# ---- grid_scanner ----
grid_scanner, pin map:
(4 px per µm) Pins as bars across the die edge, other pins in gray.
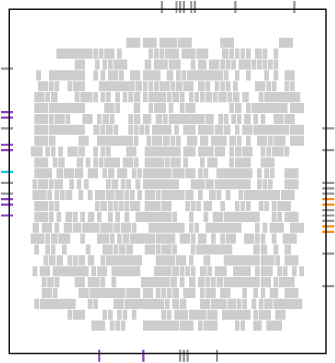

===== src/rtl/grid_pkg.sv =====
`default_nettype none
// ============================================================================
//  Module   : grid_pkg
//  Brief    : Shared grid dimensions, coordinate widths and scanner states
//  Revision : 1.0 - initial release
// ============================================================================
package grid_pkg;

    // Default simulation grid dimensions in cells
    localparam int HPIXELS_DEF = 320;
    localparam int VPIXELS_DEF = 180;

    // Coordinate widths expected by the grid-to-BRAM address calculator
    localparam int HOR_SIZE  = $clog2(HPIXELS_DEF);
    localparam int VERT_SIZE = $clog2(VPIXELS_DEF);

    // Scanner states
    typedef enum logic [1:0] {
        IDLE = 2'd0,
        SCAN = 2'd1,
        DONE = 2'd2
    } scan_state_t;

endpackage : grid_pkg
`default_nettype wire


===== src/rtl/grid_scanner_bounded_counter.sv =====
`default_nettype none
// ============================================================================
//  Module   : bounded_counter
//  Brief    : Unsigned counter with load, increment and wrap-to-min at max.
//             at_max is exposed so several instances can be chained.
//  Revision : 1.0 - initial release
// ============================================================================
module bounded_counter #(
    parameter int WIDTH = 4
) (
    input  logic             clk,
    input  logic             rst_n,
    input  logic             i_load,
    input  logic [WIDTH-1:0] i_load_val,
    input  logic [WIDTH-1:0] i_min,
    input  logic [WIDTH-1:0] i_max,
    input  logic             i_inc,
    output logic [WIDTH-1:0] o_count,
    output logic             o_at_max
);

    logic [WIDTH-1:0] r_count;

    assign o_at_max = (r_count == i_max);
    assign o_count  = r_count;

    // Load has priority; an increment at the upper bound wraps back to min
    always_ff @(posedge clk or negedge rst_n) begin
        if (!rst_n) begin
            r_count <= '0;
        end else if (i_load) begin
            r_count <= i_load_val;
        end else if (i_inc) begin
            r_count <= o_at_max ? i_min : (r_count + WIDTH'(1));
        end
    end

endmodule : bounded_counter
`default_nettype wire


===== src/rtl/grid_scanner.sv =====
`default_nettype none
// ============================================================================
//  Module   : grid_scanner
//  Brief    : Row-major (hor, vert) coordinate generator with valid/ready
//             handshake, multi-pass sweeps, optional border exclusion and
//             per-beat boundary/framing flags.
//  Revision : 1.0 - initial release
// ============================================================================
module grid_scanner
    import grid_pkg::*;
#(
    parameter int HPIXELS = HPIXELS_DEF,
    parameter int VPIXELS = VPIXELS_DEF,
    parameter int PASS_W  = 4
) (
    input  logic                       clk_in,
    input  logic                       rst_n_in,
    input  logic                       start_in,
    input  logic [PASS_W-1:0]          num_passes_in,
    input  logic                       skip_border_in,
    input  logic                       ready_in,
    output logic                       valid_out,
    output logic [$clog2(HPIXELS)-1:0] hor_out,
    output logic [$clog2(VPIXELS)-1:0] vert_out,
    output logic [3:0]                 edge_out,
    output logic                       first_out,
    output logic                       last_out,
    output logic                       final_out,
    output logic [PASS_W-1:0]          pass_out,
    output logic                       busy_out,
    output logic                       done_out
);

    localparam int XW = $clog2(HPIXELS);
    localparam int YW = $clog2(VPIXELS);

    localparam logic [1:0] C_IDLE = IDLE;
    localparam logic [1:0] C_SCAN = SCAN;
    localparam logic [1:0] C_DONE = DONE;

    logic [1:0]        r_state;
    logic [PASS_W-1:0] r_num_passes;
    logic              r_skip;

    logic              w_start_ok;
    logic              w_scan;
    logic              w_adv;
    logic              w_sweep_end;
    logic [XW-1:0]     w_xmin, w_xmax, w_xload;
    logic [YW-1:0]     w_ymin, w_ymax, w_yload;
    logic [PASS_W-1:0] w_pass_max;
    logic [XW-1:0]     w_x;
    logic [YW-1:0]     w_y;
    logic [PASS_W-1:0] w_pass;
    logic              w_x_at_max, w_y_at_max, w_p_at_max;

    assign w_start_ok  = start_in && (r_state == C_IDLE);
    assign w_scan      = (r_state == C_SCAN);
    assign w_adv       = w_scan && ready_in;
    assign w_sweep_end = w_adv && w_x_at_max && w_y_at_max && w_p_at_max;

    // Scan bounds follow the latched border mode; the load values use the
    // live input because the counters load in the same cycle it is latched.
    assign w_xmin     = r_skip ? XW'(1) : '0;
    assign w_xmax     = r_skip ? XW'(HPIXELS - 2) : XW'(HPIXELS - 1);
    assign w_ymin     = r_skip ? YW'(1) : '0;
    assign w_ymax     = r_skip ? YW'(VPIXELS - 2) : YW'(VPIXELS - 1);
    assign w_xload    = skip_border_in ? XW'(1) : '0;
    assign w_yload    = skip_border_in ? YW'(1) : '0;
    assign w_pass_max = r_num_passes - PASS_W'(1);

    bounded_counter #(.WIDTH(XW)) u_x_cnt (
        .clk        (clk_in),
        .rst_n      (rst_n_in),
        .i_load     (w_start_ok),
        .i_load_val (w_xload),
        .i_min      (w_xmin),
        .i_max      (w_xmax),
        .i_inc      (w_adv),
        .o_count    (w_x),
        .o_at_max   (w_x_at_max)
    );

    bounded_counter #(.WIDTH(YW)) u_y_cnt (
        .clk        (clk_in),
        .rst_n      (rst_n_in),
        .i_load     (w_start_ok),
        .i_load_val (w_yload),
        .i_min      (w_ymin),
        .i_max      (w_ymax),
        .i_inc      (w_adv && w_x_at_max),
        .o_count    (w_y),
        .o_at_max   (w_y_at_max)
    );

    // The pass index never wraps: the last pass ends the sweep instead
    bounded_counter #(.WIDTH(PASS_W)) u_pass_cnt (
        .clk        (clk_in),
        .rst_n      (rst_n_in),
        .i_load     (w_start_ok),
        .i_load_val ('0),
        .i_min      ('0),
        .i_max      (w_pass_max),
        .i_inc      (w_adv && w_x_at_max && w_y_at_max && !w_p_at_max),
        .o_count    (w_pass),
        .o_at_max   (w_p_at_max)
    );

    // Sweep control: latch parameters on an accepted start, step through states
    always_ff @(posedge clk_in or negedge rst_n_in) begin
        if (!rst_n_in) begin
            r_state      <= C_IDLE;
            r_num_passes <= '0;
            r_skip       <= 1'b0;
        end else begin
            case (r_state)
                C_IDLE: begin
                    if (start_in) begin
                        r_num_passes <= num_passes_in;
                        r_skip       <= skip_border_in;
                        r_state      <= (num_passes_in != '0) ? C_SCAN : C_DONE;
                    end
                end
                C_SCAN: begin
                    if (w_sweep_end) begin
                        r_state <= C_DONE;
                    end
                end
                C_DONE: begin
                    r_state <= C_IDLE;
                end
                default: begin
                    r_state <= C_IDLE;
                end
            endcase
        end
    end

    assign valid_out = w_scan;
    assign busy_out  = (r_state != C_IDLE);
    assign done_out  = (r_state == C_DONE);
    assign hor_out   = w_x;
    assign vert_out  = w_y;
    assign pass_out  = w_pass;

    // Flags only qualify a valid beat; edge reflects the true grid border
    assign first_out = w_scan && (w_x == w_xmin) && (w_y == w_ymin);
    assign last_out  = w_scan && w_x_at_max && w_y_at_max;
    assign final_out = last_out && w_p_at_max;
    assign edge_out  = (w_scan && !r_skip) ?
                       {(w_x == '0), (w_x == XW'(HPIXELS - 1)),
                        (w_y == '0), (w_y == YW'(VPIXELS - 1))} : 4'b0000;

endmodule : grid_scanner
`default_nettype wire


===== config.mk =====
export PLATFORM = sky130hd
export DESIGN_NAME = grid_scanner
export DESIGN_NICKNAME = d
export VERILOG_FILES = /design/src/rtl/grid_pkg.sv /design/src/rtl/grid_scanner_bounded_counter.sv /design/src/rtl/grid_scanner.sv
export SDC_FILE = /design/constraint.sdc
export NUM_CORES = 1
export LEC_CHECK = 0
export ABC_AREA = 1
export CORE_ASPECT_RATIO = 1.1
export CORE_MARGIN = 5
export CORE_UTILIZATION = 51
export DETAILED_ROUTE_END_ITERATION = 8
export GPL_TIMING_DRIVEN = 1
export PLACE_DENSITY = 0.77
export SLEW_MARGIN = 0
export SYNTH_ARGS = -nofsm -noshare
export SYNTH_HDL_FRONTEND = slang
export SYNTH_HIERARCHICAL = 1
export SYNTH_SLANG_ARGS = --single-unit

===== constraint.sdc =====
create_clock -name clk_in -period 2.7 [get_ports clk_in]
set_clock_uncertainty 0.1 [all_clocks]
set_input_delay 0.675 -clock clk_in [delete_from_list [all_inputs] [get_ports clk_in]]
set_output_delay 0.675 -clock clk_in [all_outputs]
set_load 0.01 [all_outputs]

# ---- hvac_zone_ctrl ----
File: config.mk
export PLATFORM = sky130hd
export DESIGN_NAME = hvac_zone_ctrl
export DESIGN_NICKNAME = d
export VERILOG_FILES = /design/src/rtl/hvac_pkg.sv /design/src/rtl/hvac_zone_fsm.sv /design/src/rtl/hvac_zone_ctrl.sv
export SDC_FILE = /design/constraint.sdc
export NUM_CORES = 1
export LEC_CHECK = 0
export ABC_CLOCK_PERIOD_IN_PS = 10700
export CAP_MARGIN = 10
export CORE_MARGIN = 1.5
export CORE_UTILIZATION = 45
export DETAILED_ROUTE_END_ITERATION = 16
export PLACE_DENSITY = 0.69
export SLEW_MARGIN = 0
export SYNTH_ARGS = -nofsm -noshare
export SYNTH_HDL_FRONTEND = slang
export SYNTH_SLANG_ARGS = --single-unit
File: constraint.sdc
create_clock -name clk -period 10.7 [get_ports clk]
set_input_delay 3.21 -clock clk [delete_from_list [all_inputs] [get_ports clk]]
set_output_delay 3.21 -clock clk [all_outputs]
set_load 0.01 [all_outputs]
File: src/rtl/hvac_pkg.sv
// hvac_pkg: shared zone state, operating mode and temperature scaling for the HVAC zone controller.
package hvac_pkg;
  typedef enum logic [1:0] {IDLE, HEAT, COOL, LOCKOUT} zone_state_t;
  typedef enum logic [1:0] {MODE_OFF, MODE_HEAT, MODE_COOL, MODE_AUTO} mode_t;
  localparam int TEMP_LSB_PER_DEG_C = 16;
endpackage

File: src/rtl/hvac_zone_fsm.sv
// hvac_zone_fsm: single-zone hysteresis thermostat with min-on/min-off dwell protection.
module hvac_zone_fsm
  import hvac_pkg::*;
#(
  parameter int T_W         = 12,
  parameter int MIN_ON_CYC  = 16,
  parameter int MIN_OFF_CYC = 8
) (
  input  logic                  clk,
  input  logic                  reset,
  input  logic                  sample_en_i,
  input  mode_t                 mode_i,
  input  logic signed [T_W-1:0] temp_i,
  input  logic signed [T_W-1:0] setpoint_i,
  input  logic        [T_W-1:0] band_i,
  output logic                  heat_o,
  output logic                  cool_o,
  output logic                  idle_o,
  output logic                  lockout_o,
  output logic                  heat_nxt_o,
  output logic                  cool_nxt_o
);
  localparam int DMAX = MIN_ON_CYC > MIN_OFF_CYC ? MIN_ON_CYC : MIN_OFF_CYC;
  localparam int DW   = $clog2(DMAX + 1);
  zone_state_t state_q, state_d;
  logic [DW-1:0] dwell_q, dwell_d;
  logic signed [T_W+1:0] t_x, sp_x, b_x;
  logic heat_dem, cool_dem, heat_ok, cool_ok, min_on, min_off;
  // two guard bits make temp+band and setpoint+band overflow-free
  assign t_x      = {{2{temp_i[T_W-1]}}, temp_i};
  assign sp_x     = {{2{setpoint_i[T_W-1]}}, setpoint_i};
  assign b_x      = {2'b00, band_i};
  assign heat_dem = sp_x >= t_x + b_x;
  assign cool_dem = t_x >= sp_x + b_x;
  assign heat_ok  = mode_i == MODE_HEAT || mode_i == MODE_AUTO;
  assign cool_ok  = mode_i == MODE_COOL || mode_i == MODE_AUTO;
  assign min_on   = dwell_q >= DW'(MIN_ON_CYC - 1);
  assign min_off  = dwell_q >= DW'(MIN_OFF_CYC - 1);
  always_comb begin
    state_d = state_q;
    case (state_q)
      IDLE:    state_d = !sample_en_i ? IDLE : heat_dem && heat_ok ? HEAT : cool_dem && cool_ok ? COOL : IDLE;
      HEAT:    state_d = !heat_ok || (sample_en_i && temp_i >= setpoint_i && min_on) ? LOCKOUT : HEAT;
      COOL:    state_d = !cool_ok || (sample_en_i && temp_i <= setpoint_i && min_on) ? LOCKOUT : COOL;
      default: state_d = min_off ? IDLE : LOCKOUT;
    endcase
    if (reset) state_d = IDLE;
    dwell_d = state_d != state_q ? '0 : &dwell_q ? dwell_q : dwell_q + 1'b1;
  end
  assign heat_nxt_o = state_d == HEAT;
  assign cool_nxt_o = state_d == COOL;
  always_ff @(posedge clk) begin
    state_q   <= state_d;
    dwell_q   <= reset ? '0 : dwell_d;
    heat_o    <= state_d == HEAT;
    cool_o    <= state_d == COOL;
    idle_o    <= state_d == IDLE;
    lockout_o <= state_d == LOCKOUT;
  end
endmodule

File: src/rtl/hvac_zone_ctrl.sv
// hvac_zone_ctrl: multi-zone thermostat controller with global mode and registered demand counts.
module hvac_zone_ctrl
  import hvac_pkg::*;
#(
  parameter int N_ZONES     = 4,
  parameter int T_W         = 12,
  parameter int MIN_ON_CYC  = 16,
  parameter int MIN_OFF_CYC = 8
) (
  input  logic                           clk,
  input  logic                           reset,
  input  logic                           sample_en,
  input  logic [1:0]                     mode,
  input  logic [N_ZONES*T_W-1:0]         temp,
  input  logic [N_ZONES*T_W-1:0]         setpoint,
  input  logic [T_W-1:0]                 band,
  output logic [N_ZONES-1:0]             heat,
  output logic [N_ZONES-1:0]             cool,
  output logic [N_ZONES-1:0]             idle,
  output logic [N_ZONES-1:0]             lockout,
  output logic [$clog2(N_ZONES+1)-1:0]   heat_cnt,
  output logic [$clog2(N_ZONES+1)-1:0]   cool_cnt
);
  localparam int CW = $clog2(N_ZONES + 1);
  logic [N_ZONES-1:0] heat_nxt, cool_nxt;
  logic [CW-1:0] heat_cnt_d, cool_cnt_d;
  for (genvar z = 0; z < N_ZONES; z++) begin : g_zone
    hvac_zone_fsm #(
      .T_W(T_W), .MIN_ON_CYC(MIN_ON_CYC), .MIN_OFF_CYC(MIN_OFF_CYC)
    ) u_fsm (
      .clk        (clk),
      .reset      (reset),
      .sample_en_i(sample_en),
      .mode_i     (mode_t'(mode)),
      .temp_i     ($signed(temp[z*T_W +: T_W])),
      .setpoint_i ($signed(setpoint[z*T_W +: T_W])),
      .band_i     (band),
      .heat_o     (heat[z]),
      .cool_o     (cool[z]),
      .idle_o     (idle[z]),
      .lockout_o  (lockout[z]),
      .heat_nxt_o (heat_nxt[z]),
      .cool_nxt_o (cool_nxt[z])
    );
  end
  // counts are taken from next-state so they land on the same edge as heat/cool
  always_comb begin
    heat_cnt_d = '0;
    cool_cnt_d = '0;
    for (int i = 0; i < N_ZONES; i++) begin
      heat_cnt_d = heat_cnt_d + {{(CW-1){1'b0}}, heat_nxt[i]};
      cool_cnt_d = cool_cnt_d + {{(CW-1){1'b0}}, cool_nxt[i]};
    end
  end
  always_ff @(posedge clk) begin
    heat_cnt <= heat_cnt_d;
    cool_cnt <= cool_cnt_d;
  end
endmodule

# ---- jk_sync_down_counter ----
--- src/rtl/jk_sync_down_counter_pkg.sv ---
// Shared types and constants for the JK-based synchronous down-counter.
package jk_sync_down_counter_pkg;

    // Counter control state
    typedef enum logic [1:0] {
        ST_IDLE = 2'd0,
        ST_RUN  = 2'd1,
        ST_DONE = 2'd2
    } state_t;

    // Operating modes selected by the MODE parameter
    localparam int MODE_WRAP    = 0;
    localparam int MODE_ONESHOT = 1;
    localparam int MODE_RELOAD  = 2;

endpackage

--- src/rtl/jk_sync_down_counter_jk_ff.sv ---
// Single JK flip-flop stage with synchronous active-high reset.
module jk_ff_sync (
    input  logic clk,
    input  logic rst,
    input  logic j,
    input  logic k,
    output logic q
);

    // JK behaviour: 00 hold, 01 clear, 10 set, 11 toggle
    always_ff @(posedge clk) begin
        if (rst) begin
            q <= 1'b0;
        end else begin
            case ({j, k})
                2'b01:   q <= 1'b0;
                2'b10:   q <= 1'b1;
                2'b11:   q <= ~q;
                default: q <= q;
            endcase
        end
    end

endmodule

--- src/rtl/jk_sync_down_counter.sv ---
// Loadable synchronous down-counter built from JK stages.
// All stages share clk, so there is no ripple skew between bits.
//
// state   | meaning
// --------+-----------------------------------------------------
// IDLE    | not armed; en only starts counting in wrap mode
// RUN     | armed, decrements on each en cycle (busy=1)
// DONE    | one-shot finished at 0; only load or rst leave it
module jk_sync_down_counter
    import jk_sync_down_counter_pkg::*;
#(
    parameter int WIDTH = 3,
    parameter int MODE  = 0
) (
    input  logic             clk,
    input  logic             rst,
    input  logic             en,
    input  logic             load,
    input  logic [WIDTH-1:0] load_val,
    output logic [WIDTH-1:0] q,
    output logic             tc,
    output logic             busy,
    output logic             zero
);

    localparam logic [WIDTH-1:0] ONE = {{(WIDTH-1){1'b0}}, 1'b1};

    state_t           state;
    state_t           state_nxt;
    logic [WIDTH-1:0] reload;
    logic             tc_nxt;
    logic             do_dec;
    logic             do_ld;
    logic [WIDTH-1:0] ld_data;
    logic [WIDTH-1:0] j_vec;
    logic [WIDTH-1:0] k_vec;

    // Next-state, tc and the action (load / decrement / hold) for this edge
    always_comb begin
        state_nxt = state;
        tc_nxt    = 1'b0;
        do_dec    = 1'b0;
        do_ld     = 1'b0;
        ld_data   = load_val;
        if (load) begin
            do_ld   = 1'b1;
            ld_data = load_val;
            if (load_val != '0)
                state_nxt = ST_RUN;
            else if (MODE == MODE_ONESHOT)
                state_nxt = ST_DONE;
            else
                state_nxt = ST_IDLE;
        end else if (en) begin
            case (state)
                ST_IDLE: begin
                    // wrap mode starts on en alone; decrement from 0 wraps to all-ones
                    if (MODE == MODE_WRAP) begin
                        do_dec    = 1'b1;
                        state_nxt = ST_RUN;
                        tc_nxt    = (q == ONE);
                    end
                end
                ST_RUN: begin
                    if (q != '0) begin
                        do_dec = 1'b1;
                        if (q == ONE) begin
                            tc_nxt = 1'b1;
                            if (MODE == MODE_ONESHOT)
                                state_nxt = ST_DONE;
                        end
                    end else if (MODE == MODE_WRAP) begin
                        do_dec = 1'b1;
                    end else if (MODE == MODE_RELOAD) begin
                        // reload of 0 keeps q at 0 with no further tc
                        do_ld   = 1'b1;
                        ld_data = reload;
                    end else begin
                        state_nxt = ST_DONE;
                    end
                end
                default: ;
            endcase
        end
    end

    // Control state register
    always_ff @(posedge clk) begin
        if (rst)
            state <= ST_IDLE;
        else
            state <= state_nxt;
    end

    // Reload register captures every explicit load
    always_ff @(posedge clk) begin
        if (rst)
            reload <= '0;
        else if (load)
            reload <= load_val;
    end

    // Registered terminal-count pulse, lines up with q first reading 0
    always_ff @(posedge clk) begin
        if (rst)
            tc <= 1'b0;
        else
            tc <= tc_nxt;
    end

    // Per-stage J/K steering: load uses J=d,K=~d; decrement toggles when all lower bits are 0
    for (genvar i = 0; i < WIDTH; i++) begin : g_stage
        logic low_zero;
        if (i == 0) begin : g_lsb
            assign low_zero = 1'b1;
        end else begin : g_upper
            assign low_zero = ~|q[i-1:0];
        end
        assign j_vec[i] = do_ld ? ld_data[i]  : (do_dec & low_zero);
        assign k_vec[i] = do_ld ? ~ld_data[i] : (do_dec & low_zero);

        jk_ff_sync u_ff (
            .clk (clk),
            .rst (rst),
            .j   (j_vec[i]),
            .k   (k_vec[i]),
            .q   (q[i])
        );
    end

    assign busy = (state == ST_RUN);
    assign zero = (q == '0);

endmodule

--- config.mk ---
export PLATFORM = sky130hd
export DESIGN_NAME = jk_sync_down_counter
export DESIGN_NICKNAME = d
export VERILOG_FILES = /design/src/rtl/jk_sync_down_counter_pkg.sv /design/src/rtl/jk_sync_down_counter_jk_ff.sv /design/src/rtl/jk_sync_down_counter.sv
export SDC_FILE = /design/constraint.sdc
export NUM_CORES = 1
export LEC_CHECK = 0
export CORE_AREA = 8 8 45 47
export CTS_BUF_LIST = sky130_fd_sc_hd__clkbuf_16
export DETAILED_ROUTE_END_ITERATION = 16
export DIE_AREA = 0 0 53 55
export RECOVER_POWER = 25
export SETUP_SLACK_MARGIN = 0.3
export SLEW_MARGIN = 5
export SYNTH_ARGS = -nofsm -noshare
export SYNTH_HDL_FRONTEND = slang
export SYNTH_SLANG_ARGS = --single-unit
--- constraint.sdc ---
create_clock -name clk -period 2.3 [get_ports clk]
set_clock_uncertainty 0.15 [all_clocks]
set_input_delay 0.345 -clock clk [delete_from_list [all_inputs] [get_ports clk]]
set_output_delay 0.345 -clock clk [all_outputs]
set_load 0.03 [all_outputs]
# ---- sha256_w_stream ----
### config.mk
export PLATFORM = sky130hd
export DESIGN_NAME = sha256_w_stream
export DESIGN_NICKNAME = d
export VERILOG_FILES = /design/src/rtl/sha256_w_stream.sv
export SDC_FILE = /design/constraint.sdc
export NUM_CORES = 2
export LEC_CHECK = 0
export ABC_AREA = 1
export ABC_CLOCK_PERIOD_IN_PS = 23900
export CAP_MARGIN = 20
export CORE_ASPECT_RATIO = 2
export CORE_MARGIN = 8
export CORE_UTILIZATION = 45
export CTS_CLUSTER_DIAMETER = 60
export DETAILED_ROUTE_END_ITERATION = 10
export GPL_ROUTABILITY_DRIVEN = 0
export GPL_TIMING_DRIVEN = 0
export MAX_ROUTING_LAYER = met4
export PLACE_DENSITY = 0.73
export SLEW_MARGIN = 40
export SYNTH_ARGS = -nofsm -noshare
export SYNTH_HDL_FRONTEND = slang
export SYNTH_SLANG_ARGS = --single-unit
### constraint.sdc
create_clock -name clk -period 23.9 [get_ports clk]
set_input_delay 4.78 -clock clk [delete_from_list [all_inputs] [get_ports clk]]
set_output_delay 4.78 -clock clk [all_outputs]
set_load 0.05 [all_outputs]
### src/rtl/sha256_w_stream.sv
// sha256_w_stream: streaming SHA-256 message-schedule generator.
// Loads one 512-bit padded block and emits W[0..ROUNDS-1], one word per
// accepted beat, from a 16-word sliding window with a single s0/s1 datapath.
//
// Ports
//   clk, rst             clock, asynchronous active-high reset
//   in_valid, in_ready   block load handshake (in_ready high only in IDLE)
//   block_in[511:0]      padded block, W[0] in bits 511:480
//   abort                synchronous flush of the current block
//   out_valid, out_ready word output handshake
//   out_w[31:0]          W[t]
//   out_idx[IDX_W-1:0]   t
//   out_last             high with the word t == ROUNDS-1
module sha256_w_stream #(
  parameter int unsigned ROUNDS = 64,
  parameter int unsigned IDX_W  = 6
) (
  input  logic             clk,
  input  logic             rst,
  input  logic             in_valid,
  output logic             in_ready,
  input  logic [511:0]     block_in,
  input  logic             abort,
  output logic             out_valid,
  input  logic             out_ready,
  output logic [31:0]      out_w,
  output logic [IDX_W-1:0] out_idx,
  output logic             out_last
);

  localparam int unsigned WORD_W = 32;
  localparam int unsigned WIN_N  = 16;
  localparam logic [IDX_W-1:0] LAST_IDX = IDX_W'(ROUNDS - 1);

  typedef enum logic {IDLE, STREAM} state_t;

  state_t              state, state_nxt;
  logic [WORD_W-1:0]   window     [WIN_N];
  logic [WORD_W-1:0]   window_nxt [WIN_N];
  logic [IDX_W-1:0]    t, t_nxt;
  logic                last_nxt;
  logic [WORD_W-1:0]   w_new;

  function automatic logic [WORD_W-1:0] sig0(input logic [WORD_W-1:0] x);
    return {x[6:0], x[31:7]} ^ {x[17:0], x[31:18]} ^ (x >> 3);
  endfunction

  function automatic logic [WORD_W-1:0] sig1(input logic [WORD_W-1:0] x);
    return {x[16:0], x[31:17]} ^ {x[18:0], x[31:19]} ^ (x >> 10);
  endfunction

  // Next schedule word W[t+16] from the current window W[t..t+15].
  assign w_new = sig1(window[14]) + window[9] + sig0(window[1]) + window[0];

  // Window head and counter are already registers; expose them directly.
  assign out_w   = window[0];
  assign out_idx = t;

  // Next-state, window and output control.
  always_comb begin
    state_nxt  = state;
    t_nxt      = t;
    last_nxt   = out_last;
    window_nxt = window;
    case (state)
      IDLE: begin
        // abort wins over a load request; the block is dropped.
        if (!abort && in_valid) begin
          for (int i = 0; i < WIN_N; i++) begin
            window_nxt[i] = block_in[WORD_W*(WIN_N-1-i) +: WORD_W];
          end
          t_nxt     = '0;
          last_nxt  = 1'b0;
          state_nxt = STREAM;
        end
      end
      STREAM: begin
        if (abort) begin
          // The word accepted alongside abort is consumed; nothing follows.
          state_nxt = IDLE;
          t_nxt     = '0;
          last_nxt  = 1'b0;
        end else if (out_ready) begin
          if (t == LAST_IDX) begin
            state_nxt = IDLE;
            last_nxt  = 1'b0;
          end else begin
            for (int i = 0; i < WIN_N - 1; i++) begin
              window_nxt[i] = window[i+1];
            end
            window_nxt[WIN_N-1] = w_new;
            t_nxt    = t + IDX_W'(1);
            last_nxt = ((t + IDX_W'(1)) == LAST_IDX);
          end
        end
      end
      default: state_nxt = IDLE;
    endcase
  end

  // State, window and registered handshake outputs.
  always_ff @(posedge clk or posedge rst) begin
    if (rst) begin
      state     <= IDLE;
      t         <= '0;
      out_last  <= 1'b0;
      out_valid <= 1'b0;
      in_ready  <= 1'b1;
      for (int i = 0; i < WIN_N; i++) begin
        window[i] <= '0;
      end
    end else begin
      state     <= state_nxt;
      t         <= t_nxt;
      out_last  <= last_nxt;
      out_valid <= (state_nxt == STREAM);
      in_ready  <= (state_nxt == IDLE);
      window    <= window_nxt;
    end
  end

endmodule


## Gallery

Metal 1.
Plate I
(4 px per µm) Supply wires on this layer in gray.
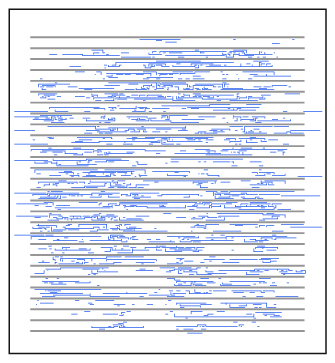
Plate II
(1 px per µm) Supply wires on this layer in gray.
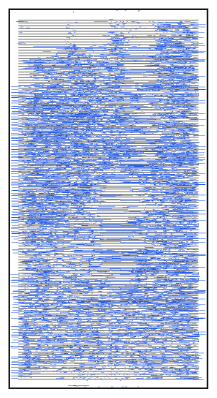
Plate III
(6 px per µm) Supply wires on this layer in gray.
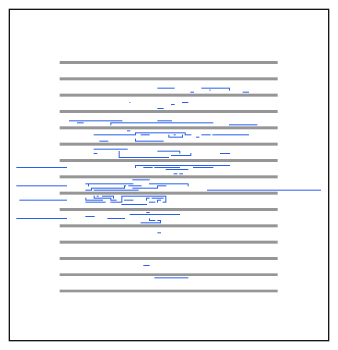
Plate IV
(2 px per µm) Supply wires on this layer in gray.
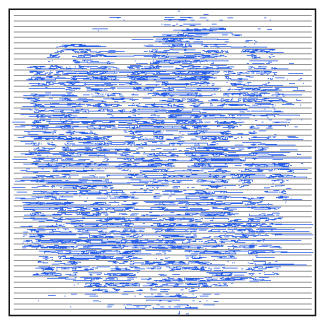
| picture | from |
|---|---|
| Plate II | sha256_w_stream |
| Plate I | grid_scanner |
| Plate III | jk_sync_down_counter |
| Plate IV | hvac_zone_ctrl |

grid_scanner, metal 2:
(3 px per µm)
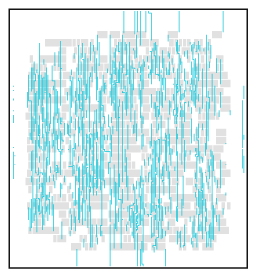
longest straight run: 33.1 µm
nets with wire on the layer: 412
share of all routed wire: 52%
wire length on this layer: 3490 µm

grid_scanner, placed standard cells:
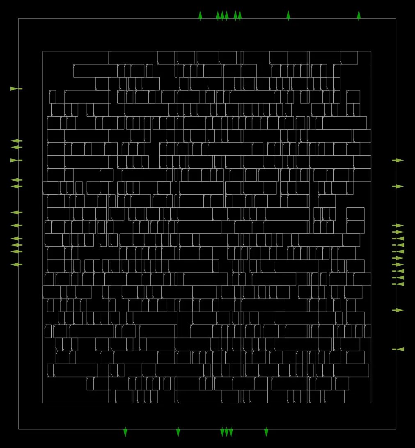
non-filler cells in the finished layout: 582
Core Region: 5030 µm²

## Picture notes: 'pin map' of grid_scanner
legend:
  first_out:
    color: cyan
    pins: 1
    direction: output
    edge: left
  hor_out:
    color: purple
    pins: 9
    direction: output
    edge: 7 left, 2 bottom
  num_passes_in:
    color: orange
    pins: 4
    direction: input
    edge: right
all pins by edge: 14 right, 12 left, 8 top, 6 bottom

==> results_dict.tcl, grid_scanner <==
# metrics dict for downstream scripts
set metrics [dict create \
    nWellTaps 58 \
    p_seq_share_pct 20.6 \
    cts_hold_buf 0 \
    final_util_pct 72.5 \
    cts_root_buffer "clkbuf_8" \
    mi_logic_area_um2 1880 \
    crit_chain "inv_1 > ha_1 > xor2_1 > inv_1 > nand2_2 > nand2_4 > nor2_8 > nand2_4 > inv_1 > nor3b_2 > buf_2" \
    num-multi-input-gates 344 \
    clkLatencyLatePin_ns 0.27 \
    flops 28 \
    async_reset_ff_share_pct 100 \
    status "finished clean" \
    wire_per_inst_um 11.6 \
    synth.avg_cell_area_um2 6.76 \
    gr-usage-all-layers_pct 20.5 \
    holdPathEnd "r_num_passes[3]" \
    cts_buffers 3 \
    crit_path_frequent_cell "inv_1" \
    antenna_found_initial 0 \
    log.warning_count 27 \
    yosys_warnings 6 \
    wl_met3_um 263 \
    ff_type "dfrtp_1" \
    max_stage_delay_ns 0.40 \
    final_hold_viol_count 0 \
    swShare_pct 47.8 \
    met1_length_um 2980 \
    worstSetupPathType "flop to primary output" \
    ff2ff_path_depth 13 \
    place_congestion 0.895 \
    dp.cells 576 \
    max_freq_mhz 378 \
    filler_cell_count 429 \
    layout_min_cycle_time_ns 2.64 \
    nNonClkInverters 72 \
    signal_buffers 76 \
    numClockSinks 28 \
    power.internal_mw 2.04 \
    rows 27 \
    ys.flops 28 \
    grt_pass1_wl_um 11400 \
    postCtsSetupRepairBufs 1 \
    syn_area_um2 2660 \
    grtUsageMet2_pct 36.5 \
    clockBufferDepth 2 \
    synth.area.top_cells "dfrtp_1, nand2_1, nand3_1" \
    grt_setup_unrepaired "yes" \
    grt_use_met1_pct 27.2 \
    hold_path_class "flop to flop" \
    p_per_area_nw_per_um2 1070 \
    place_area_um2 3560 \
    worst_pin_slew_ns 0.723 \
    cp_max_fo 2 \
    arrival_ns 1.87 \
    grt_max_degree 29 \
    dieArea_um2 6760 \
    max_slew_margin_pct 51.6 \
]
grid_scanner: cells by family after synthesis:
kind of cell	after synthesis	share of synthesized area (%)
and+or+nand+nor	233	44.4
buffers and inverters	76	11.3
AOI/OAI and AO/OA	28	7.58
DFF	28	26.4
xor gates and xnor gates	22	8.24
adders and majority gates	4	1.88
other	2	0.283
grid_scanner: registers in the layout, indices dropped and copies added, names as in the netlist:
register            count
r_state                 2
r_skip                  1
u_y_cnt/o_count         8
r_num_passes            4
u_pass_cnt/o_count      4
u_x_cnt/o_count         9
hvac_zone_ctrl, M4 wires:
(2 px per µm) Supply wires on this layer in gray.
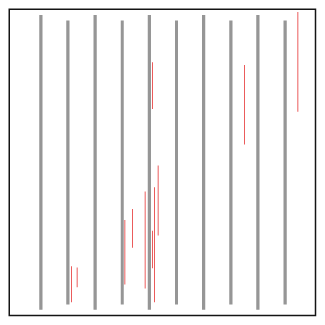
main direction: vertical
share of all routed wire: 1.3%
wire length on this layer: 349 µm
nets with wire on the layer: 10
final wirelength: 27100 µm
Vias: 9237

==> results_dict.tcl, hvac_zone_ctrl <==
# metrics dict for downstream scripts
set metrics [dict create \
    slew_violations 0 \
    regMostFlops "g_zone.u_fsm.dwell_q" \
    overflow 0 \
    wire_per_inst_um 16.4 \
    drv_cap 0 \
    grt.busiest_layer "met2" \
    arrival_ns 9.00 \
    grt_pass1_vias 8819 \
    power_frac_clock_pct 15.4 \
    dpl.hpwl_um 23000 \
    max_slew_margin_pct 47.9 \
    hold_start "g_zone[2].u_fsm.dwell_q[1]" \
    log.warning_count 38 \
    synthTopCellsByCount "ha_1, nor2_1, inv_1, a21oi_1, xor2_1" \
    power_frac_comb_pct 62.8 \
    fin_cells 1649 \
    dieArea_um2 23200 \
    fp_util_pct 45.9 \
    clockBufferDepth 2 \
    yosys_warnings 0 \
    setup_violations 0 \
    cts_buffers 5 \
    antenna_found_initial 1 \
    ff2ff_setup_slack_ns 7.45 \
    fp.dieH_um 152 \
    grtUsageMet2_pct 39.9 \
    place_ws_ns 1.60 \
    final_util_pct 53.8 \
    met1_length_um 13100 \
    max_stage_delay_ns 0.80 \
    crit_path_frequent_cell "ha_1" \
    synth_nets 1645 \
    core_um2 21900 \
    finalPower_mw 1.09 \
    cp.depth 23 \
    place_congestion 0.890 \
    grt_use_met3_pct 1.59 \
    die_w_um 152 \
    ant_nets 0 \
    ff_type "dfxtp_1" \
    place_area_um2 11600 \
    critPathBufInv 3 \
    p_per_area_nw_per_um2 92.4 \
    synth-area-yosys_um2 10000 \
    status "finished clean" \
    numClockSinks 50 \
    setup_slack_ns 1.88 \
    worst_pin_slew_ns 0.771 \
    antenna_cells 0 \
    drt_iter0_markers 448 \
]
## hvac_zone_ctrl: kinds of logic after synthesis
family                     synth area share (%)
DFF                                        9.97
and+or+nand+nor                            17.0
xor gates and xnor gates                   8.81
muxes                                     0.610
AOI/OAI and AO/OA                          21.4
buffers and inverters                      5.38
adders and majority gates                  36.9
## hvac_zone_ctrl: area by class of cell
cell class	instances	area [µm²]	share of cell area (%)
clock buffer	5	125	1.06
clock inverter	3	28.8	0.244
inverter	111	417	3.54
multi-input combinational	1064	8500	72.2
sequential	50	1000	8.50
tap	280	350	2.97
timing repair buffer	136	1360	11.5
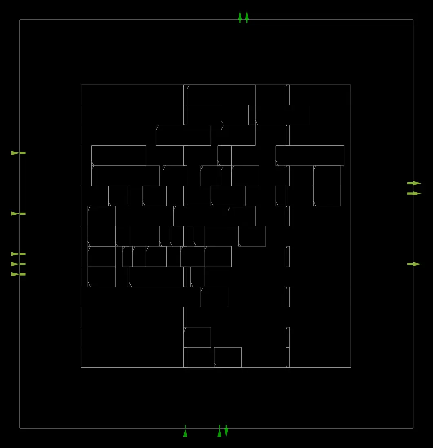
jk_sync_down_counter: placed standard cells
register share of the cell area: 22.1%
Tapcell Cnt: 16
Cell Rows: 14
Core Util, Final: 32.7%

==> results_dict.tcl, jk_sync_down_counter <==
# metrics dict for downstream scripts
set metrics [dict create \
    final_area_um2 453 \
    grt_setup_unrepaired "no" \
    dr.max_layer_used "met4" \
    xor_area_share_pct 6.76 \
    hold_depth 2 \
    max_freq_mhz 540 \
    synth-compound-area-share_pct 15.9 \
    p_per_area_nw_per_um2 1000 \
    dieArea_um2 2920 \
    layout_min_cycle_time_ns 1.85 \
    die_w_um 53 \
    max_stage_delay_ns 0.72 \
    grt_pass1_wl_um 1050 \
    yosysTopAreaCell "dfxtp_1" \
    drt_wl_total_um 650 \
    power_switching_uw 101 \
    vias_per_cell 4.14 \
    syn_to_final_growth_pct 74.9 \
    grt_pass1_vias 242 \
    yosys_warnings 0 \
    hold_slack_ns 0.383 \
    drive_gt1_share_pct 12.5 \
    synth_cells 28 \
    dpl.hpwl_um 490 \
    grt.busiest_layer "met2" \
    dominant_cells "non-clock buffers" \
    setup_violations 0 \
    place_congestion 0.733 \
    gr-usage-all-layers_pct 5.57 \
    status "finished clean" \
    cts_resized 0 \
    drc_errors 0 \
    cts_tree "yes" \
]
-- jk_sync_down_counter: synth_stat cells --
| master | number |
|---|---|
| nor3_1 | 3 |
| mux2i_1 | 1 |
| inv_1 | 3 |
| buf_2 | 1 |
| or4b_1 | 1 |
| nor2_1 | 1 |
| xor2_1 | 2 |
| nor3b_2 | 1 |
| nor3_2 | 1 |
| a21oi_1 | 2 |
| dfxtp_1 | 5 |
| a21boi_1 | 1 |
| buf_4 | 3 |
| o21a_1 | 1 |
| o31a_1 | 1 |
| a211oi_1 | 1 |
sha256_w_stream, M3 wires:
(1 px per µm)
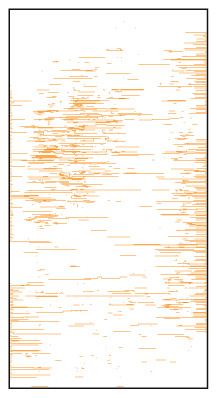
share of all routed wire: 8.0%
wire length on this layer: 10400 µm
nets with wire on the layer: 834
longest straight run: 83.3 µm
Vias: 28453
final wirelength: 129000 µm

==> results_dict.tcl, sha256_w_stream <==
# metrics dict for downstream scripts
set metrics [dict create \
    wire_per_inst_um 24.4 \
    place_ws_ns 16.78 \
    finalSetupTns_ns 0 \
    wl_met3_um 10400 \
    signal_buffers 868 \
    syn_to_final_growth_pct 29.0 \
    peakVddDrop_v 0.000144 \
    place_area_um2 36300 \
    mi_logic_area_um2 14000 \
    gr-usage-all-layers_pct 35.3 \
    final_hold_viol_count 0 \
    grt_setup_unrepaired "no" \
    ios 558 \
    clk_pin_slew_ns 0.07 \
    max_stage_delay_ns 0.81 \
    hold_path_class "flop to flop" \
    p_per_area_nw_per_um2 158 \
    nonClkBufAreaFrac_pct 19.0 \
    yosys_cells 3743 \
    setup.worst_path.start "out_w[31]" \
    grtUsageMet2_pct 58.6 \
    rr_endpoint "window[21]" \
    cp_max_fo 4 \
    comb_area_share_pct 36.9 \
    dp.cells 5178 \
    holdPathEnd "window[30]" \
    synth-compound-area-share_pct 13.6 \
    status "finished clean" \
    log.warning_count 27 \
    slowest_stage "clkdlybuf4s50_1" \
    regArea_um2 13000 \
    hold_slack_ns 0.482 \
    numClockSinks 521 \
    worst_pin_slew_ns 1.01 \
    grt_use_met3_pct 6.16 \
    setup_violations 0 \
    crit_chain "buf_4 > clkdlybuf4s50_1" \
    drive_gt1_share_pct 5.53 \
    postCtsSetupRepairBufs 0 \
    drv_cap 0 \
    async_reset_ff_share_pct 100 \
    grt.busiest_layer "met2" \
    final_area_um2 37900 \
    synth-area-yosys_um2 29400 \
    cts_tree "yes" \
    clk_share_pct 4.31 \
    vias_per_cell 5.39 \
    hold_start "window[30]" \
    ff_type "dfrtp_1" \
]
[sha256_w_stream: state kept, by name, summed over array words and instances (netlist names)]
name,cells
state,1
out_last,1
in_ready,1
window,480
out_idx,6
out_w,32
[sha256_w_stream: worst max-delay path: cells and delay by family (launching register included)]
kind | cells | cell delay [ns]
flip-flops | 1 | 0.52
buffers and inverters | 2 | 0.98
[sha256_w_stream: power by group]
part | total, mW | leakage (nW) | switching (mW) | internal (mW)
Combinational | 3.85 | 10.7 | 2.56 | 1.29
Clock | 0.818 | 0.806 | 0.366 | 0.452
Sequential | 1.32 | 6.38 | 0.190 | 1.13

# ---- dice_roll_generator ----
dice_roll_generator, pin map:
(4 px per µm) Pins as bars across the die edge, other pins in gray.
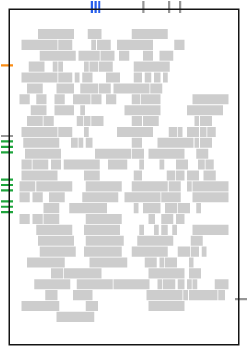

$ cat src/rtl/dice_pkg.sv
// Shared constants, FSM state type and LFSR/die helpers for the dice roll generator.
package dice_pkg;
  localparam int          DIE_W     = 3;
  localparam logic [2:0]  DIE_MIN   = 3'd1;
  localparam logic [2:0]  DIE_MAX   = 3'd6;
  localparam int          LFSR_W    = 16;
  localparam logic [15:0] LFSR_TAPS = 16'hB400;

  typedef enum logic [1:0] {IDLE, ROLL, DONE} state_e;

  // Right-shifting Galois step for x^16+x^14+x^13+x^11+1.
  function automatic logic [LFSR_W-1:0] lfsr_next(input logic [LFSR_W-1:0] s);
    return (s >> 1) ^ (s[0] ? LFSR_TAPS : '0);
  endfunction

  function automatic logic die_ok(input logic [DIE_W-1:0] v);
    return (v >= DIE_MIN) && (v <= DIE_MAX);
  endfunction
endpackage

$ cat src/rtl/button_debouncer.sv
// Two-flop synchroniser plus stability counter; emits the clean level and a
// one-cycle pulse when that level rises.
module button_debouncer #(
  parameter int MAX_COUNT = 10000
) (
  input  logic clk,
  input  logic rst_n,
  input  logic raw_i,
  output logic level_o,
  output logic rise_o
);
  localparam int CNT_W = (MAX_COUNT > 1) ? $clog2(MAX_COUNT) : 1;
  localparam logic [CNT_W-1:0] CNT_LAST = CNT_W'(MAX_COUNT - 1);

  logic [1:0]       sync_q;
  logic [CNT_W-1:0] cnt_q;
  logic             level_q;
  logic             rise_q;

  always_ff @(posedge clk or negedge rst_n) begin
    if (!rst_n) begin
      sync_q  <= '0;
      cnt_q   <= '0;
      level_q <= 1'b0;
      rise_q  <= 1'b0;
    end else begin
      sync_q <= {sync_q[0], raw_i};
      rise_q <= 1'b0;
      if (sync_q[1] != level_q) begin
        if (cnt_q == CNT_LAST) begin
          level_q <= sync_q[1];
          cnt_q   <= '0;
          rise_q  <= sync_q[1];
        end else begin
          cnt_q <= cnt_q + 1'b1;
        end
      end else begin
        cnt_q <= '0;
      end
    end
  end

  assign level_o = level_q;
  assign rise_o  = rise_q;
endmodule

$ cat src/rtl/dice_roll_generator.sv
// Debounced roll button drives an LFSR-based die roller; held dice keep their
// value, completed rolls are flagged with a single-cycle dice_valid.
module dice_roll_generator
  import dice_pkg::*;
#(
  parameter int          MAX_COUNT = 10000,
  parameter int          NUM_DICE  = 3,
  parameter logic [15:0] LFSR_SEED = 16'hACE1
) (
  input  logic                      clk,
  input  logic                      rst_n,
  input  logic                      ena,
  input  logic                      roll_btn,
  input  logic [NUM_DICE-1:0]       hold_mask,
  output logic [DIE_W*NUM_DICE-1:0] dice_out,
  output logic                      dice_valid,
  output logic                      busy
);
  localparam int IDX_W = (NUM_DICE > 1) ? $clog2(NUM_DICE) : 1;
  localparam logic [IDX_W-1:0] LAST_IDX = IDX_W'(NUM_DICE - 1);

  logic btn_level, btn_rise, roll_req;

  button_debouncer #(.MAX_COUNT(MAX_COUNT)) u_deb (
    .clk     (clk),
    .rst_n   (rst_n),
    .raw_i   (roll_btn),
    .level_o (btn_level),
    .rise_o  (btn_rise)
  );

  assign roll_req = btn_rise & btn_level;

  logic [LFSR_W-1:0]         lfsr_q;
  state_e                    state_q;
  logic [IDX_W-1:0]          idx_q;
  logic [DIE_W*NUM_DICE-1:0] dice_q;
  logic                      valid_q;
  logic                      busy_q;
  logic                      hold_cur;
  logic                      resolve;

  // Free-running: the draw depends on when the roll lands, not just on roll count.
  always_ff @(posedge clk or negedge rst_n) begin
    if (!rst_n) lfsr_q <= LFSR_SEED;
    else        lfsr_q <= lfsr_next(lfsr_q);
  end

  assign hold_cur = hold_mask[idx_q];
  assign resolve  = hold_cur | die_ok(lfsr_q[DIE_W-1:0]);

  always_ff @(posedge clk or negedge rst_n) begin
    if (!rst_n) begin
      state_q <= IDLE;
      idx_q   <= '0;
      dice_q  <= '0;
      valid_q <= 1'b0;
      busy_q  <= 1'b0;
    end else begin
      case (state_q)
        IDLE: begin
          valid_q <= 1'b0;
          if (roll_req && ena) begin
            state_q <= ROLL;
            idx_q   <= '0;
            busy_q  <= 1'b1;
          end
        end
        ROLL: begin
          // Codes 0 and 7 are rejected; the same die retries on the next LFSR value.
          if (resolve) begin
            for (int i = 0; i < NUM_DICE; i++)
              if (idx_q == IDX_W'(i) && !hold_cur)
                dice_q[i*DIE_W +: DIE_W] <= lfsr_q[DIE_W-1:0];
            if (idx_q == LAST_IDX) begin
              state_q <= DONE;
              valid_q <= 1'b1;
            end else begin
              idx_q <= idx_q + 1'b1;
            end
          end
        end
        DONE: begin
          state_q <= IDLE;
          valid_q <= 1'b0;
          busy_q  <= 1'b0;
        end
        default: begin
          state_q <= IDLE;
          valid_q <= 1'b0;
          busy_q  <= 1'b0;
        end
      endcase
    end
  end

  assign dice_out   = dice_q;
  assign dice_valid = valid_q;
  assign busy       = busy_q;
endmodule
$ cat config.mk
export PLATFORM = sky130hd
export DESIGN_NAME = dice_roll_generator
export DESIGN_NICKNAME = d
export VERILOG_FILES = /design/src/rtl/dice_pkg.sv /design/src/rtl/button_debouncer.sv /design/src/rtl/dice_roll_generator.sv
export SDC_FILE = /design/constraint.sdc
export NUM_CORES = 1
export LEC_CHECK = 0
export CAP_MARGIN = 20
export CELL_PAD_IN_SITES_DETAIL_PLACEMENT = 0
export CELL_PAD_IN_SITES_GLOBAL_PLACEMENT = 1
export CORE_ASPECT_RATIO = 1.5
export CORE_MARGIN = 2
export CORE_UTILIZATION = 46
export DETAILED_ROUTE_END_ITERATION = 10
export HOLD_SLACK_MARGIN = 0.05
export PLACE_DENSITY_LB_ADDON = 0.25
export SLEW_MARGIN = 20
export SYNTH_ARGS = -nofsm -noshare
export SYNTH_HDL_FRONTEND = slang
export SYNTH_SLANG_ARGS = --single-unit
$ cat constraint.sdc
create_clock -name clk -period 2.2 [get_ports clk]
set_clock_uncertainty 0.15 [all_clocks]
set_input_delay 0.44 -clock clk [delete_from_list [all_inputs] [get_ports clk]]
set_output_delay 0.44 -clock clk [all_outputs]
set_load 0.1 [all_outputs]
# ---- track_switch_ctrl_flat ----
File: src/rtl/track_switch_pkg.sv
// track_switch_pkg: shared FSM state type, default parameters and width helpers
package track_switch_pkg;
    typedef enum logic [1:0] {IDLE, MOVE, LOCKED, CLEAR} state_t;
    localparam int DEF_N_TRACKS     = 4;
    localparam int DEF_DEBOUNCE_CYC = 4;
    localparam int DEF_SETTLE_CYC   = 8;
    localparam int DEF_HOLD_CYC     = 16;
    function automatic int cnt_w(int a, int b, int c);
        int m;
        m = a > b ? a : b;
        m = m > c ? m : c;
        return $clog2(m + 1);
    endfunction
    function automatic int idx_w(int n);
        return n > 1 ? $clog2(n) : 1;
    endfunction
endpackage

File: src/rtl/track_switch_ctrl_if.sv
// track_switch_ctrl_if: sensor inputs and route outputs of the junction controller
interface track_switch_ctrl_if
    import track_switch_pkg::*;
#(
    parameter int N_TRACKS = DEF_N_TRACKS
);
    localparam int IW = idx_w(N_TRACKS);
    logic [N_TRACKS-1:0] sensor;
    logic [N_TRACKS-1:0] switch_out;
    logic                route_valid;
    logic                busy;
    logic                conflict;
    logic [IW-1:0]       grant_idx;
    modport master(output sensor, input switch_out, route_valid, busy, conflict, grant_idx);
    modport slave(input sensor, output switch_out, route_valid, busy, conflict, grant_idx);
endinterface

File: src/rtl/sensor_debounce.sv
// sensor_debounce: 2-flop synchroniser followed by a consecutive-cycle stability filter
module sensor_debounce
    import track_switch_pkg::*;
#(
    parameter int DEBOUNCE_CYC = DEF_DEBOUNCE_CYC
) (
    input  logic clk,
    input  logic rest,
    input  logic raw,
    output logic req
);
    localparam int CW = cnt_w(DEBOUNCE_CYC, 1, 1);
    logic          s1, s2;
    logic [CW-1:0] cnt;
    always_ff @(posedge clk) begin
        if (rest) begin
            s1  <= 1'b0;
            s2  <= 1'b0;
            req <= 1'b0;
            cnt <= '0;
        end else begin
            s1 <= raw;
            s2 <= s1;
            if (s2 == req) cnt <= '0;
            else if (cnt == CW'(DEBOUNCE_CYC - 1)) begin
                req <= s2;
                cnt <= '0;
            end else cnt <= cnt + 1'b1;
        end
    end
endmodule

File: src/rtl/track_switch_ctrl.sv
// track_switch_ctrl: N-way junction controller granting one debounced route at a time
// Define TRACK_SWITCH_RR_EN for round-robin arbitration instead of fixed priority.
module track_switch_ctrl
    import track_switch_pkg::*;
#(
    parameter int N_TRACKS     = DEF_N_TRACKS,
    parameter int DEBOUNCE_CYC = DEF_DEBOUNCE_CYC,
    parameter int SETTLE_CYC   = DEF_SETTLE_CYC,
    parameter int HOLD_CYC     = DEF_HOLD_CYC
) (
    input  logic               clk,
    input  logic               rest,
    track_switch_ctrl_if.slave bus
);
    localparam int IW = idx_w(N_TRACKS);
    localparam int CW = cnt_w(DEBOUNCE_CYC, SETTLE_CYC, HOLD_CYC);
    logic [N_TRACKS-1:0] req, oh_n;
    state_t              state, state_n;
    logic [CW-1:0]       cnt, cnt_n;
    logic [IW-1:0]       grant, grant_n, pick, idx, base;
    logic                found;
    for (genvar i = 0; i < N_TRACKS; i++) begin : g_deb
        sensor_debounce #(.DEBOUNCE_CYC(DEBOUNCE_CYC)) u_deb (
            .clk(clk), .rest(rest), .raw(bus.sensor[i]), .req(req[i])
        );
    end
`ifdef TRACK_SWITCH_RR_EN
    logic [IW-1:0] rr;
    always_ff @(posedge clk) begin
        if (rest) rr <= '0;
        else if (state == IDLE && |req) rr <= IW'((int'(pick) + 1) % N_TRACKS);
    end
    assign base = rr;
`else
    assign base = '0;
`endif
    // First active request found when scanning upward (wrapping) from base.
    always_comb begin
        pick  = '0;
        idx   = '0;
        found = 1'b0;
        for (int k = 0; k < N_TRACKS; k++) begin
            idx = IW'((int'(base) + k) % N_TRACKS);
            if (!found && req[idx]) begin
                pick  = idx;
                found = 1'b1;
            end
        end
    end
    always_comb begin
        state_n = state;
        cnt_n   = cnt;
        grant_n = grant;
        case (state)
            IDLE: if (|req) begin
                state_n = MOVE;
                grant_n = pick;
                cnt_n   = CW'(SETTLE_CYC - 1);
            end
            MOVE: if (cnt == '0) state_n = LOCKED;
                  else cnt_n = cnt - 1'b1;
            LOCKED: if (!req[grant]) begin
                state_n = CLEAR;
                cnt_n   = CW'(HOLD_CYC - 1);
            end
            CLEAR: if (req[grant]) state_n = LOCKED;
                   else if (cnt == '0) state_n = IDLE;
                   else cnt_n = cnt - 1'b1;
            default: state_n = IDLE;
        endcase
        oh_n = N_TRACKS'(1) << grant_n;
    end
    always_ff @(posedge clk) begin
        if (rest) begin
            state           <= IDLE;
            cnt             <= '0;
            grant           <= '0;
            bus.switch_out  <= '0;
            bus.route_valid <= 1'b0;
            bus.busy        <= 1'b0;
            bus.conflict    <= 1'b0;
        end else begin
            state           <= state_n;
            cnt             <= cnt_n;
            grant           <= grant_n;
            bus.switch_out  <= state_n != IDLE ? oh_n : '0;
            bus.route_valid <= state_n == LOCKED || state_n == CLEAR;
            bus.busy        <= state_n != IDLE;
            bus.conflict    <= state_n != IDLE && |(req & ~oh_n);
        end
    end
    assign bus.grant_idx = grant;
endmodule

File: src/flat_wrapper.sv
// flat-port wrapper written by rule: the top's interface ports become plain ports
module track_switch_ctrl_flat import track_switch_pkg::*;
#(
    parameter int N_TRACKS     = DEF_N_TRACKS,
    parameter int DEBOUNCE_CYC = DEF_DEBOUNCE_CYC,
    parameter int SETTLE_CYC   = DEF_SETTLE_CYC,
    parameter int HOLD_CYC     = DEF_HOLD_CYC
)
  (clk, rest, bus_sensor, bus_switch_out, bus_route_valid, bus_busy, bus_conflict, bus_grant_idx);
  track_switch_ctrl_if #(.N_TRACKS(N_TRACKS)) bus_i ();
  input  logic clk;
  input  logic rest;
  input wire logic [$bits(bus_i.sensor)-1:0] bus_sensor;
  output wire logic [$bits(bus_i.switch_out)-1:0] bus_switch_out;
  output wire logic [$bits(bus_i.route_valid)-1:0] bus_route_valid;
  output wire logic [$bits(bus_i.busy)-1:0] bus_busy;
  output wire logic [$bits(bus_i.conflict)-1:0] bus_conflict;
  output wire logic [$bits(bus_i.grant_idx)-1:0] bus_grant_idx;
  assign bus_i.sensor = bus_sensor;
  assign bus_switch_out = bus_i.switch_out;
  assign bus_route_valid = bus_i.route_valid;
  assign bus_busy = bus_i.busy;
  assign bus_conflict = bus_i.conflict;
  assign bus_grant_idx = bus_i.grant_idx;
  track_switch_ctrl #(.N_TRACKS(N_TRACKS), .DEBOUNCE_CYC(DEBOUNCE_CYC), .SETTLE_CYC(SETTLE_CYC), .HOLD_CYC(HOLD_CYC)) u_core (.clk(clk), .rest(rest), .bus(bus_i));
endmodule
File: config.mk
export PLATFORM = sky130hd
export DESIGN_NAME = track_switch_ctrl_flat
export DESIGN_NICKNAME = d
export VERILOG_FILES = /design/src/rtl/track_switch_pkg.sv /design/src/rtl/track_switch_ctrl_if.sv /design/src/rtl/sensor_debounce.sv /design/src/rtl/track_switch_ctrl.sv /design/src/flat_wrapper.sv
export SDC_FILE = /design/constraint.sdc
export NUM_CORES = 1
export LEC_CHECK = 0
export ABC_AREA = 1
export CAP_MARGIN = 20
export CORE_ASPECT_RATIO = 0.75
export CORE_MARGIN = 5
export CORE_UTILIZATION = 35
export DETAILED_ROUTE_END_ITERATION = 10
export PLACE_DENSITY = 0.63
export SETUP_SLACK_MARGIN = 0.1
export SYNTH_ARGS = -nofsm -noshare
export SYNTH_HDL_FRONTEND = slang
export SYNTH_HIERARCHICAL = 1
export SYNTH_SLANG_ARGS = --single-unit
File: constraint.sdc
create_clock -name clk -period 2 [get_ports clk]
set_clock_uncertainty 0.15 [all_clocks]
set_input_delay 0.4 -clock clk [delete_from_list [all_inputs] [get_ports clk]]
set_output_delay 0.4 -clock clk [all_outputs]
set_load 0.05 [all_outputs]
# ---- inst_fetch_controller_flat ----
[src/rtl/inst_fetch_controller_if.sv]
// ---------------------------------------------------------------------------
// inst_fetch_controller_if
//
// Purpose: bundles the instruction-memory bus, the redirect request and the
// decode-side valid/ready handshake of the fetch controller.
//
// Signals:
//   Inst_Address   [63:0]  byte address to instruction memory (controller drives)
//   Instruction    [31:0]  combinational memory read data, little-endian
//   redirect_valid         one-cycle fetch retarget request
//   redirect_pc    [63:0]  retarget PC, bits [1:0] ignored
//   inst_valid             buffer head valid (controller drives)
//   inst_ready             decode accepts head this cycle
//   inst_out       [31:0]  head instruction, 0 when not valid
//   inst_pc        [63:0]  head PC, 0 when not valid
//   fault                  fetch halted on an out-of-range PC
//
// Modports: master = fetch controller, slave = memory/decode/branch side.
// ---------------------------------------------------------------------------
interface inst_fetch_controller_if;
    logic [63:0] Inst_Address;
    logic [31:0] Instruction;
    logic        redirect_valid;
    logic [63:0] redirect_pc;
    logic        inst_valid;
    logic        inst_ready;
    logic [31:0] inst_out;
    logic [63:0] inst_pc;
    logic        fault;

    modport master (
        output Inst_Address, inst_valid, inst_out, inst_pc, fault,
        input  Instruction, redirect_valid, redirect_pc, inst_ready
    );

    modport slave (
        input  Inst_Address, inst_valid, inst_out, inst_pc, fault,
        output Instruction, redirect_valid, redirect_pc, inst_ready
    );
endinterface

[src/rtl/inst_fetch_controller.sv]
// ---------------------------------------------------------------------------
// inst_fetch_controller
//
// Purpose: owns the program counter, fetches 32-bit words from a
// combinational instruction memory and queues them, tagged with their PC,
// in a small in-order buffer presented to decode over valid/ready.
// Redirects flush the buffer and retarget fetch.
//
// Parameters:
//   MEM_BYTES  instruction memory size in bytes (power of two, multiple of 4)
//   RESET_PC   PC loaded on reset (4-byte aligned)
//   DEPTH      buffer entries, 2..4
//
// Ports:
//   clk    rising-edge clock
//   reset  synchronous active-high reset
//   bus    inst_fetch_controller_if.master (memory, redirect, decode handshake)
//
// Build option:
//   IFETCH_BOUND_CHECK_EN  when defined, a PC above MEM_BYTES-4 halts fetch
//                          (FAULT state, fault=1) until a redirect. When not
//                          defined, the memory address wraps within MEM_BYTES
//                          and fault is tied low.
// ---------------------------------------------------------------------------
module inst_fetch_controller #(
    parameter int unsigned MEM_BYTES = 16,
    parameter logic [63:0] RESET_PC  = 64'd0,
    parameter int unsigned DEPTH     = 2
) (
    input  logic                          clk,
    input  logic                          reset,
    inst_fetch_controller_if.master       bus
);

    typedef enum logic [1:0] {
        ST_START = 2'd0,
        ST_RUN   = 2'd1,
        ST_FAULT = 2'd2
    } state_e;

    localparam logic [2:0] DEPTH_C = 3'(DEPTH);
`ifdef IFETCH_BOUND_CHECK_EN
    localparam logic [63:0] LAST_ADDR = 64'(MEM_BYTES - 4);
`else
    localparam logic [63:0] ADDR_MASK = 64'(MEM_BYTES - 1);
`endif

    // Storage is sized for the largest DEPTH so a 2-bit pointer indexes it
    // exactly; only entries 0..DEPTH-1 are ever used.
    logic [63:0] ent_pc_q  [4];
    logic [31:0] ent_ins_q [4];

    state_e      state_q, state_d;
    logic [63:0] pc_q, pc_d;
    logic [2:0]  count_q, count_d;
    logic [1:0]  head_q, head_d;

    logic        valid_s;
    logic        pop_s;
    logic        push_s;
    logic        flush_s;
    logic        out_of_range_s;
    logic [1:0]  tail_s;
    logic [63:0] redirect_tgt_s;

    // Circular pointer addition modulo DEPTH (base < DEPTH, off <= DEPTH).
    function automatic logic [1:0] ptr_add(input logic [1:0] base, input logic [2:0] off);
        logic [2:0] sum;
        sum = {1'b0, base} + off;
        sum = (sum >= DEPTH_C) ? (sum - DEPTH_C) : sum;
        return sum[1:0];
    endfunction

    // Handshake and buffer-pointer helpers derived from registered state.
    always_comb begin
        valid_s        = (count_q != 3'd0);
        pop_s          = valid_s & bus.inst_ready;
        tail_s         = ptr_add(head_q, count_q);
        redirect_tgt_s = bus.redirect_pc & ~64'd3;
`ifdef IFETCH_BOUND_CHECK_EN
        out_of_range_s = (pc_q > LAST_ADDR);
`else
        out_of_range_s = 1'b0;
`endif
    end

    // Next-state logic: FSM, push/flush decisions, pc/count/head update.
    always_comb begin
        state_d = state_q;
        pc_d    = pc_q;
        count_d = count_q;
        head_d  = head_q;
        push_s  = 1'b0;
        flush_s = 1'b0;

        case (state_q)
            ST_START: begin
                // Redirects are ignored here; the buffer is empty so no pop.
                state_d = ST_RUN;
            end
            ST_RUN: begin
                if (bus.redirect_valid) begin
                    flush_s = 1'b1;
                end else if (out_of_range_s) begin
                    state_d = ST_FAULT;
                end else begin
                    // A pop this cycle frees the slot the push will use.
                    push_s = (count_q < DEPTH_C) | pop_s;
                end
            end
            ST_FAULT: begin
                if (bus.redirect_valid) begin
                    flush_s = 1'b1;
                    state_d = ST_RUN;
                end else begin
                    state_d = ST_FAULT;
                end
            end
            default: begin
                state_d = ST_START;
            end
        endcase

        if (flush_s) begin
            // Flush discards any pop this cycle along with the whole buffer.
            count_d = 3'd0;
            head_d  = 2'd0;
            pc_d    = redirect_tgt_s;
        end else begin
            count_d = count_q + {2'b00, push_s} - {2'b00, pop_s};
            head_d  = pop_s ? ptr_add(head_q, 3'd1) : head_q;
            pc_d    = push_s ? (pc_q + 64'd4) : pc_q;
        end
    end

    // Control registers: state, pc, occupancy and head pointer.
    always_ff @(posedge clk) begin
        if (reset) begin
            state_q <= ST_START;
            pc_q    <= RESET_PC;
            count_q <= 3'd0;
            head_q  <= 2'd0;
        end else begin
            state_q <= state_d;
            pc_q    <= pc_d;
            count_q <= count_d;
            head_q  <= head_d;
        end
    end

    // Buffer entry storage: capture {pc, Instruction} at the tail on push.
    always_ff @(posedge clk) begin
        if (reset) begin
            for (int i = 0; i < 4; i++) begin
                ent_pc_q[i]  <= 64'd0;
                ent_ins_q[i] <= 32'd0;
            end
        end else if (push_s) begin
            ent_pc_q[tail_s]  <= pc_q;
            ent_ins_q[tail_s] <= bus.Instruction;
        end else begin
            for (int i = 0; i < 4; i++) begin
                ent_pc_q[i]  <= ent_pc_q[i];
                ent_ins_q[i] <= ent_ins_q[i];
            end
        end
    end

    // Outputs: all derived directly from registered state.
    always_comb begin
`ifdef IFETCH_BOUND_CHECK_EN
        bus.Inst_Address = pc_q;
        bus.fault        = (state_q == ST_FAULT);
`else
        bus.Inst_Address = pc_q & ADDR_MASK;
        bus.fault        = 1'b0;
`endif
        bus.inst_valid = valid_s;
        if (valid_s) begin
            bus.inst_out = ent_ins_q[head_q];
            bus.inst_pc  = ent_pc_q[head_q];
        end else begin
            bus.inst_out = 32'd0;
            bus.inst_pc  = 64'd0;
        end
    end

endmodule

[src/flat_wrapper.sv]
// flat-port wrapper written by rule: the top's interface ports become plain ports
module inst_fetch_controller_flat 
#(
    parameter int unsigned MEM_BYTES = 16,
    parameter logic [63:0] RESET_PC  = 64'd0,
    parameter int unsigned DEPTH     = 2
)
  (clk, reset, bus_Inst_Address, bus_inst_valid, bus_inst_out, bus_inst_pc, bus_fault, bus_Instruction, bus_redirect_valid, bus_redirect_pc, bus_inst_ready);
  inst_fetch_controller_if bus_i ();
  input  logic clk;
  input  logic reset;
  output wire logic [$bits(bus_i.Inst_Address)-1:0] bus_Inst_Address;
  output wire logic [$bits(bus_i.inst_valid)-1:0] bus_inst_valid;
  output wire logic [$bits(bus_i.inst_out)-1:0] bus_inst_out;
  output wire logic [$bits(bus_i.inst_pc)-1:0] bus_inst_pc;
  output wire logic [$bits(bus_i.fault)-1:0] bus_fault;
  input wire logic [$bits(bus_i.Instruction)-1:0] bus_Instruction;
  input wire logic [$bits(bus_i.redirect_valid)-1:0] bus_redirect_valid;
  input wire logic [$bits(bus_i.redirect_pc)-1:0] bus_redirect_pc;
  input wire logic [$bits(bus_i.inst_ready)-1:0] bus_inst_ready;
  assign bus_Inst_Address = bus_i.Inst_Address;
  assign bus_inst_valid = bus_i.inst_valid;
  assign bus_inst_out = bus_i.inst_out;
  assign bus_inst_pc = bus_i.inst_pc;
  assign bus_fault = bus_i.fault;
  assign bus_i.Instruction = bus_Instruction;
  assign bus_i.redirect_valid = bus_redirect_valid;
  assign bus_i.redirect_pc = bus_redirect_pc;
  assign bus_i.inst_ready = bus_inst_ready;
  inst_fetch_controller #(.MEM_BYTES(MEM_BYTES), .RESET_PC(RESET_PC), .DEPTH(DEPTH)) u_core (.clk(clk), .reset(reset), .bus(bus_i));
endmodule
[config.mk]
export PLATFORM = sky130hd
export DESIGN_NAME = inst_fetch_controller_flat
export DESIGN_NICKNAME = d
export VERILOG_FILES = /design/src/rtl/inst_fetch_controller_if.sv /design/src/rtl/inst_fetch_controller.sv /design/src/flat_wrapper.sv
export SDC_FILE = /design/constraint.sdc
export NUM_CORES = 1
export LEC_CHECK = 0
export CORE_MARGIN = 8
export CORE_UTILIZATION = 40
export CTS_CLUSTER_DIAMETER = 40
export DETAILED_ROUTE_END_ITERATION = 6
export PLACE_DENSITY = 0.58
export SETUP_SLACK_MARGIN = 0.05
export SLEW_MARGIN = 0
export SYNTH_ARGS = -nofsm -noshare
export SYNTH_HDL_FRONTEND = slang
export SYNTH_SLANG_ARGS = --single-unit
[constraint.sdc]
create_clock -name clk -period 5.45 [get_ports clk]
set_input_delay 0.8175 -clock clk [delete_from_list [all_inputs] [get_ports clk]]
set_output_delay 0.8175 -clock clk [all_outputs]
set_load 0.05 [all_outputs]
# ---- fetch_stage ----
### src/rtl/fetch_stage.sv
// Instruction fetch stage: issues in-order fetch requests, queues the responses
// in a small in-order queue, and feeds the IF/ID register with stall/flush/redirect control.
module fetch_stage #(
  parameter logic [31:0] RESET_PC = 32'h0000_0000,
  parameter int unsigned DEPTH    = 4
) (
  input  logic        clk,
  input  logic        rst,
  output logic        imem_req_valid,
  input  logic        imem_req_ready,
  output logic [31:0] imem_req_addr,
  input  logic        imem_rsp_valid,
  input  logic [31:0] imem_rsp_data,
  input  logic        stall,
  input  logic        flush,
  input  logic        redirect_valid,
  input  logic [31:0] redirect_pc,
  output logic        if_id_valid,
  output logic [31:0] if_id_pc,
  output logic [31:0] if_id_pc_next,
  output logic [31:0] if_id_instr
);
  localparam int unsigned AW = (DEPTH > 1) ? $clog2(DEPTH) : 1;
  localparam int unsigned CW = AW + 1;
  localparam logic [31:0] NOP = 32'h0000_0013;
  localparam logic [CW:0] DEPTH_W = (CW+1)'(DEPTH);
  localparam logic [CW-1:0] ONE = CW'(1);

  logic [31:0]            fetch_pc_q, fetch_pc_d;
  logic [DEPTH-1:0][31:0] qpc_q, qpc_d, qinstr_q, qinstr_d;
  logic [DEPTH-1:0]       qfilled_q, qfilled_d;
  logic [AW-1:0]          head_q, head_d, tail_q, tail_d, fidx;
  logic [CW-1:0]          count_q, count_d, unf_q, unf_d, drop_q, drop_d;
  logic                   vld_q, vld_d;
  logic [31:0]            pc_q, pc_d, pcn_q, pcn_d, instr_q, instr_d;
  logic                   req_fire, head_filled;
  logic [CW:0]            inflight;

  // In-flight accounting counts both live entries and responses still to be dropped.
  assign inflight       = {1'b0, count_q} + {1'b0, drop_q};
  assign imem_req_valid = !rst && !redirect_valid && (inflight < DEPTH_W);
  assign imem_req_addr  = fetch_pc_q;
  assign req_fire       = imem_req_valid && imem_req_ready;
  assign head_filled    = (count_q != '0) && qfilled_q[head_q];
  // Fills are in order, so the oldest unfilled entry sits unf_q slots behind the tail.
  assign fidx           = tail_q - unf_q[AW-1:0];

  assign if_id_valid   = vld_q;
  assign if_id_pc      = pc_q;
  assign if_id_pc_next = pcn_q;
  assign if_id_instr   = instr_q;

  always_comb begin
    fetch_pc_d = fetch_pc_q;
    qpc_d      = qpc_q;
    qinstr_d   = qinstr_q;
    qfilled_d  = qfilled_q;
    head_d     = head_q;
    tail_d     = tail_q;
    count_d    = count_q;
    unf_d      = unf_q;
    drop_d     = drop_q;
    vld_d      = vld_q;
    pc_d       = pc_q;
    pcn_d      = pcn_q;
    instr_d    = instr_q;

    if (redirect_valid) begin
      fetch_pc_d = redirect_pc;
      head_d     = '0;
      tail_d     = '0;
      count_d    = '0;
      unf_d      = '0;
      drop_d     = drop_q + unf_q - CW'(imem_rsp_valid);
      vld_d      = 1'b0;
      instr_d    = NOP;
    end else begin
      if (imem_rsp_valid) begin
        if (drop_q != '0) begin
          drop_d = drop_q - ONE;
        end else begin
          qinstr_d[fidx]  = imem_rsp_data;
          qfilled_d[fidx] = 1'b1;
          unf_d           = unf_q - ONE;
        end
      end
      if (req_fire) begin
        qpc_d[tail_q]     = fetch_pc_q;
        qfilled_d[tail_q] = 1'b0;
        tail_d            = tail_q + AW'(1);
        fetch_pc_d        = fetch_pc_q + 32'd4;
        unf_d             = unf_d + ONE;
      end
      if (flush) begin
        vld_d   = 1'b0;
        instr_d = NOP;
      end else if (!stall) begin
        if (head_filled) begin
          vld_d   = 1'b1;
          pc_d    = qpc_q[head_q];
          pcn_d   = qpc_q[head_q] + 32'd4;
          instr_d = qinstr_q[head_q];
          head_d  = head_q + AW'(1);
        end else begin
          vld_d   = 1'b0;
          instr_d = NOP;
        end
      end
      count_d = count_q + CW'(req_fire) - CW'(!flush && !stall && head_filled);
    end
  end

  always_ff @(posedge clk) begin
    if (rst) begin
      fetch_pc_q <= RESET_PC;
      head_q     <= '0;
      tail_q     <= '0;
      count_q    <= '0;
      unf_q      <= '0;
      drop_q     <= '0;
      vld_q      <= 1'b0;
      pc_q       <= '0;
      pcn_q      <= '0;
      instr_q    <= NOP;
    end else begin
      fetch_pc_q <= fetch_pc_d;
      head_q     <= head_d;
      tail_q     <= tail_d;
      count_q    <= count_d;
      unf_q      <= unf_d;
      drop_q     <= drop_d;
      vld_q      <= vld_d;
      pc_q       <= pc_d;
      pcn_q      <= pcn_d;
      instr_q    <= instr_d;
    end
  end

  // Queue payload needs no reset: count_q gates every read.
  always_ff @(posedge clk) begin
    qpc_q     <= qpc_d;
    qinstr_q  <= qinstr_d;
    qfilled_q <= qfilled_d;
  end
endmodule
### config.mk
export PLATFORM = sky130hd
export DESIGN_NAME = fetch_stage
export DESIGN_NICKNAME = d
export VERILOG_FILES = /design/src/rtl/fetch_stage.sv
export SDC_FILE = /design/constraint.sdc
export NUM_CORES = 1
export LEC_CHECK = 0
export ABC_AREA = 1
export CAP_MARGIN = 20
export CORE_AREA = 2 2 214 216
export DETAILED_ROUTE_END_ITERATION = 6
export DIE_AREA = 0 0 216 218
export MAX_ROUTING_LAYER = met4
export SLEW_MARGIN = 25
export SYNTH_ARGS = -nofsm -noshare
export SYNTH_HDL_FRONTEND = slang
export SYNTH_SLANG_ARGS = --single-unit
export TNS_END_PERCENT = 50
### constraint.sdc
create_clock -name clk -period 8.3 [get_ports clk]
set_input_delay 1.66 -clock clk [delete_from_list [all_inputs] [get_ports clk]]
set_output_delay 1.66 -clock clk [all_outputs]
set_load 0.02 [all_outputs]
fetch_stage, M3 wires:
(1.5 px per µm)
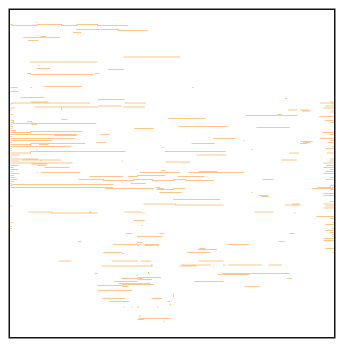
longest straight run: 67.9 µm
wire length on this layer: 2940 µm

==> results_dict.tcl, fetch_stage <==
# metrics dict for downstream scripts
set metrics [dict create \
    antenna_found_initial 0 \
    cts_hold_buf 0 \
    swShare_pct 23.4 \
    clkLatencyLatePin_ns 0.58 \
    grt_use_met3_pct 4.09 \
    hold_path_class "flop to flop" \
    synth-compound-area-share_pct 10.0 \
    synth_nets 2019 \
    nets 2194 \
    hold_start "if_id_instr[8]" \
    mux_share_pct 0 \
    power_frac_comb_pct 6.5 \
    edf_count 260 \
    num-multi-input-gates 1300 \
    ff2ff_path_depth 13 \
    final_util_pct 47.8 \
    filler_cell_count 4274 \
    crit_chain "clkdlybuf4s50_1 > buf_4 > nor2_4 > nand2_1 > nor2_1 > clkdlybuf4s50_1" \
    hold_depth 2 \
    wl_met3_um 2940 \
    vias_per_cell 5.03 \
    layout_top_cells "nand2_1, edfxtp_1, nor2_1, clkdlybuf4s50_1, o21ai_0" \
    regArea_um2 10600 \
    setup.worst_path.start "redirect_valid" \
    cp.required_ns 6.64 \
    drt_iter0_markers 1035 \
    endpoint_kind "primary output" \
    cts_root_buffer "clkbuf_16" \
    log.warning_count 33 \
    status "finished clean" \
    nonClkBufAreaFrac_pct 10.0 \
    top_cell_area_share_pct 44.2 \
    setup_slack_ns 3.24 \
    grt_setup_unrepaired "no" \
    fa_ha_area_share_pct 1.50 \
    wl_met2_um 22900 \
    core_um2 44900 \
    overflow 0 \
    max_stage_delay_ns 0.64 \
    ios 201 \
    fp.dieH_um 218 \
    simple_gate_share_pct 21.5 \
    numClockSinks 400 \
    ant_nets 0 \
    power_frac_clock_pct 42.3 \
    numPortBuffers 200 \
    yosys_cells 1928 \
    yosysTopAreaCell "edfxtp_1" \
]
fetch_stage: registers in the layout, indices dropped and copies added (netlist names):
register / flops
qinstr_q: 128
qfilled_q: 4
count_q: 3
if_id_instr: 32
head_q: 2
imem_req_addr: 32
qpc_q: 128
unf_q: 3
if_id_pc_next: 30
if_id_pc: 32
drop_q: 3
if_id_valid: 1
tail_q: 2
fetch_stage: worst max-delay path, delay by kind of cell:
| kind | cells | cell delay, ns |
|---|---|---|
| simple gates | 3 | 0.41 |
| buf+inv | 3 | 1.32 |
track_switch_ctrl_flat, placed standard cells:
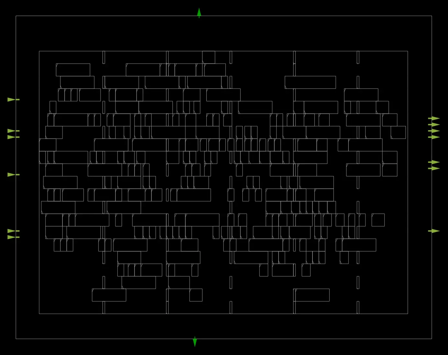
FILL cells: 491
register share of the cell area: 38.6%

track_switch_ctrl_flat, M3 wires:
(4 px per µm)
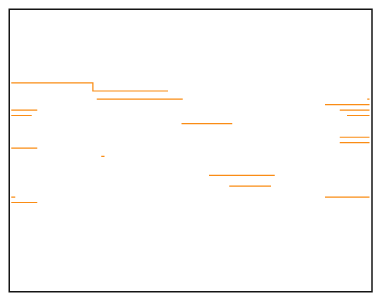
longest straight run: 21.2 µm
share of all routed wire: 6.1%
wire length on this layer: 174 µm

==> results_dict.tcl, track_switch_ctrl_flat <==
# metrics dict for downstream scripts
set metrics [dict create \
    clkLatencyLatePin_ns 0.29 \
    mux_share_pct 0 \
    synth-compound-area-share_pct 4.95 \
    syn_to_final_growth_pct 19.6 \
    slew_violations 0 \
    cts_buffers 5 \
    synth.comb.largest_family "simple AND/OR/NAND/NOR gates" \
    grt_pass1_vias 1200 \
    endpoint "bus_switch_out[1]" \
    drt_wl_total_um 2830 \
    comb_area_share_pct 36.9 \
    syn_area_um2 1690 \
    nNonClkInverters 44 \
    nets 261 \
    synth.avg_cell_area_um2 7.63 \
    htree_levels 2 \
    drtPass1Iterations 4 \
    setup.worst_path.start "u_core/bus.switch_out[1]" \
    met1_length_um 1570 \
    log.warning_count 27 \
    cp.required_ns 1.45 \
    final_hold_viol_count 0 \
    overflow 0 \
    peakVddDrop_v 0.000391 \
    ys_seq_share_pct 46.1 \
    signal_buffers 16 \
    fp.dieH_um 70.2 \
    period_used_pct 83.2 \
    status "finished clean" \
    hold_depth 2 \
    ant_nets 0 \
    ff2ff_setup_slack_ns 0.34 \
    synth_cells 222 \
    ios 15 \
    worst_pin_slew_ns 0.491 \
    max_freq_mhz 601 \
    setup_slack_ns 0.337 \
    hold_path_class "flop to flop" \
    ff2ff_path_depth 9 \
    layout_top_cells "nor2_1, nand2_1, inv_1, dfxtp_1, nor2_2" \
]
track_switch_ctrl_flat: per-stage QoR:
stage / total power, mW / util (%)
after floorplan: 1.12 / -
after global placement: 1.20 / 41.8
after detailed placement: 1.21 / 41.8
after CTS: 1.90 / 44.3
after global routing: 1.97 / 44.3
final: 1.87 / 44.3
track_switch_ctrl_flat: where the power goes:
part	internal, mW	switching [mW]
clock network	0.410	0.280
registers	0.823	0.0293
logic	0.111	0.217
total	1.34	0.526
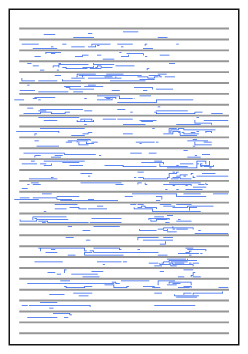
dice_roll_generator: metal 1
(4 px per µm) Supply wires on this layer in gray.
nets with wire on the layer: 155
main direction: horizontal
share of all routed wire: 41%
longest straight run: 21.6 µm
wire length on this layer: 1290 µm
global routing met1 resource utilization: 17.5%
Vias: 1179
final wirelength: 3140 µm

dice_roll_generator, metal 2:
(3 px per µm)
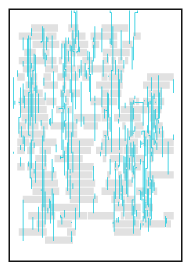
main direction: vertical
wire length on this layer: 1660 µm
share of all routed wire: 53%
met2 Resource Use GR: 24.3%

## Picture notes: 'pin map' of dice_roll_generator
legend:
  clk:
    color: orange
    pins: 1
    direction: input
    edge: left
  hold_mask:
    color: blue
    pins: 3
    direction: input
    edge: top
  dice_out:
    color: green
    pins: 9
    direction: output
    edge: left

==> results_dict.tcl, dice_roll_generator <==
# metrics dict for downstream scripts
set metrics [dict create \
    fin_cells 218 \
    nets 183 \
    ys.flops 49 \
    critPathBufInv 0 \
    drtPass1Iterations 4 \
    p_leak_nw 1.13 \
    power.group.top "registers" \
    critPathLaunchType "flop" \
    cp.required_ns 2.22 \
    synth.avg_cell_area_um2 13.2 \
    async_reset_ff_share_pct 100 \
    ys_types 33 \
    setup.worst_path.start "u_deb.cnt_q[0]" \
    setup_slack_ns 0.304 \
    max_stage_delay_ns 0.42 \
    antenna_found_initial 0 \
    met1_length_um 1290 \
    synth.comb.largest_family "simple AND/OR/NAND/NOR gates" \
    yosys_cells 147 \
    layout_top_cells "dfrtp_1, nor2_1, xor2_1, buf_4, mux2_2" \
    cts_root_buffer "clkbuf_8" \
    mux_share_pct 7.35 \
    arrival_ns 1.92 \
    numPortBuffers 17 \
    yosysTopAreaCell "dfrtp_1" \
    die_w_um 57.0 \
    dieArea_um2 4760 \
    power_frac_clock_pct 34.8 \
    wl_met3_um 147 \
    r2r_start "u_deb.cnt_q[0]" \
    flops 49 \
    grt_pass1_vias 1192 \
    vias_per_cell 5.41 \
    hold_start "u_deb.sync_q[0]" \
    ios 18 \
    p_seq_share_pct 62.1 \
    cts_tree "yes" \
    simple_gate_share_pct 14.1 \
    fa_ha_area_share_pct 2.58 \
    ff2ff_path_depth 5 \
    numClockSinks 49 \
    swShare_pct 21.8 \
    rows 28 \
    clk_pin_slew_ns 0.09 \
    endpoint "u_deb.cnt_q[9]" \
    cts_buffers 5 \
    drt_iter0_markers 50 \
    htree_levels 2 \
    grt_max_degree 50 \
    status "finished clean" \
    power_clock_uw 512 \
    synth-compound-area-share_pct 3.35 \
    max_freq_mhz 527 \
    regMostFlops "lfsr_q" \
]
dice_roll_generator: routing by layer:
layer  up-vias  GRT usage, %
met1       596          17.5
met3         4          4.65
met2        31          24.3
li1        548             -
met4         0          6.98
met5         -             0
dice_roll_generator: through the flow:
step,util [%],power [mW],instance area [µm²]
2_1_floorplan,-,0.940,1940
3_3_place_gp,53.8,0.974,2150
3_5_place_dp,53.8,0.975,2150
4_1_cts,56.2,1.49,2250
5_1_grt,56.2,1.53,2250
6_report,56.2,1.47,2250
dice_roll_generator: repair_timing:
item / CTS / global route
hold buffers: 1 / 0
hold endpoints to repair: 41 / 0
buffers inserted: 0 / 0
inst_fetch_controller_flat, metal 1:
(1.5 px per µm) Supply wires on this layer in gray.
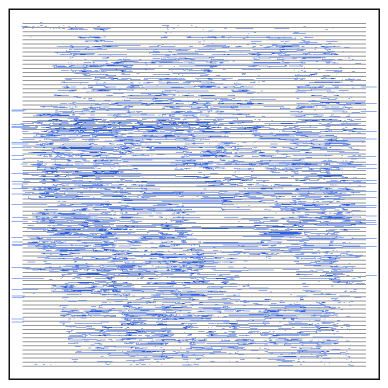
share of all routed wire: 44%
wire length on this layer: 24.2 mm
nets with wire on the layer: 1723
longest straight run: 77.3 µm

==> results_dict.tcl, inst_fetch_controller_flat <==
# metrics dict for downstream scripts
set metrics [dict create \
    status "finished clean" \
    ff_type "edfxtp_1" \
    rr_endpoint "u_core.ent_pc_q[0][40]" \
    final_util_pct 49.4 \
    yosys_warnings 0 \
    power_clock_mw 4.39 \
    dpl.hpwl_um 31900 \
    cts_root_buffer "clkbuf_16" \
    top_cell_area_share_pct 53.5 \
    drc_errors 0 \
    setup_violations 0 \
    r2r_start "u_core.count_q[0]" \
    fp_util_pct 40.3 \
    top_cell "and2_1" \
    place_area_um2 23500 \
    fp.dieH_um 246 \
    endpoint_kind "primary output" \
    hold_depth 1 \
    hold_path_class "flop to flop" \
    finalSetupTns_ns 0 \
    numClockSinks 447 \
    drive_gt1_share_pct 14.5 \
    rows 84 \
    overflow 0 \
    endpoint "bus_inst_pc[31]" \
    worst_pin_slew_ns 1.15 \
    ys_types 45 \
    power_frac_clock_pct 38.1 \
    fa_ha_area_share_pct 0.664 \
    power.internal_mw 7.78 \
    cts_resized 0 \
    arrival_ns 3.31 \
    p_comb_mw 3.01 \
    place_ws_ns 1.44 \
    wl_met3_um 3560 \
    gr-usage-all-layers_pct 18.2 \
    grt_max_degree 90 \
    final_hold_viol_count 0 \
    edf_count 376 \
    antenna_found_initial 4 \
]
-- inst_fetch_controller_flat: critical path, cell delays in order (launching register included) --
cell and delay, ns:
dfxtp_1 0.41, inv_1 0.12, nand3_4 0.51, buf_4 0.49, and2_1 0.29, clkdlybuf4s50_1 0.84
-- inst_fetch_controller_flat: layout make-up --
| class | instances | area, µm² |
|---|---|---|
| well taps | 688 | 861 |
| multi-input cells | 996 | 7710 |
| clock inverters | 44 | 497 |
| clock buffers | 78 | 1790 |
| flip-flops and latches | 447 | 12700 |
| repair buffers | 217 | 2180 |
| inverters | 17 | 63.8 |
| fillers | 4660 | 26500 |

# ---- multicycle_controller ----
**config.mk**
```make
export PLATFORM = sky130hd
export DESIGN_NAME = multicycle_controller
export DESIGN_NICKNAME = d
export VERILOG_FILES = /design/src/rtl/multicycle_controller.sv
export SDC_FILE = /design/constraint.sdc
export NUM_CORES = 1
export LEC_CHECK = 0
export CORE_MARGIN = 2
export CORE_UTILIZATION = 41
export CTS_BUF_LIST = sky130_fd_sc_hd__clkbuf_4 sky130_fd_sc_hd__clkbuf_8
export DETAILED_ROUTE_END_ITERATION = 8
export PLACE_DENSITY = 0.89
export SLEW_MARGIN = 20
export SYNTH_ARGS = -nofsm -noshare
export SYNTH_HDL_FRONTEND = slang
export SYNTH_SLANG_ARGS = --single-unit
```
**constraint.sdc**
```tcl
create_clock -name clk -period 6 [get_ports clk]
set_input_delay 1.5 -clock clk [delete_from_list [all_inputs] [get_ports clk]]
set_output_delay 1.5 -clock clk [all_outputs]
set_load 0.005 [all_outputs]
```
**src/rtl/multicycle_controller.sv**
```systemverilog
// Multi-cycle RV32I sequencer: one datapath micro-step per cycle.
// Optional retired-instruction counter enabled by INSTRET_CNT_EN.
module multicycle_controller #(
  parameter int CNT_W           = 32,
  parameter bit HALT_ON_ILLEGAL = 1'b1
) (
  input  logic             clk,
  input  logic             rst,
  input  logic [6:0]       op,
  input  logic [2:0]       funct3,
  input  logic [6:0]       funct7,
  input  logic             Zero,
  input  logic             Lt,
  input  logic             mem_ready,
  output logic             mem_req,
  output logic             MemWrite,
  output logic             AdrSrc,
  output logic             IRWrite,
  output logic             PCWrite,
  output logic             RegWrite,
  output logic [1:0]       ALUSrcA,
  output logic [1:0]       ALUSrcB,
  output logic [1:0]       ResultSrc,
  output logic [2:0]       ImmSrc,
  output logic [2:0]       ALUControl,
`ifdef INSTRET_CNT_EN
  output logic [CNT_W-1:0] instret,
`endif
  output logic             halt
);

  typedef enum logic [3:0] {
    S_FETCH, S_DECODE, S_MEMADR, S_MEMREAD,
    S_MEMWB, S_MEMWRITE, S_EXECR, S_EXECI,
    S_ALUWB, S_BRANCH, S_JAL, S_JLINK,
    S_JALR, S_LUI, S_ILLEGAL, S_HALT
  } state_e;

  localparam logic [6:0] OP_LOAD  = 7'b0000011;
  localparam logic [6:0] OP_STORE = 7'b0100011;
  localparam logic [6:0] OP_R     = 7'b0110011;
  localparam logic [6:0] OP_I     = 7'b0010011;
  localparam logic [6:0] OP_BR    = 7'b1100011;
  localparam logic [6:0] OP_JAL   = 7'b1101111;
  localparam logic [6:0] OP_JALR  = 7'b1100111;
  localparam logic [6:0] OP_LUI   = 7'b0110111;

  localparam logic [2:0] ALU_ADD  = 3'b000;
  localparam logic [2:0] ALU_SUB  = 3'b001;
  localparam logic [2:0] ALU_AND  = 3'b010;
  localparam logic [2:0] ALU_OR   = 3'b011;
  localparam logic [2:0] ALU_SLT  = 3'b100;
  localparam logic [2:0] ALU_XOR  = 3'b101;
  localparam logic [2:0] ALU_PASS = 3'b110;

  localparam logic [2:0] IMM_I = 3'b000;
  localparam logic [2:0] IMM_S = 3'b001;
  localparam logic [2:0] IMM_B = 3'b010;
  localparam logic [2:0] IMM_J = 3'b011;
  localparam logic [2:0] IMM_U = 3'b100;

  state_e     state_q, state_d;
  logic       op_r;
  logic       alu_ok, br_ok, br_take;
  logic [2:0] alu_sel;

  assign op_r = (op == OP_R);

  // Decode ALU operation and branch outcome from funct fields
  always_comb begin
    alu_sel = ALU_ADD;
    alu_ok  = 1'b1;
    case (funct3)
      3'b000: begin
        if (op_r && funct7 == 7'b0100000) alu_sel = ALU_SUB;
        else if (op_r && funct7 != 7'd0)  alu_ok  = 1'b0;
      end
      3'b111:  alu_sel = ALU_AND;
      3'b110:  alu_sel = ALU_OR;
      3'b010:  alu_sel = ALU_SLT;
      3'b100:  alu_sel = ALU_XOR;
      default: alu_ok  = 1'b0;
    endcase
    if (op_r && funct3 != 3'b000 && funct7 != 7'd0) alu_ok = 1'b0;
    if (!alu_ok) alu_sel = ALU_ADD;
    br_ok   = 1'b1;
    br_take = 1'b0;
    case (funct3)
      3'b000:  br_take = Zero;
      3'b001:  br_take = ~Zero;
      3'b100:  br_take = Lt;
      3'b101:  br_take = ~Lt;
      default: br_ok   = 1'b0;
    endcase
  end

  // State register; reset aborts any instruction in flight
  always_ff @(posedge clk or negedge rst) begin
    if (!rst) state_q <= S_FETCH;
    else      state_q <= state_d;
  end

  // Next-state sequencing
  always_comb begin
    state_d = state_q;
    unique case (state_q)
      S_FETCH:    if (mem_ready) state_d = S_DECODE;
      S_DECODE: begin
        case (op)
          OP_LOAD, OP_STORE: state_d = S_MEMADR;
          OP_R:              state_d = S_EXECR;
          OP_I:              state_d = S_EXECI;
          OP_BR:             state_d = S_BRANCH;
          OP_JAL:            state_d = S_JAL;
          OP_JALR:           state_d = S_JALR;
          OP_LUI:            state_d = S_LUI;
          default:           state_d = S_ILLEGAL;
        endcase
      end
      S_MEMADR:   state_d = (op == OP_STORE) ? S_MEMWRITE : S_MEMREAD;
      S_MEMREAD:  if (mem_ready) state_d = S_MEMWB;
      S_MEMWB:    state_d = S_FETCH;
      S_MEMWRITE: if (mem_ready) state_d = S_FETCH;
      S_EXECR,
      S_EXECI:    state_d = alu_ok ? S_ALUWB : S_ILLEGAL;
      S_ALUWB:    state_d = S_FETCH;
      S_BRANCH:   state_d = br_ok ? S_FETCH : S_ILLEGAL;
      S_JAL,
      S_JALR:     state_d = S_JLINK;
      S_JLINK,
      S_LUI:      state_d = S_ALUWB;
      S_ILLEGAL:  state_d = HALT_ON_ILLEGAL ? S_HALT : S_FETCH;
      S_HALT:     state_d = S_HALT;
      default:    state_d = S_FETCH;
    endcase
  end

  // Datapath controls; everything forced low while reset is held
  always_comb begin
    mem_req    = 1'b0;
    MemWrite   = 1'b0;
    AdrSrc     = 1'b0;
    IRWrite    = 1'b0;
    PCWrite    = 1'b0;
    RegWrite   = 1'b0;
    ALUSrcA    = 2'b00;
    ALUSrcB    = 2'b00;
    ResultSrc  = 2'b00;
    ImmSrc     = IMM_I;
    ALUControl = ALU_ADD;
    halt       = 1'b0;
    if (rst) begin
      unique case (state_q)
        S_FETCH: begin
          mem_req   = 1'b1;
          ALUSrcB   = 2'b10;
          ResultSrc = 2'b10;
          IRWrite   = mem_ready;
          PCWrite   = mem_ready;
        end
        S_DECODE: begin
          ALUSrcA = 2'b01;
          ALUSrcB = 2'b01;
          ImmSrc  = IMM_B;
        end
        S_MEMADR: begin
          ALUSrcA = 2'b10;
          ALUSrcB = 2'b01;
          ImmSrc  = (op == OP_STORE) ? IMM_S : IMM_I;
        end
        S_MEMREAD: begin
          mem_req = 1'b1;
          AdrSrc  = 1'b1;
        end
        S_MEMWB: begin
          ResultSrc = 2'b01;
          RegWrite  = 1'b1;
        end
        S_MEMWRITE: begin
          mem_req  = 1'b1;
          MemWrite = 1'b1;
          AdrSrc   = 1'b1;
        end
        S_EXECR: begin
          ALUSrcA    = 2'b10;
          ALUControl = alu_sel;
        end
        S_EXECI: begin
          ALUSrcA    = 2'b10;
          ALUSrcB    = 2'b01;
          ALUControl = alu_sel;
        end
        S_ALUWB:  RegWrite = 1'b1;
        S_BRANCH: begin
          ALUSrcA    = 2'b10;
          ALUControl = ALU_SUB;
          PCWrite    = br_ok & br_take;
        end
        S_JAL: begin
          ALUSrcA   = 2'b01;
          ALUSrcB   = 2'b01;
          ImmSrc    = IMM_J;
          ResultSrc = 2'b10;
          PCWrite   = 1'b1;
        end
        S_JLINK: begin
          ALUSrcA = 2'b01;
          ALUSrcB = 2'b10;
        end
        S_JALR: begin
          ALUSrcA   = 2'b10;
          ALUSrcB   = 2'b01;
          ResultSrc = 2'b10;
          PCWrite   = 1'b1;
        end
        S_LUI: begin
          ALUSrcB    = 2'b01;
          ImmSrc     = IMM_U;
          ALUControl = ALU_PASS;
        end
        S_ILLEGAL: ;
        S_HALT:    halt = 1'b1;
        default:   ;
      endcase
    end
  end

`ifdef INSTRET_CNT_EN
  logic [CNT_W-1:0] instret_q;

  // Count each return to FETCH, i.e. one finished instruction
  always_ff @(posedge clk or negedge rst) begin
    if (!rst)
      instret_q <= '0;
    else if (state_q != S_FETCH && state_d == S_FETCH)
      instret_q <= instret_q + CNT_W'(1);
  end

  assign instret = instret_q;
`else
  logic unused_cnt_w;
  assign unused_cnt_w = (CNT_W > 0);
`endif

endmodule
```
# ---- sdram_bist ----
File: src/rtl/sdram_bist.sv
// rtl/sdram_bist.sv - two-pass write/read-back self test driving the SDRAM controller request port
//
// Ports:
//   clk, rst_n          system clock, asynchronous active-low reset
//   start               one-cycle pulse, accepted only in IDLE
//   busy, done, pass    test status; pass/timeout_err valid while done=1
//   timeout_err         test aborted because the controller stopped handshaking
//   err_count           saturating count of mismatching reads
//   first_err_addr/data address and read data of the first mismatch
//   mem_enable, mem_write, mem_addr, mem_write_data   request to the controller
//   mem_read_data, mem_ready                          response from the controller
module sdram_bist #(
  parameter int                 ADDR_W     = 24,
  parameter int                 DATA_W     = 32,
  parameter logic [ADDR_W-1:0]  START_ADDR = '0,
  parameter int                 NUM_WORDS  = 1024,
  parameter int                 ADDR_STEP  = 1,
  parameter int                 TIMEOUT    = 255
) (
  input  logic              clk,
  input  logic              rst_n,
  input  logic              start,
  output logic              busy,
  output logic              done,
  output logic              pass,
  output logic              timeout_err,
  output logic [15:0]       err_count,
  output logic [ADDR_W-1:0] first_err_addr,
  output logic [DATA_W-1:0] first_err_data,
  output logic              mem_enable,
  output logic              mem_write,
  output logic [ADDR_W-1:0] mem_addr,
  output logic [DATA_W-1:0] mem_write_data,
  input  logic [DATA_W-1:0] mem_read_data,
  input  logic              mem_ready
);

  localparam int               CNT_W    = (NUM_WORDS > 1) ? $clog2(NUM_WORDS) : 1;
  localparam logic [CNT_W-1:0] LAST_CNT = CNT_W'(NUM_WORDS - 1);
  localparam logic [15:0]      TO_LIMIT = 16'(TIMEOUT);

  typedef enum logic [2:0] {
    IDLE, INIT, WR_REQ, WR_WAIT, RD_REQ, RD_WAIT, FINISH
  } state_t;

  state_t           state;
  logic [CNT_W-1:0] addr_cnt;
  logic             pass_sel;
  logic             ready_q;
  logic [15:0]      wd;

  logic              accept, complete, advance, watched, last;
  logic [ADDR_W-1:0] step_addr;

  // Pattern {A5, address}; pass 1 writes the complement so every bit toggles.
  function automatic logic [DATA_W-1:0] pattern(input logic [ADDR_W-1:0] a, input logic inv);
    logic [DATA_W-1:0] p;
    p = '0;
    p[ADDR_W-1:0] = a;
    p[DATA_W-1 -: 8] = 8'hA5;
    return inv ? ~p : p;
  endfunction

  // Handshakes are edge-qualified so a ready glitch in REQ cannot count as completion.
  assign accept    = ready_q & ~mem_ready;
  assign complete  = ~ready_q & mem_ready;
  assign last      = (addr_cnt == LAST_CNT);
  assign step_addr = last ? START_ADDR : mem_addr + ADDR_W'(ADDR_STEP);

  always_comb begin
    advance = 1'b0;
    watched = 1'b1;
    unique case (state)
      INIT:             advance = mem_ready;
      WR_REQ, RD_REQ:   advance = accept;
      WR_WAIT, RD_WAIT: advance = complete;
      default:          watched = 1'b0;
    endcase
  end

  always_ff @(posedge clk or negedge rst_n) begin
    if (!rst_n) begin
      state          <= IDLE;
      addr_cnt       <= '0;
      pass_sel       <= 1'b0;
      ready_q        <= 1'b0;
      wd             <= '0;
      busy           <= 1'b0;
      done           <= 1'b0;
      pass           <= 1'b0;
      timeout_err    <= 1'b0;
      err_count      <= '0;
      first_err_addr <= '0;
      first_err_data <= '0;
      mem_enable     <= 1'b0;
      mem_write      <= 1'b0;
      mem_addr       <= '0;
      mem_write_data <= '0;
    end else begin
      ready_q <= mem_ready;
      if (watched && !advance) begin
        if (wd == TO_LIMIT) begin
          timeout_err <= 1'b1;
          mem_enable  <= 1'b0;
          mem_write   <= 1'b0;
          wd          <= '0;
          state       <= FINISH;
        end else begin
          wd <= wd + 16'd1;
        end
      end else begin
        wd <= '0;
        unique case (state)
          IDLE: if (start) begin
            err_count      <= '0;
            first_err_addr <= '0;
            first_err_data <= '0;
            pass           <= 1'b0;
            done           <= 1'b0;
            timeout_err    <= 1'b0;
            busy           <= 1'b1;
            addr_cnt       <= '0;
            pass_sel       <= 1'b0;
            state          <= INIT;
          end
          INIT: begin
            mem_enable     <= 1'b1;
            mem_write      <= 1'b1;
            mem_addr       <= START_ADDR;
            mem_write_data <= pattern(START_ADDR, 1'b0);
            state          <= WR_REQ;
          end
          WR_REQ, RD_REQ: begin
            mem_enable <= 1'b0;
            mem_write  <= 1'b0;
            state      <= (state == WR_REQ) ? WR_WAIT : RD_WAIT;
          end
          WR_WAIT: begin
            addr_cnt       <= last ? '0 : addr_cnt + CNT_W'(1);
            mem_enable     <= 1'b1;
            mem_write      <= ~last;
            mem_addr       <= step_addr;
            mem_write_data <= pattern(step_addr, pass_sel);
            state          <= last ? RD_REQ : WR_REQ;
          end
          RD_WAIT: begin
            // mem_write_data still holds the expected pattern for this address.
            if (mem_read_data != mem_write_data) begin
              if (err_count == 16'h0000) begin
                first_err_addr <= mem_addr;
                first_err_data <= mem_read_data;
              end
              if (err_count != 16'hFFFF) err_count <= err_count + 16'd1;
            end
            if (last && pass_sel) begin
              state <= FINISH;
            end else begin
              addr_cnt       <= last ? '0 : addr_cnt + CNT_W'(1);
              pass_sel       <= pass_sel | last;
              mem_enable     <= 1'b1;
              mem_write      <= last;
              mem_addr       <= step_addr;
              mem_write_data <= pattern(step_addr, pass_sel | last);
              state          <= last ? WR_REQ : RD_REQ;
            end
          end
          FINISH: begin
            busy  <= 1'b0;
            done  <= 1'b1;
            pass  <= (err_count == 16'h0000) && !timeout_err;
            state <= IDLE;
          end
          default: state <= IDLE;
        endcase
      end
    end
  end

endmodule

File: config.mk
export PLATFORM = sky130hd
export DESIGN_NAME = sdram_bist
export DESIGN_NICKNAME = d
export VERILOG_FILES = /design/src/rtl/sdram_bist.sv
export SDC_FILE = /design/constraint.sdc
export NUM_CORES = 1
export LEC_CHECK = 0
export ABC_AREA = 1
export ABC_CLOCK_PERIOD_IN_PS = 2900
export CAP_MARGIN = 25
export CORE_MARGIN = 8
export CORE_UTILIZATION = 57
export DETAILED_ROUTE_END_ITERATION = 10
export GPL_TIMING_DRIVEN = 0
export PLACE_DENSITY_LB_ADDON = 0.25
export SLEW_MARGIN = 20
export SYNTH_ARGS = -nofsm -noshare
export SYNTH_HDL_FRONTEND = slang
export SYNTH_SLANG_ARGS = --single-unit
File: constraint.sdc
create_clock -name clk -period 2.9 [get_ports clk]
set_input_delay 0.435 -clock clk [delete_from_list [all_inputs] [get_ports clk]]
set_output_delay 0.435 -clock clk [all_outputs]
set_load 0.005 [all_outputs]
multicycle_controller, pin map:
(8 px per µm) Pins as bars across the die edge, other pins in gray.
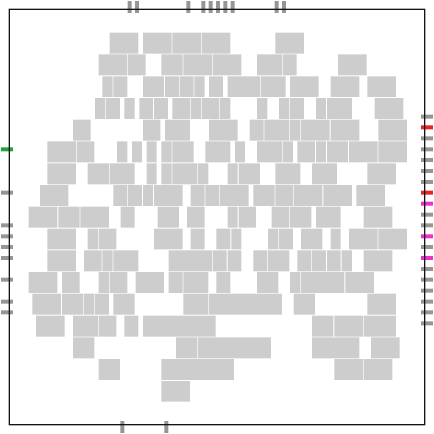
legend:
  funct3:
    color: magenta
    pins: 3
    direction: input
    edge: right
  ResultSrc:
    color: red
    pins: 2
    direction: output
    edge: right
  mem_ready:
    color: green
    pins: 1
    direction: input
    edge: left

multicycle_controller, metal 1:
(8 px per µm) Supply wires on this layer in gray.
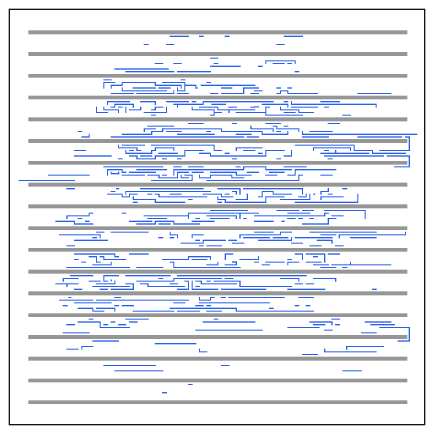
longest straight run: 16.6 µm
wire length on this layer: 1150 µm
main direction: horizontal
share of all routed wire: 42%
final wirelength: 2740 µm
Vias: 1177
global routing met1 resource utilization: 24.5%

==> results_dict.tcl, multicycle_controller <==
# metrics dict for downstream scripts
set metrics [dict create \
    hold_path_class "flop to flop" \
    dr.max_layer_used "met4" \
    log.warning_count 26 \
    status "finished clean" \
    crit_chain "clkdlybuf4s50_1 > or4_4 > nor3_4 > a21oi_1 > o32ai_1 > clkdlybuf4s50_1" \
    edf_count 0 \
    power.internal_uw 230 \
    yosysTopAreaCell "dfrtp_1" \
    power.group.top "combinational logic" \
    grt_use_met3_pct 4.31 \
    nWellTaps 28 \
    ys.flops 4 \
    die_w_um 51.7 \
    period_used_pct 84.4 \
    clk_pin_slew_ns 0.04 \
    mi_logic_area_um2 766 \
    seq_share_pct 7.50 \
    dpl.hpwl_um 2050 \
    grt_pass1_wl_um 4460 \
    setup_slack_ns 0.935 \
    crit_path_frequent_cell "clkdlybuf4s50_1" \
    wl_met2_um 1370 \
    worst_pin_slew_ns 0.825 \
    drc_errors 0 \
    postCtsSetupRepairBufs 0 \
    hold_start "state_q[0]" \
    layout_top_cells "clkdlybuf4s50_1, nor2_1, nand2_1, a21oi_1" \
    synth-area-yosys_um2 935 \
    n_clock_buffer 3 \
    num-multi-input-gates 119 \
    drv_cap 0 \
    numPortBuffers 40 \
    arrival_ns 3.57 \
    vias_per_cell 5.97 \
    cts_hold_buf 0 \
    worstSetupPathType "input pin to primary output" \
    p_comb_uw 308 \
    numClockSinks 4 \
    max_slew_margin_pct 45.0 \
    yosys_warnings 0 \
    reg_top3 "state_q x4" \
    hold_slack_ns 0.908 \
    fp_util_pct 42.7 \
    critPathTopFamily "buffers and inverters" \
    ff_type "dfrtp_1" \
    ys_types 46 \
    drive_gt1_share_pct 6.51 \
    ios 41 \
    ff2ff_setup_slack_ns 4.08 \
    clk_share_pct 1.69 \
    yosys_cells 138 \
    grtUsageMet2_pct 39.3 \
    largest_reg_flops 4 \
    slowest_stage "clkdlybuf4s50_1" \
    place_ws_ns 0.938 \
    filler_cell_count 218 \
    top_cell_area_share_pct 10.7 \
    cp_max_fo 4 \
    grt_max_degree 29 \
    slew_violations 0 \
    power_switching_uw 225 \
    setup.worst_path.start "funct7[3]" \
    syn_area_um2 935 \
    antenna_cells 0 \
    grt.busiest_layer "met2" \
    wl_met3_um 199 \
    cts_tree "yes" \
]
multicycle_controller: how the worst max path moves through the flow:
stage | endpoint | slack [ns] | cells past startpoint
2_1_floorplan | ALUControl[1] | 1.90 | 4
3_3_place_gp | ALUControl[1] | 0.97 | 6
3_5_place_dp | ALUControl[1] | 0.94 | 6
4_1_cts | ALUControl[1] | 0.93 | 6
5_1_grt | ALUControl[0] | 0.84 | 7
6_report | ALUControl[1] | 0.93 | 6
multicycle_controller: cell families after synthesis:
family	after synthesis	synth area share, %
flops	4	10.7
mux	5	5.49
buf+inv	15	7.36
compound gates	44	32.7
simple gates	65	39.1
xor+xnor	5	4.69
sdram_bist, M4 wires:
(3 px per µm) Supply wires on this layer in gray.
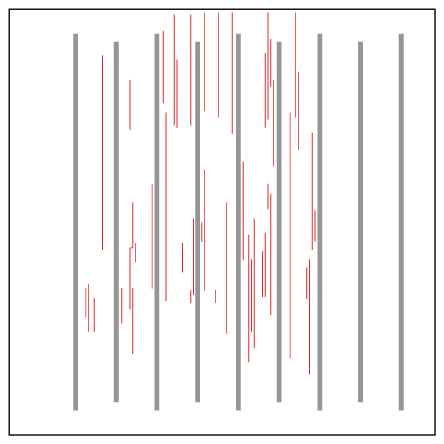
nets with wire on the layer: 41
main direction: vertical
share of all routed wire: 4.4%

sdram_bist, placed standard cells:
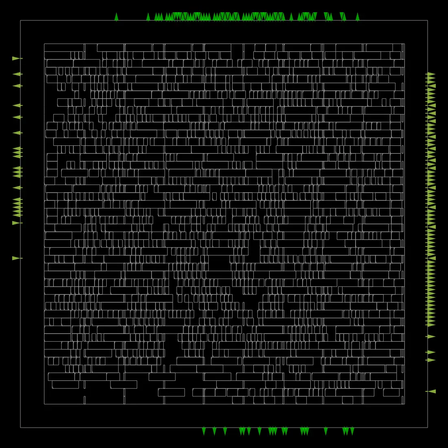
Cell Rows: 46
Core Util, Final: 73.9%
sequential cell count: 159
register share of the cell area: 34.4%
non-filler cells in the finished layout: 1678

==> results_dict.tcl, sdram_bist <==
# metrics dict for downstream scripts
set metrics [dict create \
    fp.dieH_um 141 \
    slowest_stage "nor2_1" \
    place_area_um2 11000 \
    nonClkBufAreaFrac_pct 17.6 \
    hold_path_class "flop to flop" \
    ff2ff_path_depth 11 \
    cts_resized 0 \
    dpl.hpwl_um 20600 \
    final_area_um2 11600 \
    drt_wl_total_um 27800 \
    place_congestion 0.944 \
    numPortBuffers 169 \
    rr_endpoint "state[2]" \
    met1_length_um 11200 \
    syn_area_um2 8960 \
    cp_max_fo 10 \
    nNonClkInverters 114 \
    hold_slack_ns 0.458 \
    grt_max_degree 100 \
    edf_count 0 \
    p_leak_nw 5.17 \
    numClockSinks 159 \
    p_per_area_nw_per_um2 640 \
    cp.depth 11 \
    cts_hold_buf 1 \
    holdPathEnd "wd[0]" \
    status "finished clean" \
    endpoint "state[2]" \
    ant_nets 0 \
    antenna_cells 0 \
    layout_min_cycle_time_ns 2.63 \
    ys_seq_share_pct 44.4 \
    fp_util_pct 57.3 \
    simple_gate_share_pct 35.3 \
    max_slew_margin_pct 51.5 \
    critPathBufInv 2 \
    peakVddDrop_v 0.000404 \
    powerSeq_mw 2.81 \
    yosysTopAreaCell "dfrtp_1" \
    cts_buffers 17 \
    signal_buffers 223 \
    drtPass1Iterations 5 \
    core_um2 15700 \
    wire_per_inst_um 16.5 \
    critPathLaunchType "flop" \
    mux_share_pct 0 \
    nWellTaps 216 \
    grt_use_met1_pct 33.7 \
    r2r_start "addr_cnt[0]" \
    cts_tree "yes" \
]
## sdram_bist: flip-flops by register name, summed over array words and instances (netlist names)
signal and flops:
addr_cnt 10, busy 1, done 1, err_count 16
first_err_addr 24, first_err_data 32, mem_addr 24, mem_enable 1
mem_write 1, mem_write_data 26, pass 1, pass_sel 1
ready_q 1, state 3, timeout_err 1, wd 16

# ---- mips_multi_cycle_core_flat ----
$ cat src/rtl/mips_mc_pkg.sv
// rtl/mips_mc_pkg.sv - opcodes, FSM states and decode helpers for the multi-cycle MIPS core
package mips_mc_pkg;

  localparam int INSTR_W  = 16;
  localparam int OP_W     = 4;
  localparam int REG_AW   = 4;
  localparam int NUM_REGS = 16;

  localparam logic [OP_W-1:0] OP_ADD  = 4'h0;
  localparam logic [OP_W-1:0] OP_SUB  = 4'h1;
  localparam logic [OP_W-1:0] OP_ADDI = 4'h2;
  localparam logic [OP_W-1:0] OP_LW   = 4'h3;
  localparam logic [OP_W-1:0] OP_SW   = 4'h4;
  localparam logic [OP_W-1:0] OP_J    = 4'h5;
  localparam logic [OP_W-1:0] OP_XOR  = 4'h6;
  localparam logic [OP_W-1:0] OP_OR   = 4'h7;
  localparam logic [OP_W-1:0] OP_BEQ  = 4'h8;
  localparam logic [OP_W-1:0] OP_HALT = 4'hF;

  typedef enum logic [2:0] {
    S_IDLE,
    S_FETCH,
    S_DECODE,
    S_EXEC,
    S_MEM,
    S_WB,
    S_HALT
  } state_e;

  typedef enum logic [1:0] {
    ALU_ADD,
    ALU_SUB,
    ALU_XOR,
    ALU_OR
  } alu_op_e;

  // Everything that is not SUB/XOR/OR adds (ADDI/LW/SW address, J/BEQ/NOP/HALT a+b).
  function automatic alu_op_e alu_op_of(input logic [OP_W-1:0] op);
    alu_op_e r;
    case (op)
      OP_SUB:  r = ALU_SUB;
      OP_XOR:  r = ALU_XOR;
      OP_OR:   r = ALU_OR;
      default: r = ALU_ADD;
    endcase
    return r;
  endfunction

  // Ops whose second ALU operand is the sign-extended C field.
  function automatic logic uses_imm(input logic [OP_W-1:0] op);
    return (op == OP_ADDI) || (op == OP_LW) || (op == OP_SW);
  endfunction

endpackage

$ cat src/rtl/mips_multi_cycle_core_if.sv
// rtl/mips_multi_cycle_core_if.sv - host control / program-load / status bundle of the core
interface mips_multi_cycle_core_if
  import mips_mc_pkg::*;
#(
  parameter int DATA_W     = 16,
  parameter int IMEM_DEPTH = 16
);
  localparam int IMEM_AW = $clog2(IMEM_DEPTH);

  logic               run;
  logic               load_we;
  logic [IMEM_AW-1:0] load_addr;
  logic [INSTR_W-1:0] load_data;
  logic               busy;
  logic               halted;
  logic               retire;
  logic [IMEM_AW-1:0] pc_q;
  logic [DATA_W-1:0]  alu_q;

  modport master (
    output run, load_we, load_addr, load_data,
    input  busy, halted, retire, pc_q, alu_q
  );

  modport slave (
    input  run, load_we, load_addr, load_data,
    output busy, halted, retire, pc_q, alu_q
  );
endinterface

$ cat src/rtl/mips_mc_alu.sv
// rtl/mips_mc_alu.sv - combinational ALU (add/sub/xor/or, modulo 2^DATA_W, no flags)
module mips_mc_alu
  import mips_mc_pkg::*;
#(
  parameter int DATA_W = 16
) (
  input  alu_op_e           i_op,
  input  logic [DATA_W-1:0] i_a,
  input  logic [DATA_W-1:0] i_b,
  output logic [DATA_W-1:0] o_y
);

  // Single shared function unit; result wraps naturally at DATA_W bits.
  always_comb begin
    o_y = '0;
    case (i_op)
      ALU_ADD: o_y = i_a + i_b;
      ALU_SUB: o_y = i_a - i_b;
      ALU_XOR: o_y = i_a ^ i_b;
      ALU_OR:  o_y = i_a | i_b;
      default: o_y = '0;
    endcase
  end

endmodule

$ cat src/rtl/mips_multi_cycle_core.sv
// rtl/mips_multi_cycle_core.sv - multi-cycle 16-bit MIPS-like core with loadable program RAM
module mips_multi_cycle_core
  import mips_mc_pkg::*;
#(
  parameter int DATA_W     = 16,
  parameter int IMEM_DEPTH = 16,
  parameter int DMEM_DEPTH = 64
) (
  input  logic                   clk,
  input  logic                   rst_n,
  mips_multi_cycle_core_if.slave bus
);

  localparam int IMEM_AW = $clog2(IMEM_DEPTH);
  localparam int DMEM_AW = $clog2(DMEM_DEPTH);

  state_e             r_state;
  state_e             w_next;
  logic [INSTR_W-1:0] r_imem [IMEM_DEPTH];
  logic [DATA_W-1:0]  r_regs [NUM_REGS];
  logic [DATA_W-1:0]  r_dmem [DMEM_DEPTH];
  logic [INSTR_W-1:0] r_ir;
  logic [DATA_W-1:0]  r_a;
  logic [DATA_W-1:0]  r_b;
  logic [DATA_W-1:0]  r_imm;
  logic [DATA_W-1:0]  r_alu;
  logic [DATA_W-1:0]  r_mdr;
  logic [IMEM_AW-1:0] r_pc;

  logic [OP_W-1:0]    w_op;
  logic [REG_AW-1:0]  w_fa;
  logic [REG_AW-1:0]  w_fb;
  logic [REG_AW-1:0]  w_fc;
  logic [DATA_W-1:0]  w_rd_a;
  logic [DATA_W-1:0]  w_rd_b;
  logic [DATA_W-1:0]  w_rd_c;
  logic [DATA_W-1:0]  w_alu_b;
  logic [DATA_W-1:0]  w_alu_y;
  logic [IMEM_AW-1:0] w_pc_inc;
  logic [IMEM_AW-1:0] w_pc_next;
  logic               w_ctrl_idle;
  logic               w_load;
  logic               w_busy;
  logic               w_halted;
  logic               w_retire;

  assign w_op = r_ir[15:12];
  assign w_fa = r_ir[11:8];
  assign w_fb = r_ir[7:4];
  assign w_fc = r_ir[3:0];

  // r0 reads as zero no matter what the array holds.
  assign w_rd_a = (w_fa == '0) ? '0 : r_regs[w_fa];
  assign w_rd_b = (w_fb == '0) ? '0 : r_regs[w_fb];
  assign w_rd_c = (w_fc == '0) ? '0 : r_regs[w_fc];

  assign w_alu_b = uses_imm(w_op) ? r_imm : r_b;

  mips_mc_alu #(.DATA_W(DATA_W)) u_alu (
    .i_op (alu_op_of(w_op)),
    .i_a  (r_a),
    .i_b  (w_alu_b),
    .o_y  (w_alu_y)
  );

  // For BEQ r_a holds R[B] and r_b holds R[A]; r_imm is already sign-extended, so its low bits wrap the pc.
  assign w_pc_inc = r_pc + IMEM_AW'(1);
  always_comb begin
    w_pc_next = w_pc_inc;
    case (w_op)
      OP_J:    w_pc_next = r_ir[IMEM_AW-1:0];
      OP_HALT: w_pc_next = r_pc;
      OP_BEQ:  if (r_a == r_b) w_pc_next = w_pc_inc + r_imm[IMEM_AW-1:0];
      default: w_pc_next = w_pc_inc;
    endcase
  end

  // The host may only touch the program or restart while the core is parked.
  assign w_ctrl_idle = (r_state == S_IDLE) || (r_state == S_HALT);
  assign w_load      = bus.load_we && w_ctrl_idle;

  // FSM state register.
  always_ff @(posedge clk or negedge rst_n) begin
    if (!rst_n) r_state <= S_IDLE;
    else        r_state <= w_next;
  end

  // Next state plus status outputs; retire marks the last cycle of every instruction.
  always_comb begin
    w_next   = r_state;
    w_busy   = 1'b0;
    w_halted = 1'b0;
    w_retire = 1'b0;
    case (r_state)
      S_IDLE: begin
        if (bus.run) w_next = S_FETCH;
      end
      S_HALT: begin
        w_halted = 1'b1;
        if (bus.run) w_next = S_FETCH;
      end
      S_FETCH: begin
        w_busy = 1'b1;
        w_next = S_DECODE;
      end
      S_DECODE: begin
        w_busy = 1'b1;
        w_next = S_EXEC;
      end
      S_EXEC: begin
        w_busy = 1'b1;
        case (w_op)
          OP_ADD, OP_SUB, OP_XOR, OP_OR, OP_ADDI: w_next = S_WB;
          OP_LW, OP_SW: w_next = S_MEM;
          OP_HALT: begin
            w_next   = S_HALT;
            w_retire = 1'b1;
          end
          default: begin
            w_next   = S_FETCH;
            w_retire = 1'b1;
          end
        endcase
      end
      S_MEM: begin
        w_busy = 1'b1;
        if (w_op == OP_LW) begin
          w_next = S_WB;
        end else begin
          w_next   = S_FETCH;
          w_retire = 1'b1;
        end
      end
      S_WB: begin
        w_busy   = 1'b1;
        w_retire = 1'b1;
        w_next   = S_FETCH;
      end
      default: w_next = S_IDLE;
    endcase
  end

  // Program RAM: written only by the host, deliberately left out of reset.
  always_ff @(posedge clk) begin
    if (w_load) r_imem[bus.load_addr] <= bus.load_data;
  end

  // Datapath registers, register file and data memory, advanced one FSM step per cycle.
  always_ff @(posedge clk or negedge rst_n) begin
    if (!rst_n) begin
      r_ir  <= '0;
      r_a   <= '0;
      r_b   <= '0;
      r_imm <= '0;
      r_alu <= '0;
      r_mdr <= '0;
      r_pc  <= '0;
      for (int i = 0; i < NUM_REGS; i++)   r_regs[i] <= '0;
      for (int i = 0; i < DMEM_DEPTH; i++) r_dmem[i] <= '0;
    end else begin
      case (r_state)
        S_IDLE, S_HALT: begin
          if (bus.run) r_pc <= '0;
        end
        S_FETCH: r_ir <= r_imem[r_pc];
        S_DECODE: begin
          r_a   <= w_rd_b;
          r_b   <= ((w_op == OP_SW) || (w_op == OP_BEQ)) ? w_rd_a : w_rd_c;
          r_imm <= {{(DATA_W-4){w_fc[3]}}, w_fc};
        end
        S_EXEC: begin
          r_alu <= w_alu_y;
          r_pc  <= w_pc_next;
        end
        S_MEM: begin
          if (w_op == OP_LW) r_mdr <= r_dmem[r_alu[DMEM_AW-1:0]];
          else               r_dmem[r_alu[DMEM_AW-1:0]] <= r_b;
        end
        S_WB: begin
          if (w_fa != '0) r_regs[w_fa] <= (w_op == OP_LW) ? r_mdr : r_alu;
        end
        default: ;
      endcase
    end
  end

  assign bus.busy   = w_busy;
  assign bus.halted = w_halted;
  assign bus.retire = w_retire;
  assign bus.pc_q   = r_pc;
  assign bus.alu_q  = r_alu;

endmodule

$ cat src/flat_wrapper.sv
// flat-port wrapper written by rule: the top's interface ports become plain ports
module mips_multi_cycle_core_flat import mips_mc_pkg::*;
#(
  parameter int DATA_W     = 16,
  parameter int IMEM_DEPTH = 16,
  parameter int DMEM_DEPTH = 64
)
  (clk, rst_n, bus_run, bus_load_we, bus_load_addr, bus_load_data, bus_busy, bus_halted, bus_retire, bus_pc_q, bus_alu_q);
  mips_multi_cycle_core_if #(.DATA_W(DATA_W), .IMEM_DEPTH(IMEM_DEPTH)) bus_i ();
  input  logic clk;
  input  logic rst_n;
  input wire logic [$bits(bus_i.run)-1:0] bus_run;
  input wire logic [$bits(bus_i.load_we)-1:0] bus_load_we;
  input wire logic [$bits(bus_i.load_addr)-1:0] bus_load_addr;
  input wire logic [$bits(bus_i.load_data)-1:0] bus_load_data;
  output wire logic [$bits(bus_i.busy)-1:0] bus_busy;
  output wire logic [$bits(bus_i.halted)-1:0] bus_halted;
  output wire logic [$bits(bus_i.retire)-1:0] bus_retire;
  output wire logic [$bits(bus_i.pc_q)-1:0] bus_pc_q;
  output wire logic [$bits(bus_i.alu_q)-1:0] bus_alu_q;
  assign bus_i.run = bus_run;
  assign bus_i.load_we = bus_load_we;
  assign bus_i.load_addr = bus_load_addr;
  assign bus_i.load_data = bus_load_data;
  assign bus_busy = bus_i.busy;
  assign bus_halted = bus_i.halted;
  assign bus_retire = bus_i.retire;
  assign bus_pc_q = bus_i.pc_q;
  assign bus_alu_q = bus_i.alu_q;
  mips_multi_cycle_core #(.DATA_W(DATA_W), .IMEM_DEPTH(IMEM_DEPTH), .DMEM_DEPTH(DMEM_DEPTH)) u_core (.clk(clk), .rst_n(rst_n), .bus(bus_i));
endmodule
$ cat config.mk
export PLATFORM = sky130hd
export DESIGN_NAME = mips_multi_cycle_core_flat
export DESIGN_NICKNAME = d
export VERILOG_FILES = /design/src/rtl/mips_mc_pkg.sv /design/src/rtl/mips_multi_cycle_core_if.sv /design/src/rtl/mips_mc_alu.sv /design/src/rtl/mips_multi_cycle_core.sv /design/src/flat_wrapper.sv
export SDC_FILE = /design/constraint.sdc
export NUM_CORES = 2
export LEC_CHECK = 0
export CORE_ASPECT_RATIO = 0.6
export CORE_MARGIN = 2
export CORE_UTILIZATION = 40
export DETAILED_ROUTE_END_ITERATION = 10
export PLACE_DENSITY_LB_ADDON = 0.1
export SYNTH_ARGS = -nofsm -noshare
export SYNTH_HDL_FRONTEND = slang
export SYNTH_SLANG_ARGS = --single-unit
export TNS_END_PERCENT = 1
$ cat constraint.sdc
create_clock -name clk -period 11.5 [get_ports clk]
set_input_delay 1.15 -clock clk [delete_from_list [all_inputs] [get_ports clk]]
set_output_delay 1.15 -clock clk [all_outputs]
set_load 0.1 [all_outputs]
mips_multi_cycle_core_flat, metal 1:
(1 px per µm) Supply wires on this layer in gray.
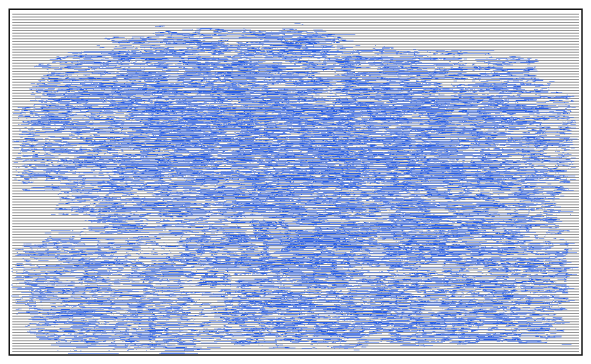
nets with wire on the layer: 5354
share of all routed wire: 50%
longest straight run: 131 µm
main direction: horizontal

==> results_dict.tcl <==
# metrics dict for downstream scripts
set metrics [dict create \
    status "finished clean" \
    rr_endpoint "u_core.bus.alu_q[15]" \
    core_um2 191000 \
    max_slew_margin_pct 4.75 \
    arrival_ns 5.81 \
    cts_buffers 169 \
    ys_seq_share_pct 54.4 \
    synth_cells 5737 \
    dpl.hpwl_um 161000 \
    grt_pass1_vias 49567 \
    cts_resized 0 \
    clockBufferDepth 4 \
    drv_cap 0 \
    setup_violations 0 \
    grt_setup_unrepaired "no" \
    wl_met2_um 103000 \
    drive_gt1_share_pct 34.3 \
    drtPass1Iterations 6 \
    simple_gate_share_pct 4.95 \
    slowest_stage "dfrtp_1" \
    worstSetupPathType "flop to flop" \
    dieArea_um2 197000 \
    drt_iter0_markers 5407 \
    hold_path_class "input pin to async pin" \
    cp_max_fo 28 \
    met1_length_um 129000 \
    skew_ns 0.0418 \
    p_leak_nw 37.8 \
    numPortBuffers 46 \
    postCtsSetupRepairBufs 0 \
    yosys_warnings 0 \
    setup_slack_ns 6.40 \
]
## final cells by class
cell class / instances / area [µm²]
clock buffers: 239 / 4870
well taps: 2583 / 3230
clock inverters: 54 / 718
fillers: 17180 / 105000
repair buffers: 211 / 1830
multi-input cells: 3521 / 33000
diodes: 3 / 7.51
flip-flops and latches: 1627 / 42100
inverters: 52 / 198
## power by group
group	leakage (nW)	total (mW)	internal (mW)	switching [mW]
Clock	2.74	5.70	3.30	2.40
Sequential	21.2	7.80	6.71	1.09
Combinational	13.9	8.63	3.06	5.57


==> gallery <==
Metal 1.
image #1
(4 px per µm) Supply wires on this layer in gray.
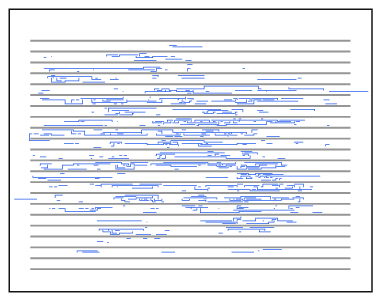
image #2
(3 px per µm) Supply wires on this layer in gray.
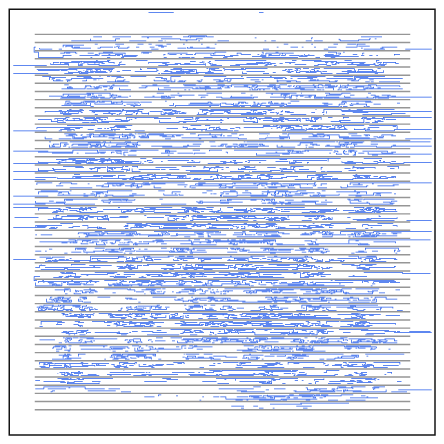
image #3
(1.5 px per µm) Supply wires on this layer in gray.
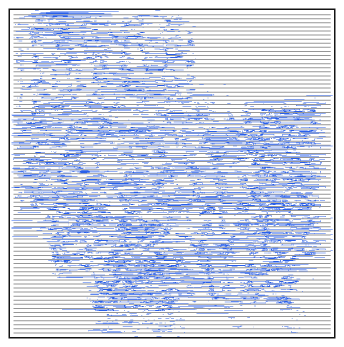
- smallest die: image #1
- largest die: image #3
Image #2 comes from sdram_bist.
Image #3 comes from fetch_stage.
Image #1 comes from track_switch_ctrl_flat.

Key to image #2:
share of all routed wire: 40%
longest straight run: 62.6 µm
wire length on this layer: 11200 µm


==> notes/layouts.md <==
Pictures saved along the way, in no particular order.

Placed standard cells.
(a)
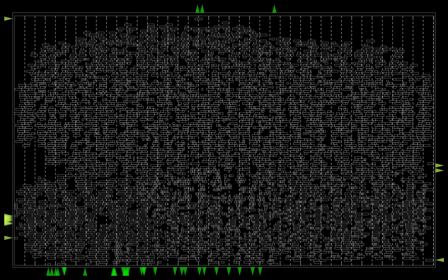
(b)
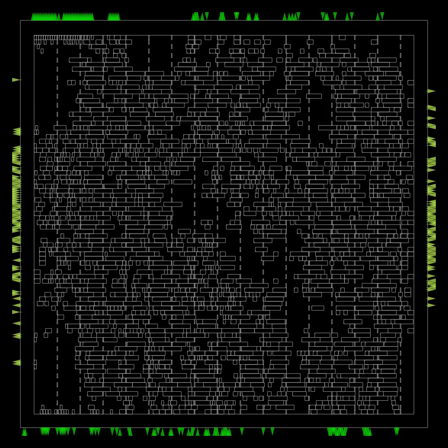
(c)
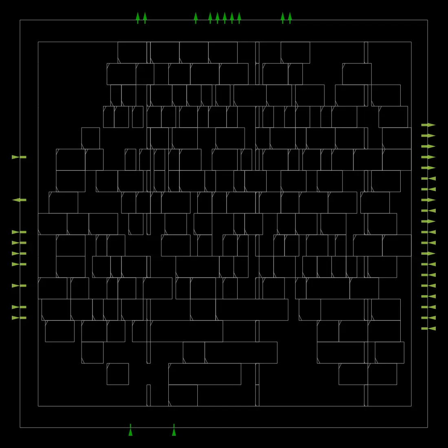
(d)
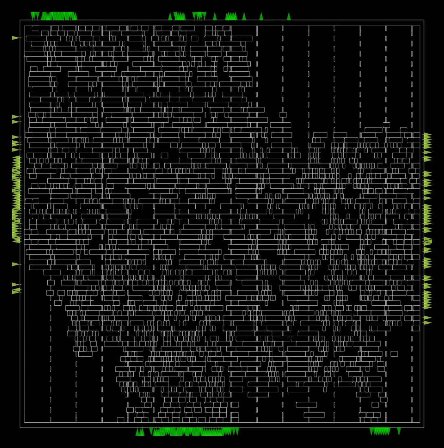
(e)
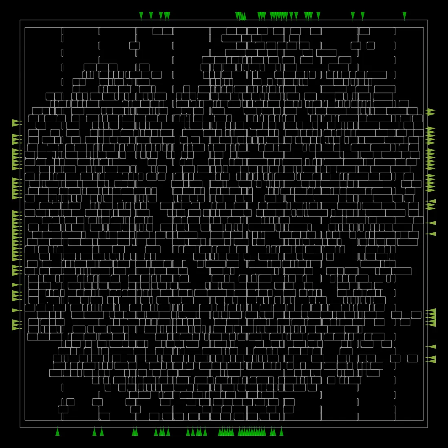
(f)
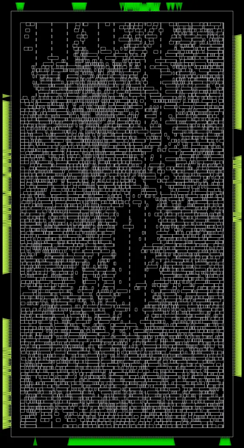
sha256_w_stream is (f).
mips_multi_cycle_core_flat is (a).
fetch_stage is (d).
inst_fetch_controller_flat is (b).
hvac_zone_ctrl is (e).
multicycle_controller is (c).

Power is estimated from default activity; no workload was simulated.
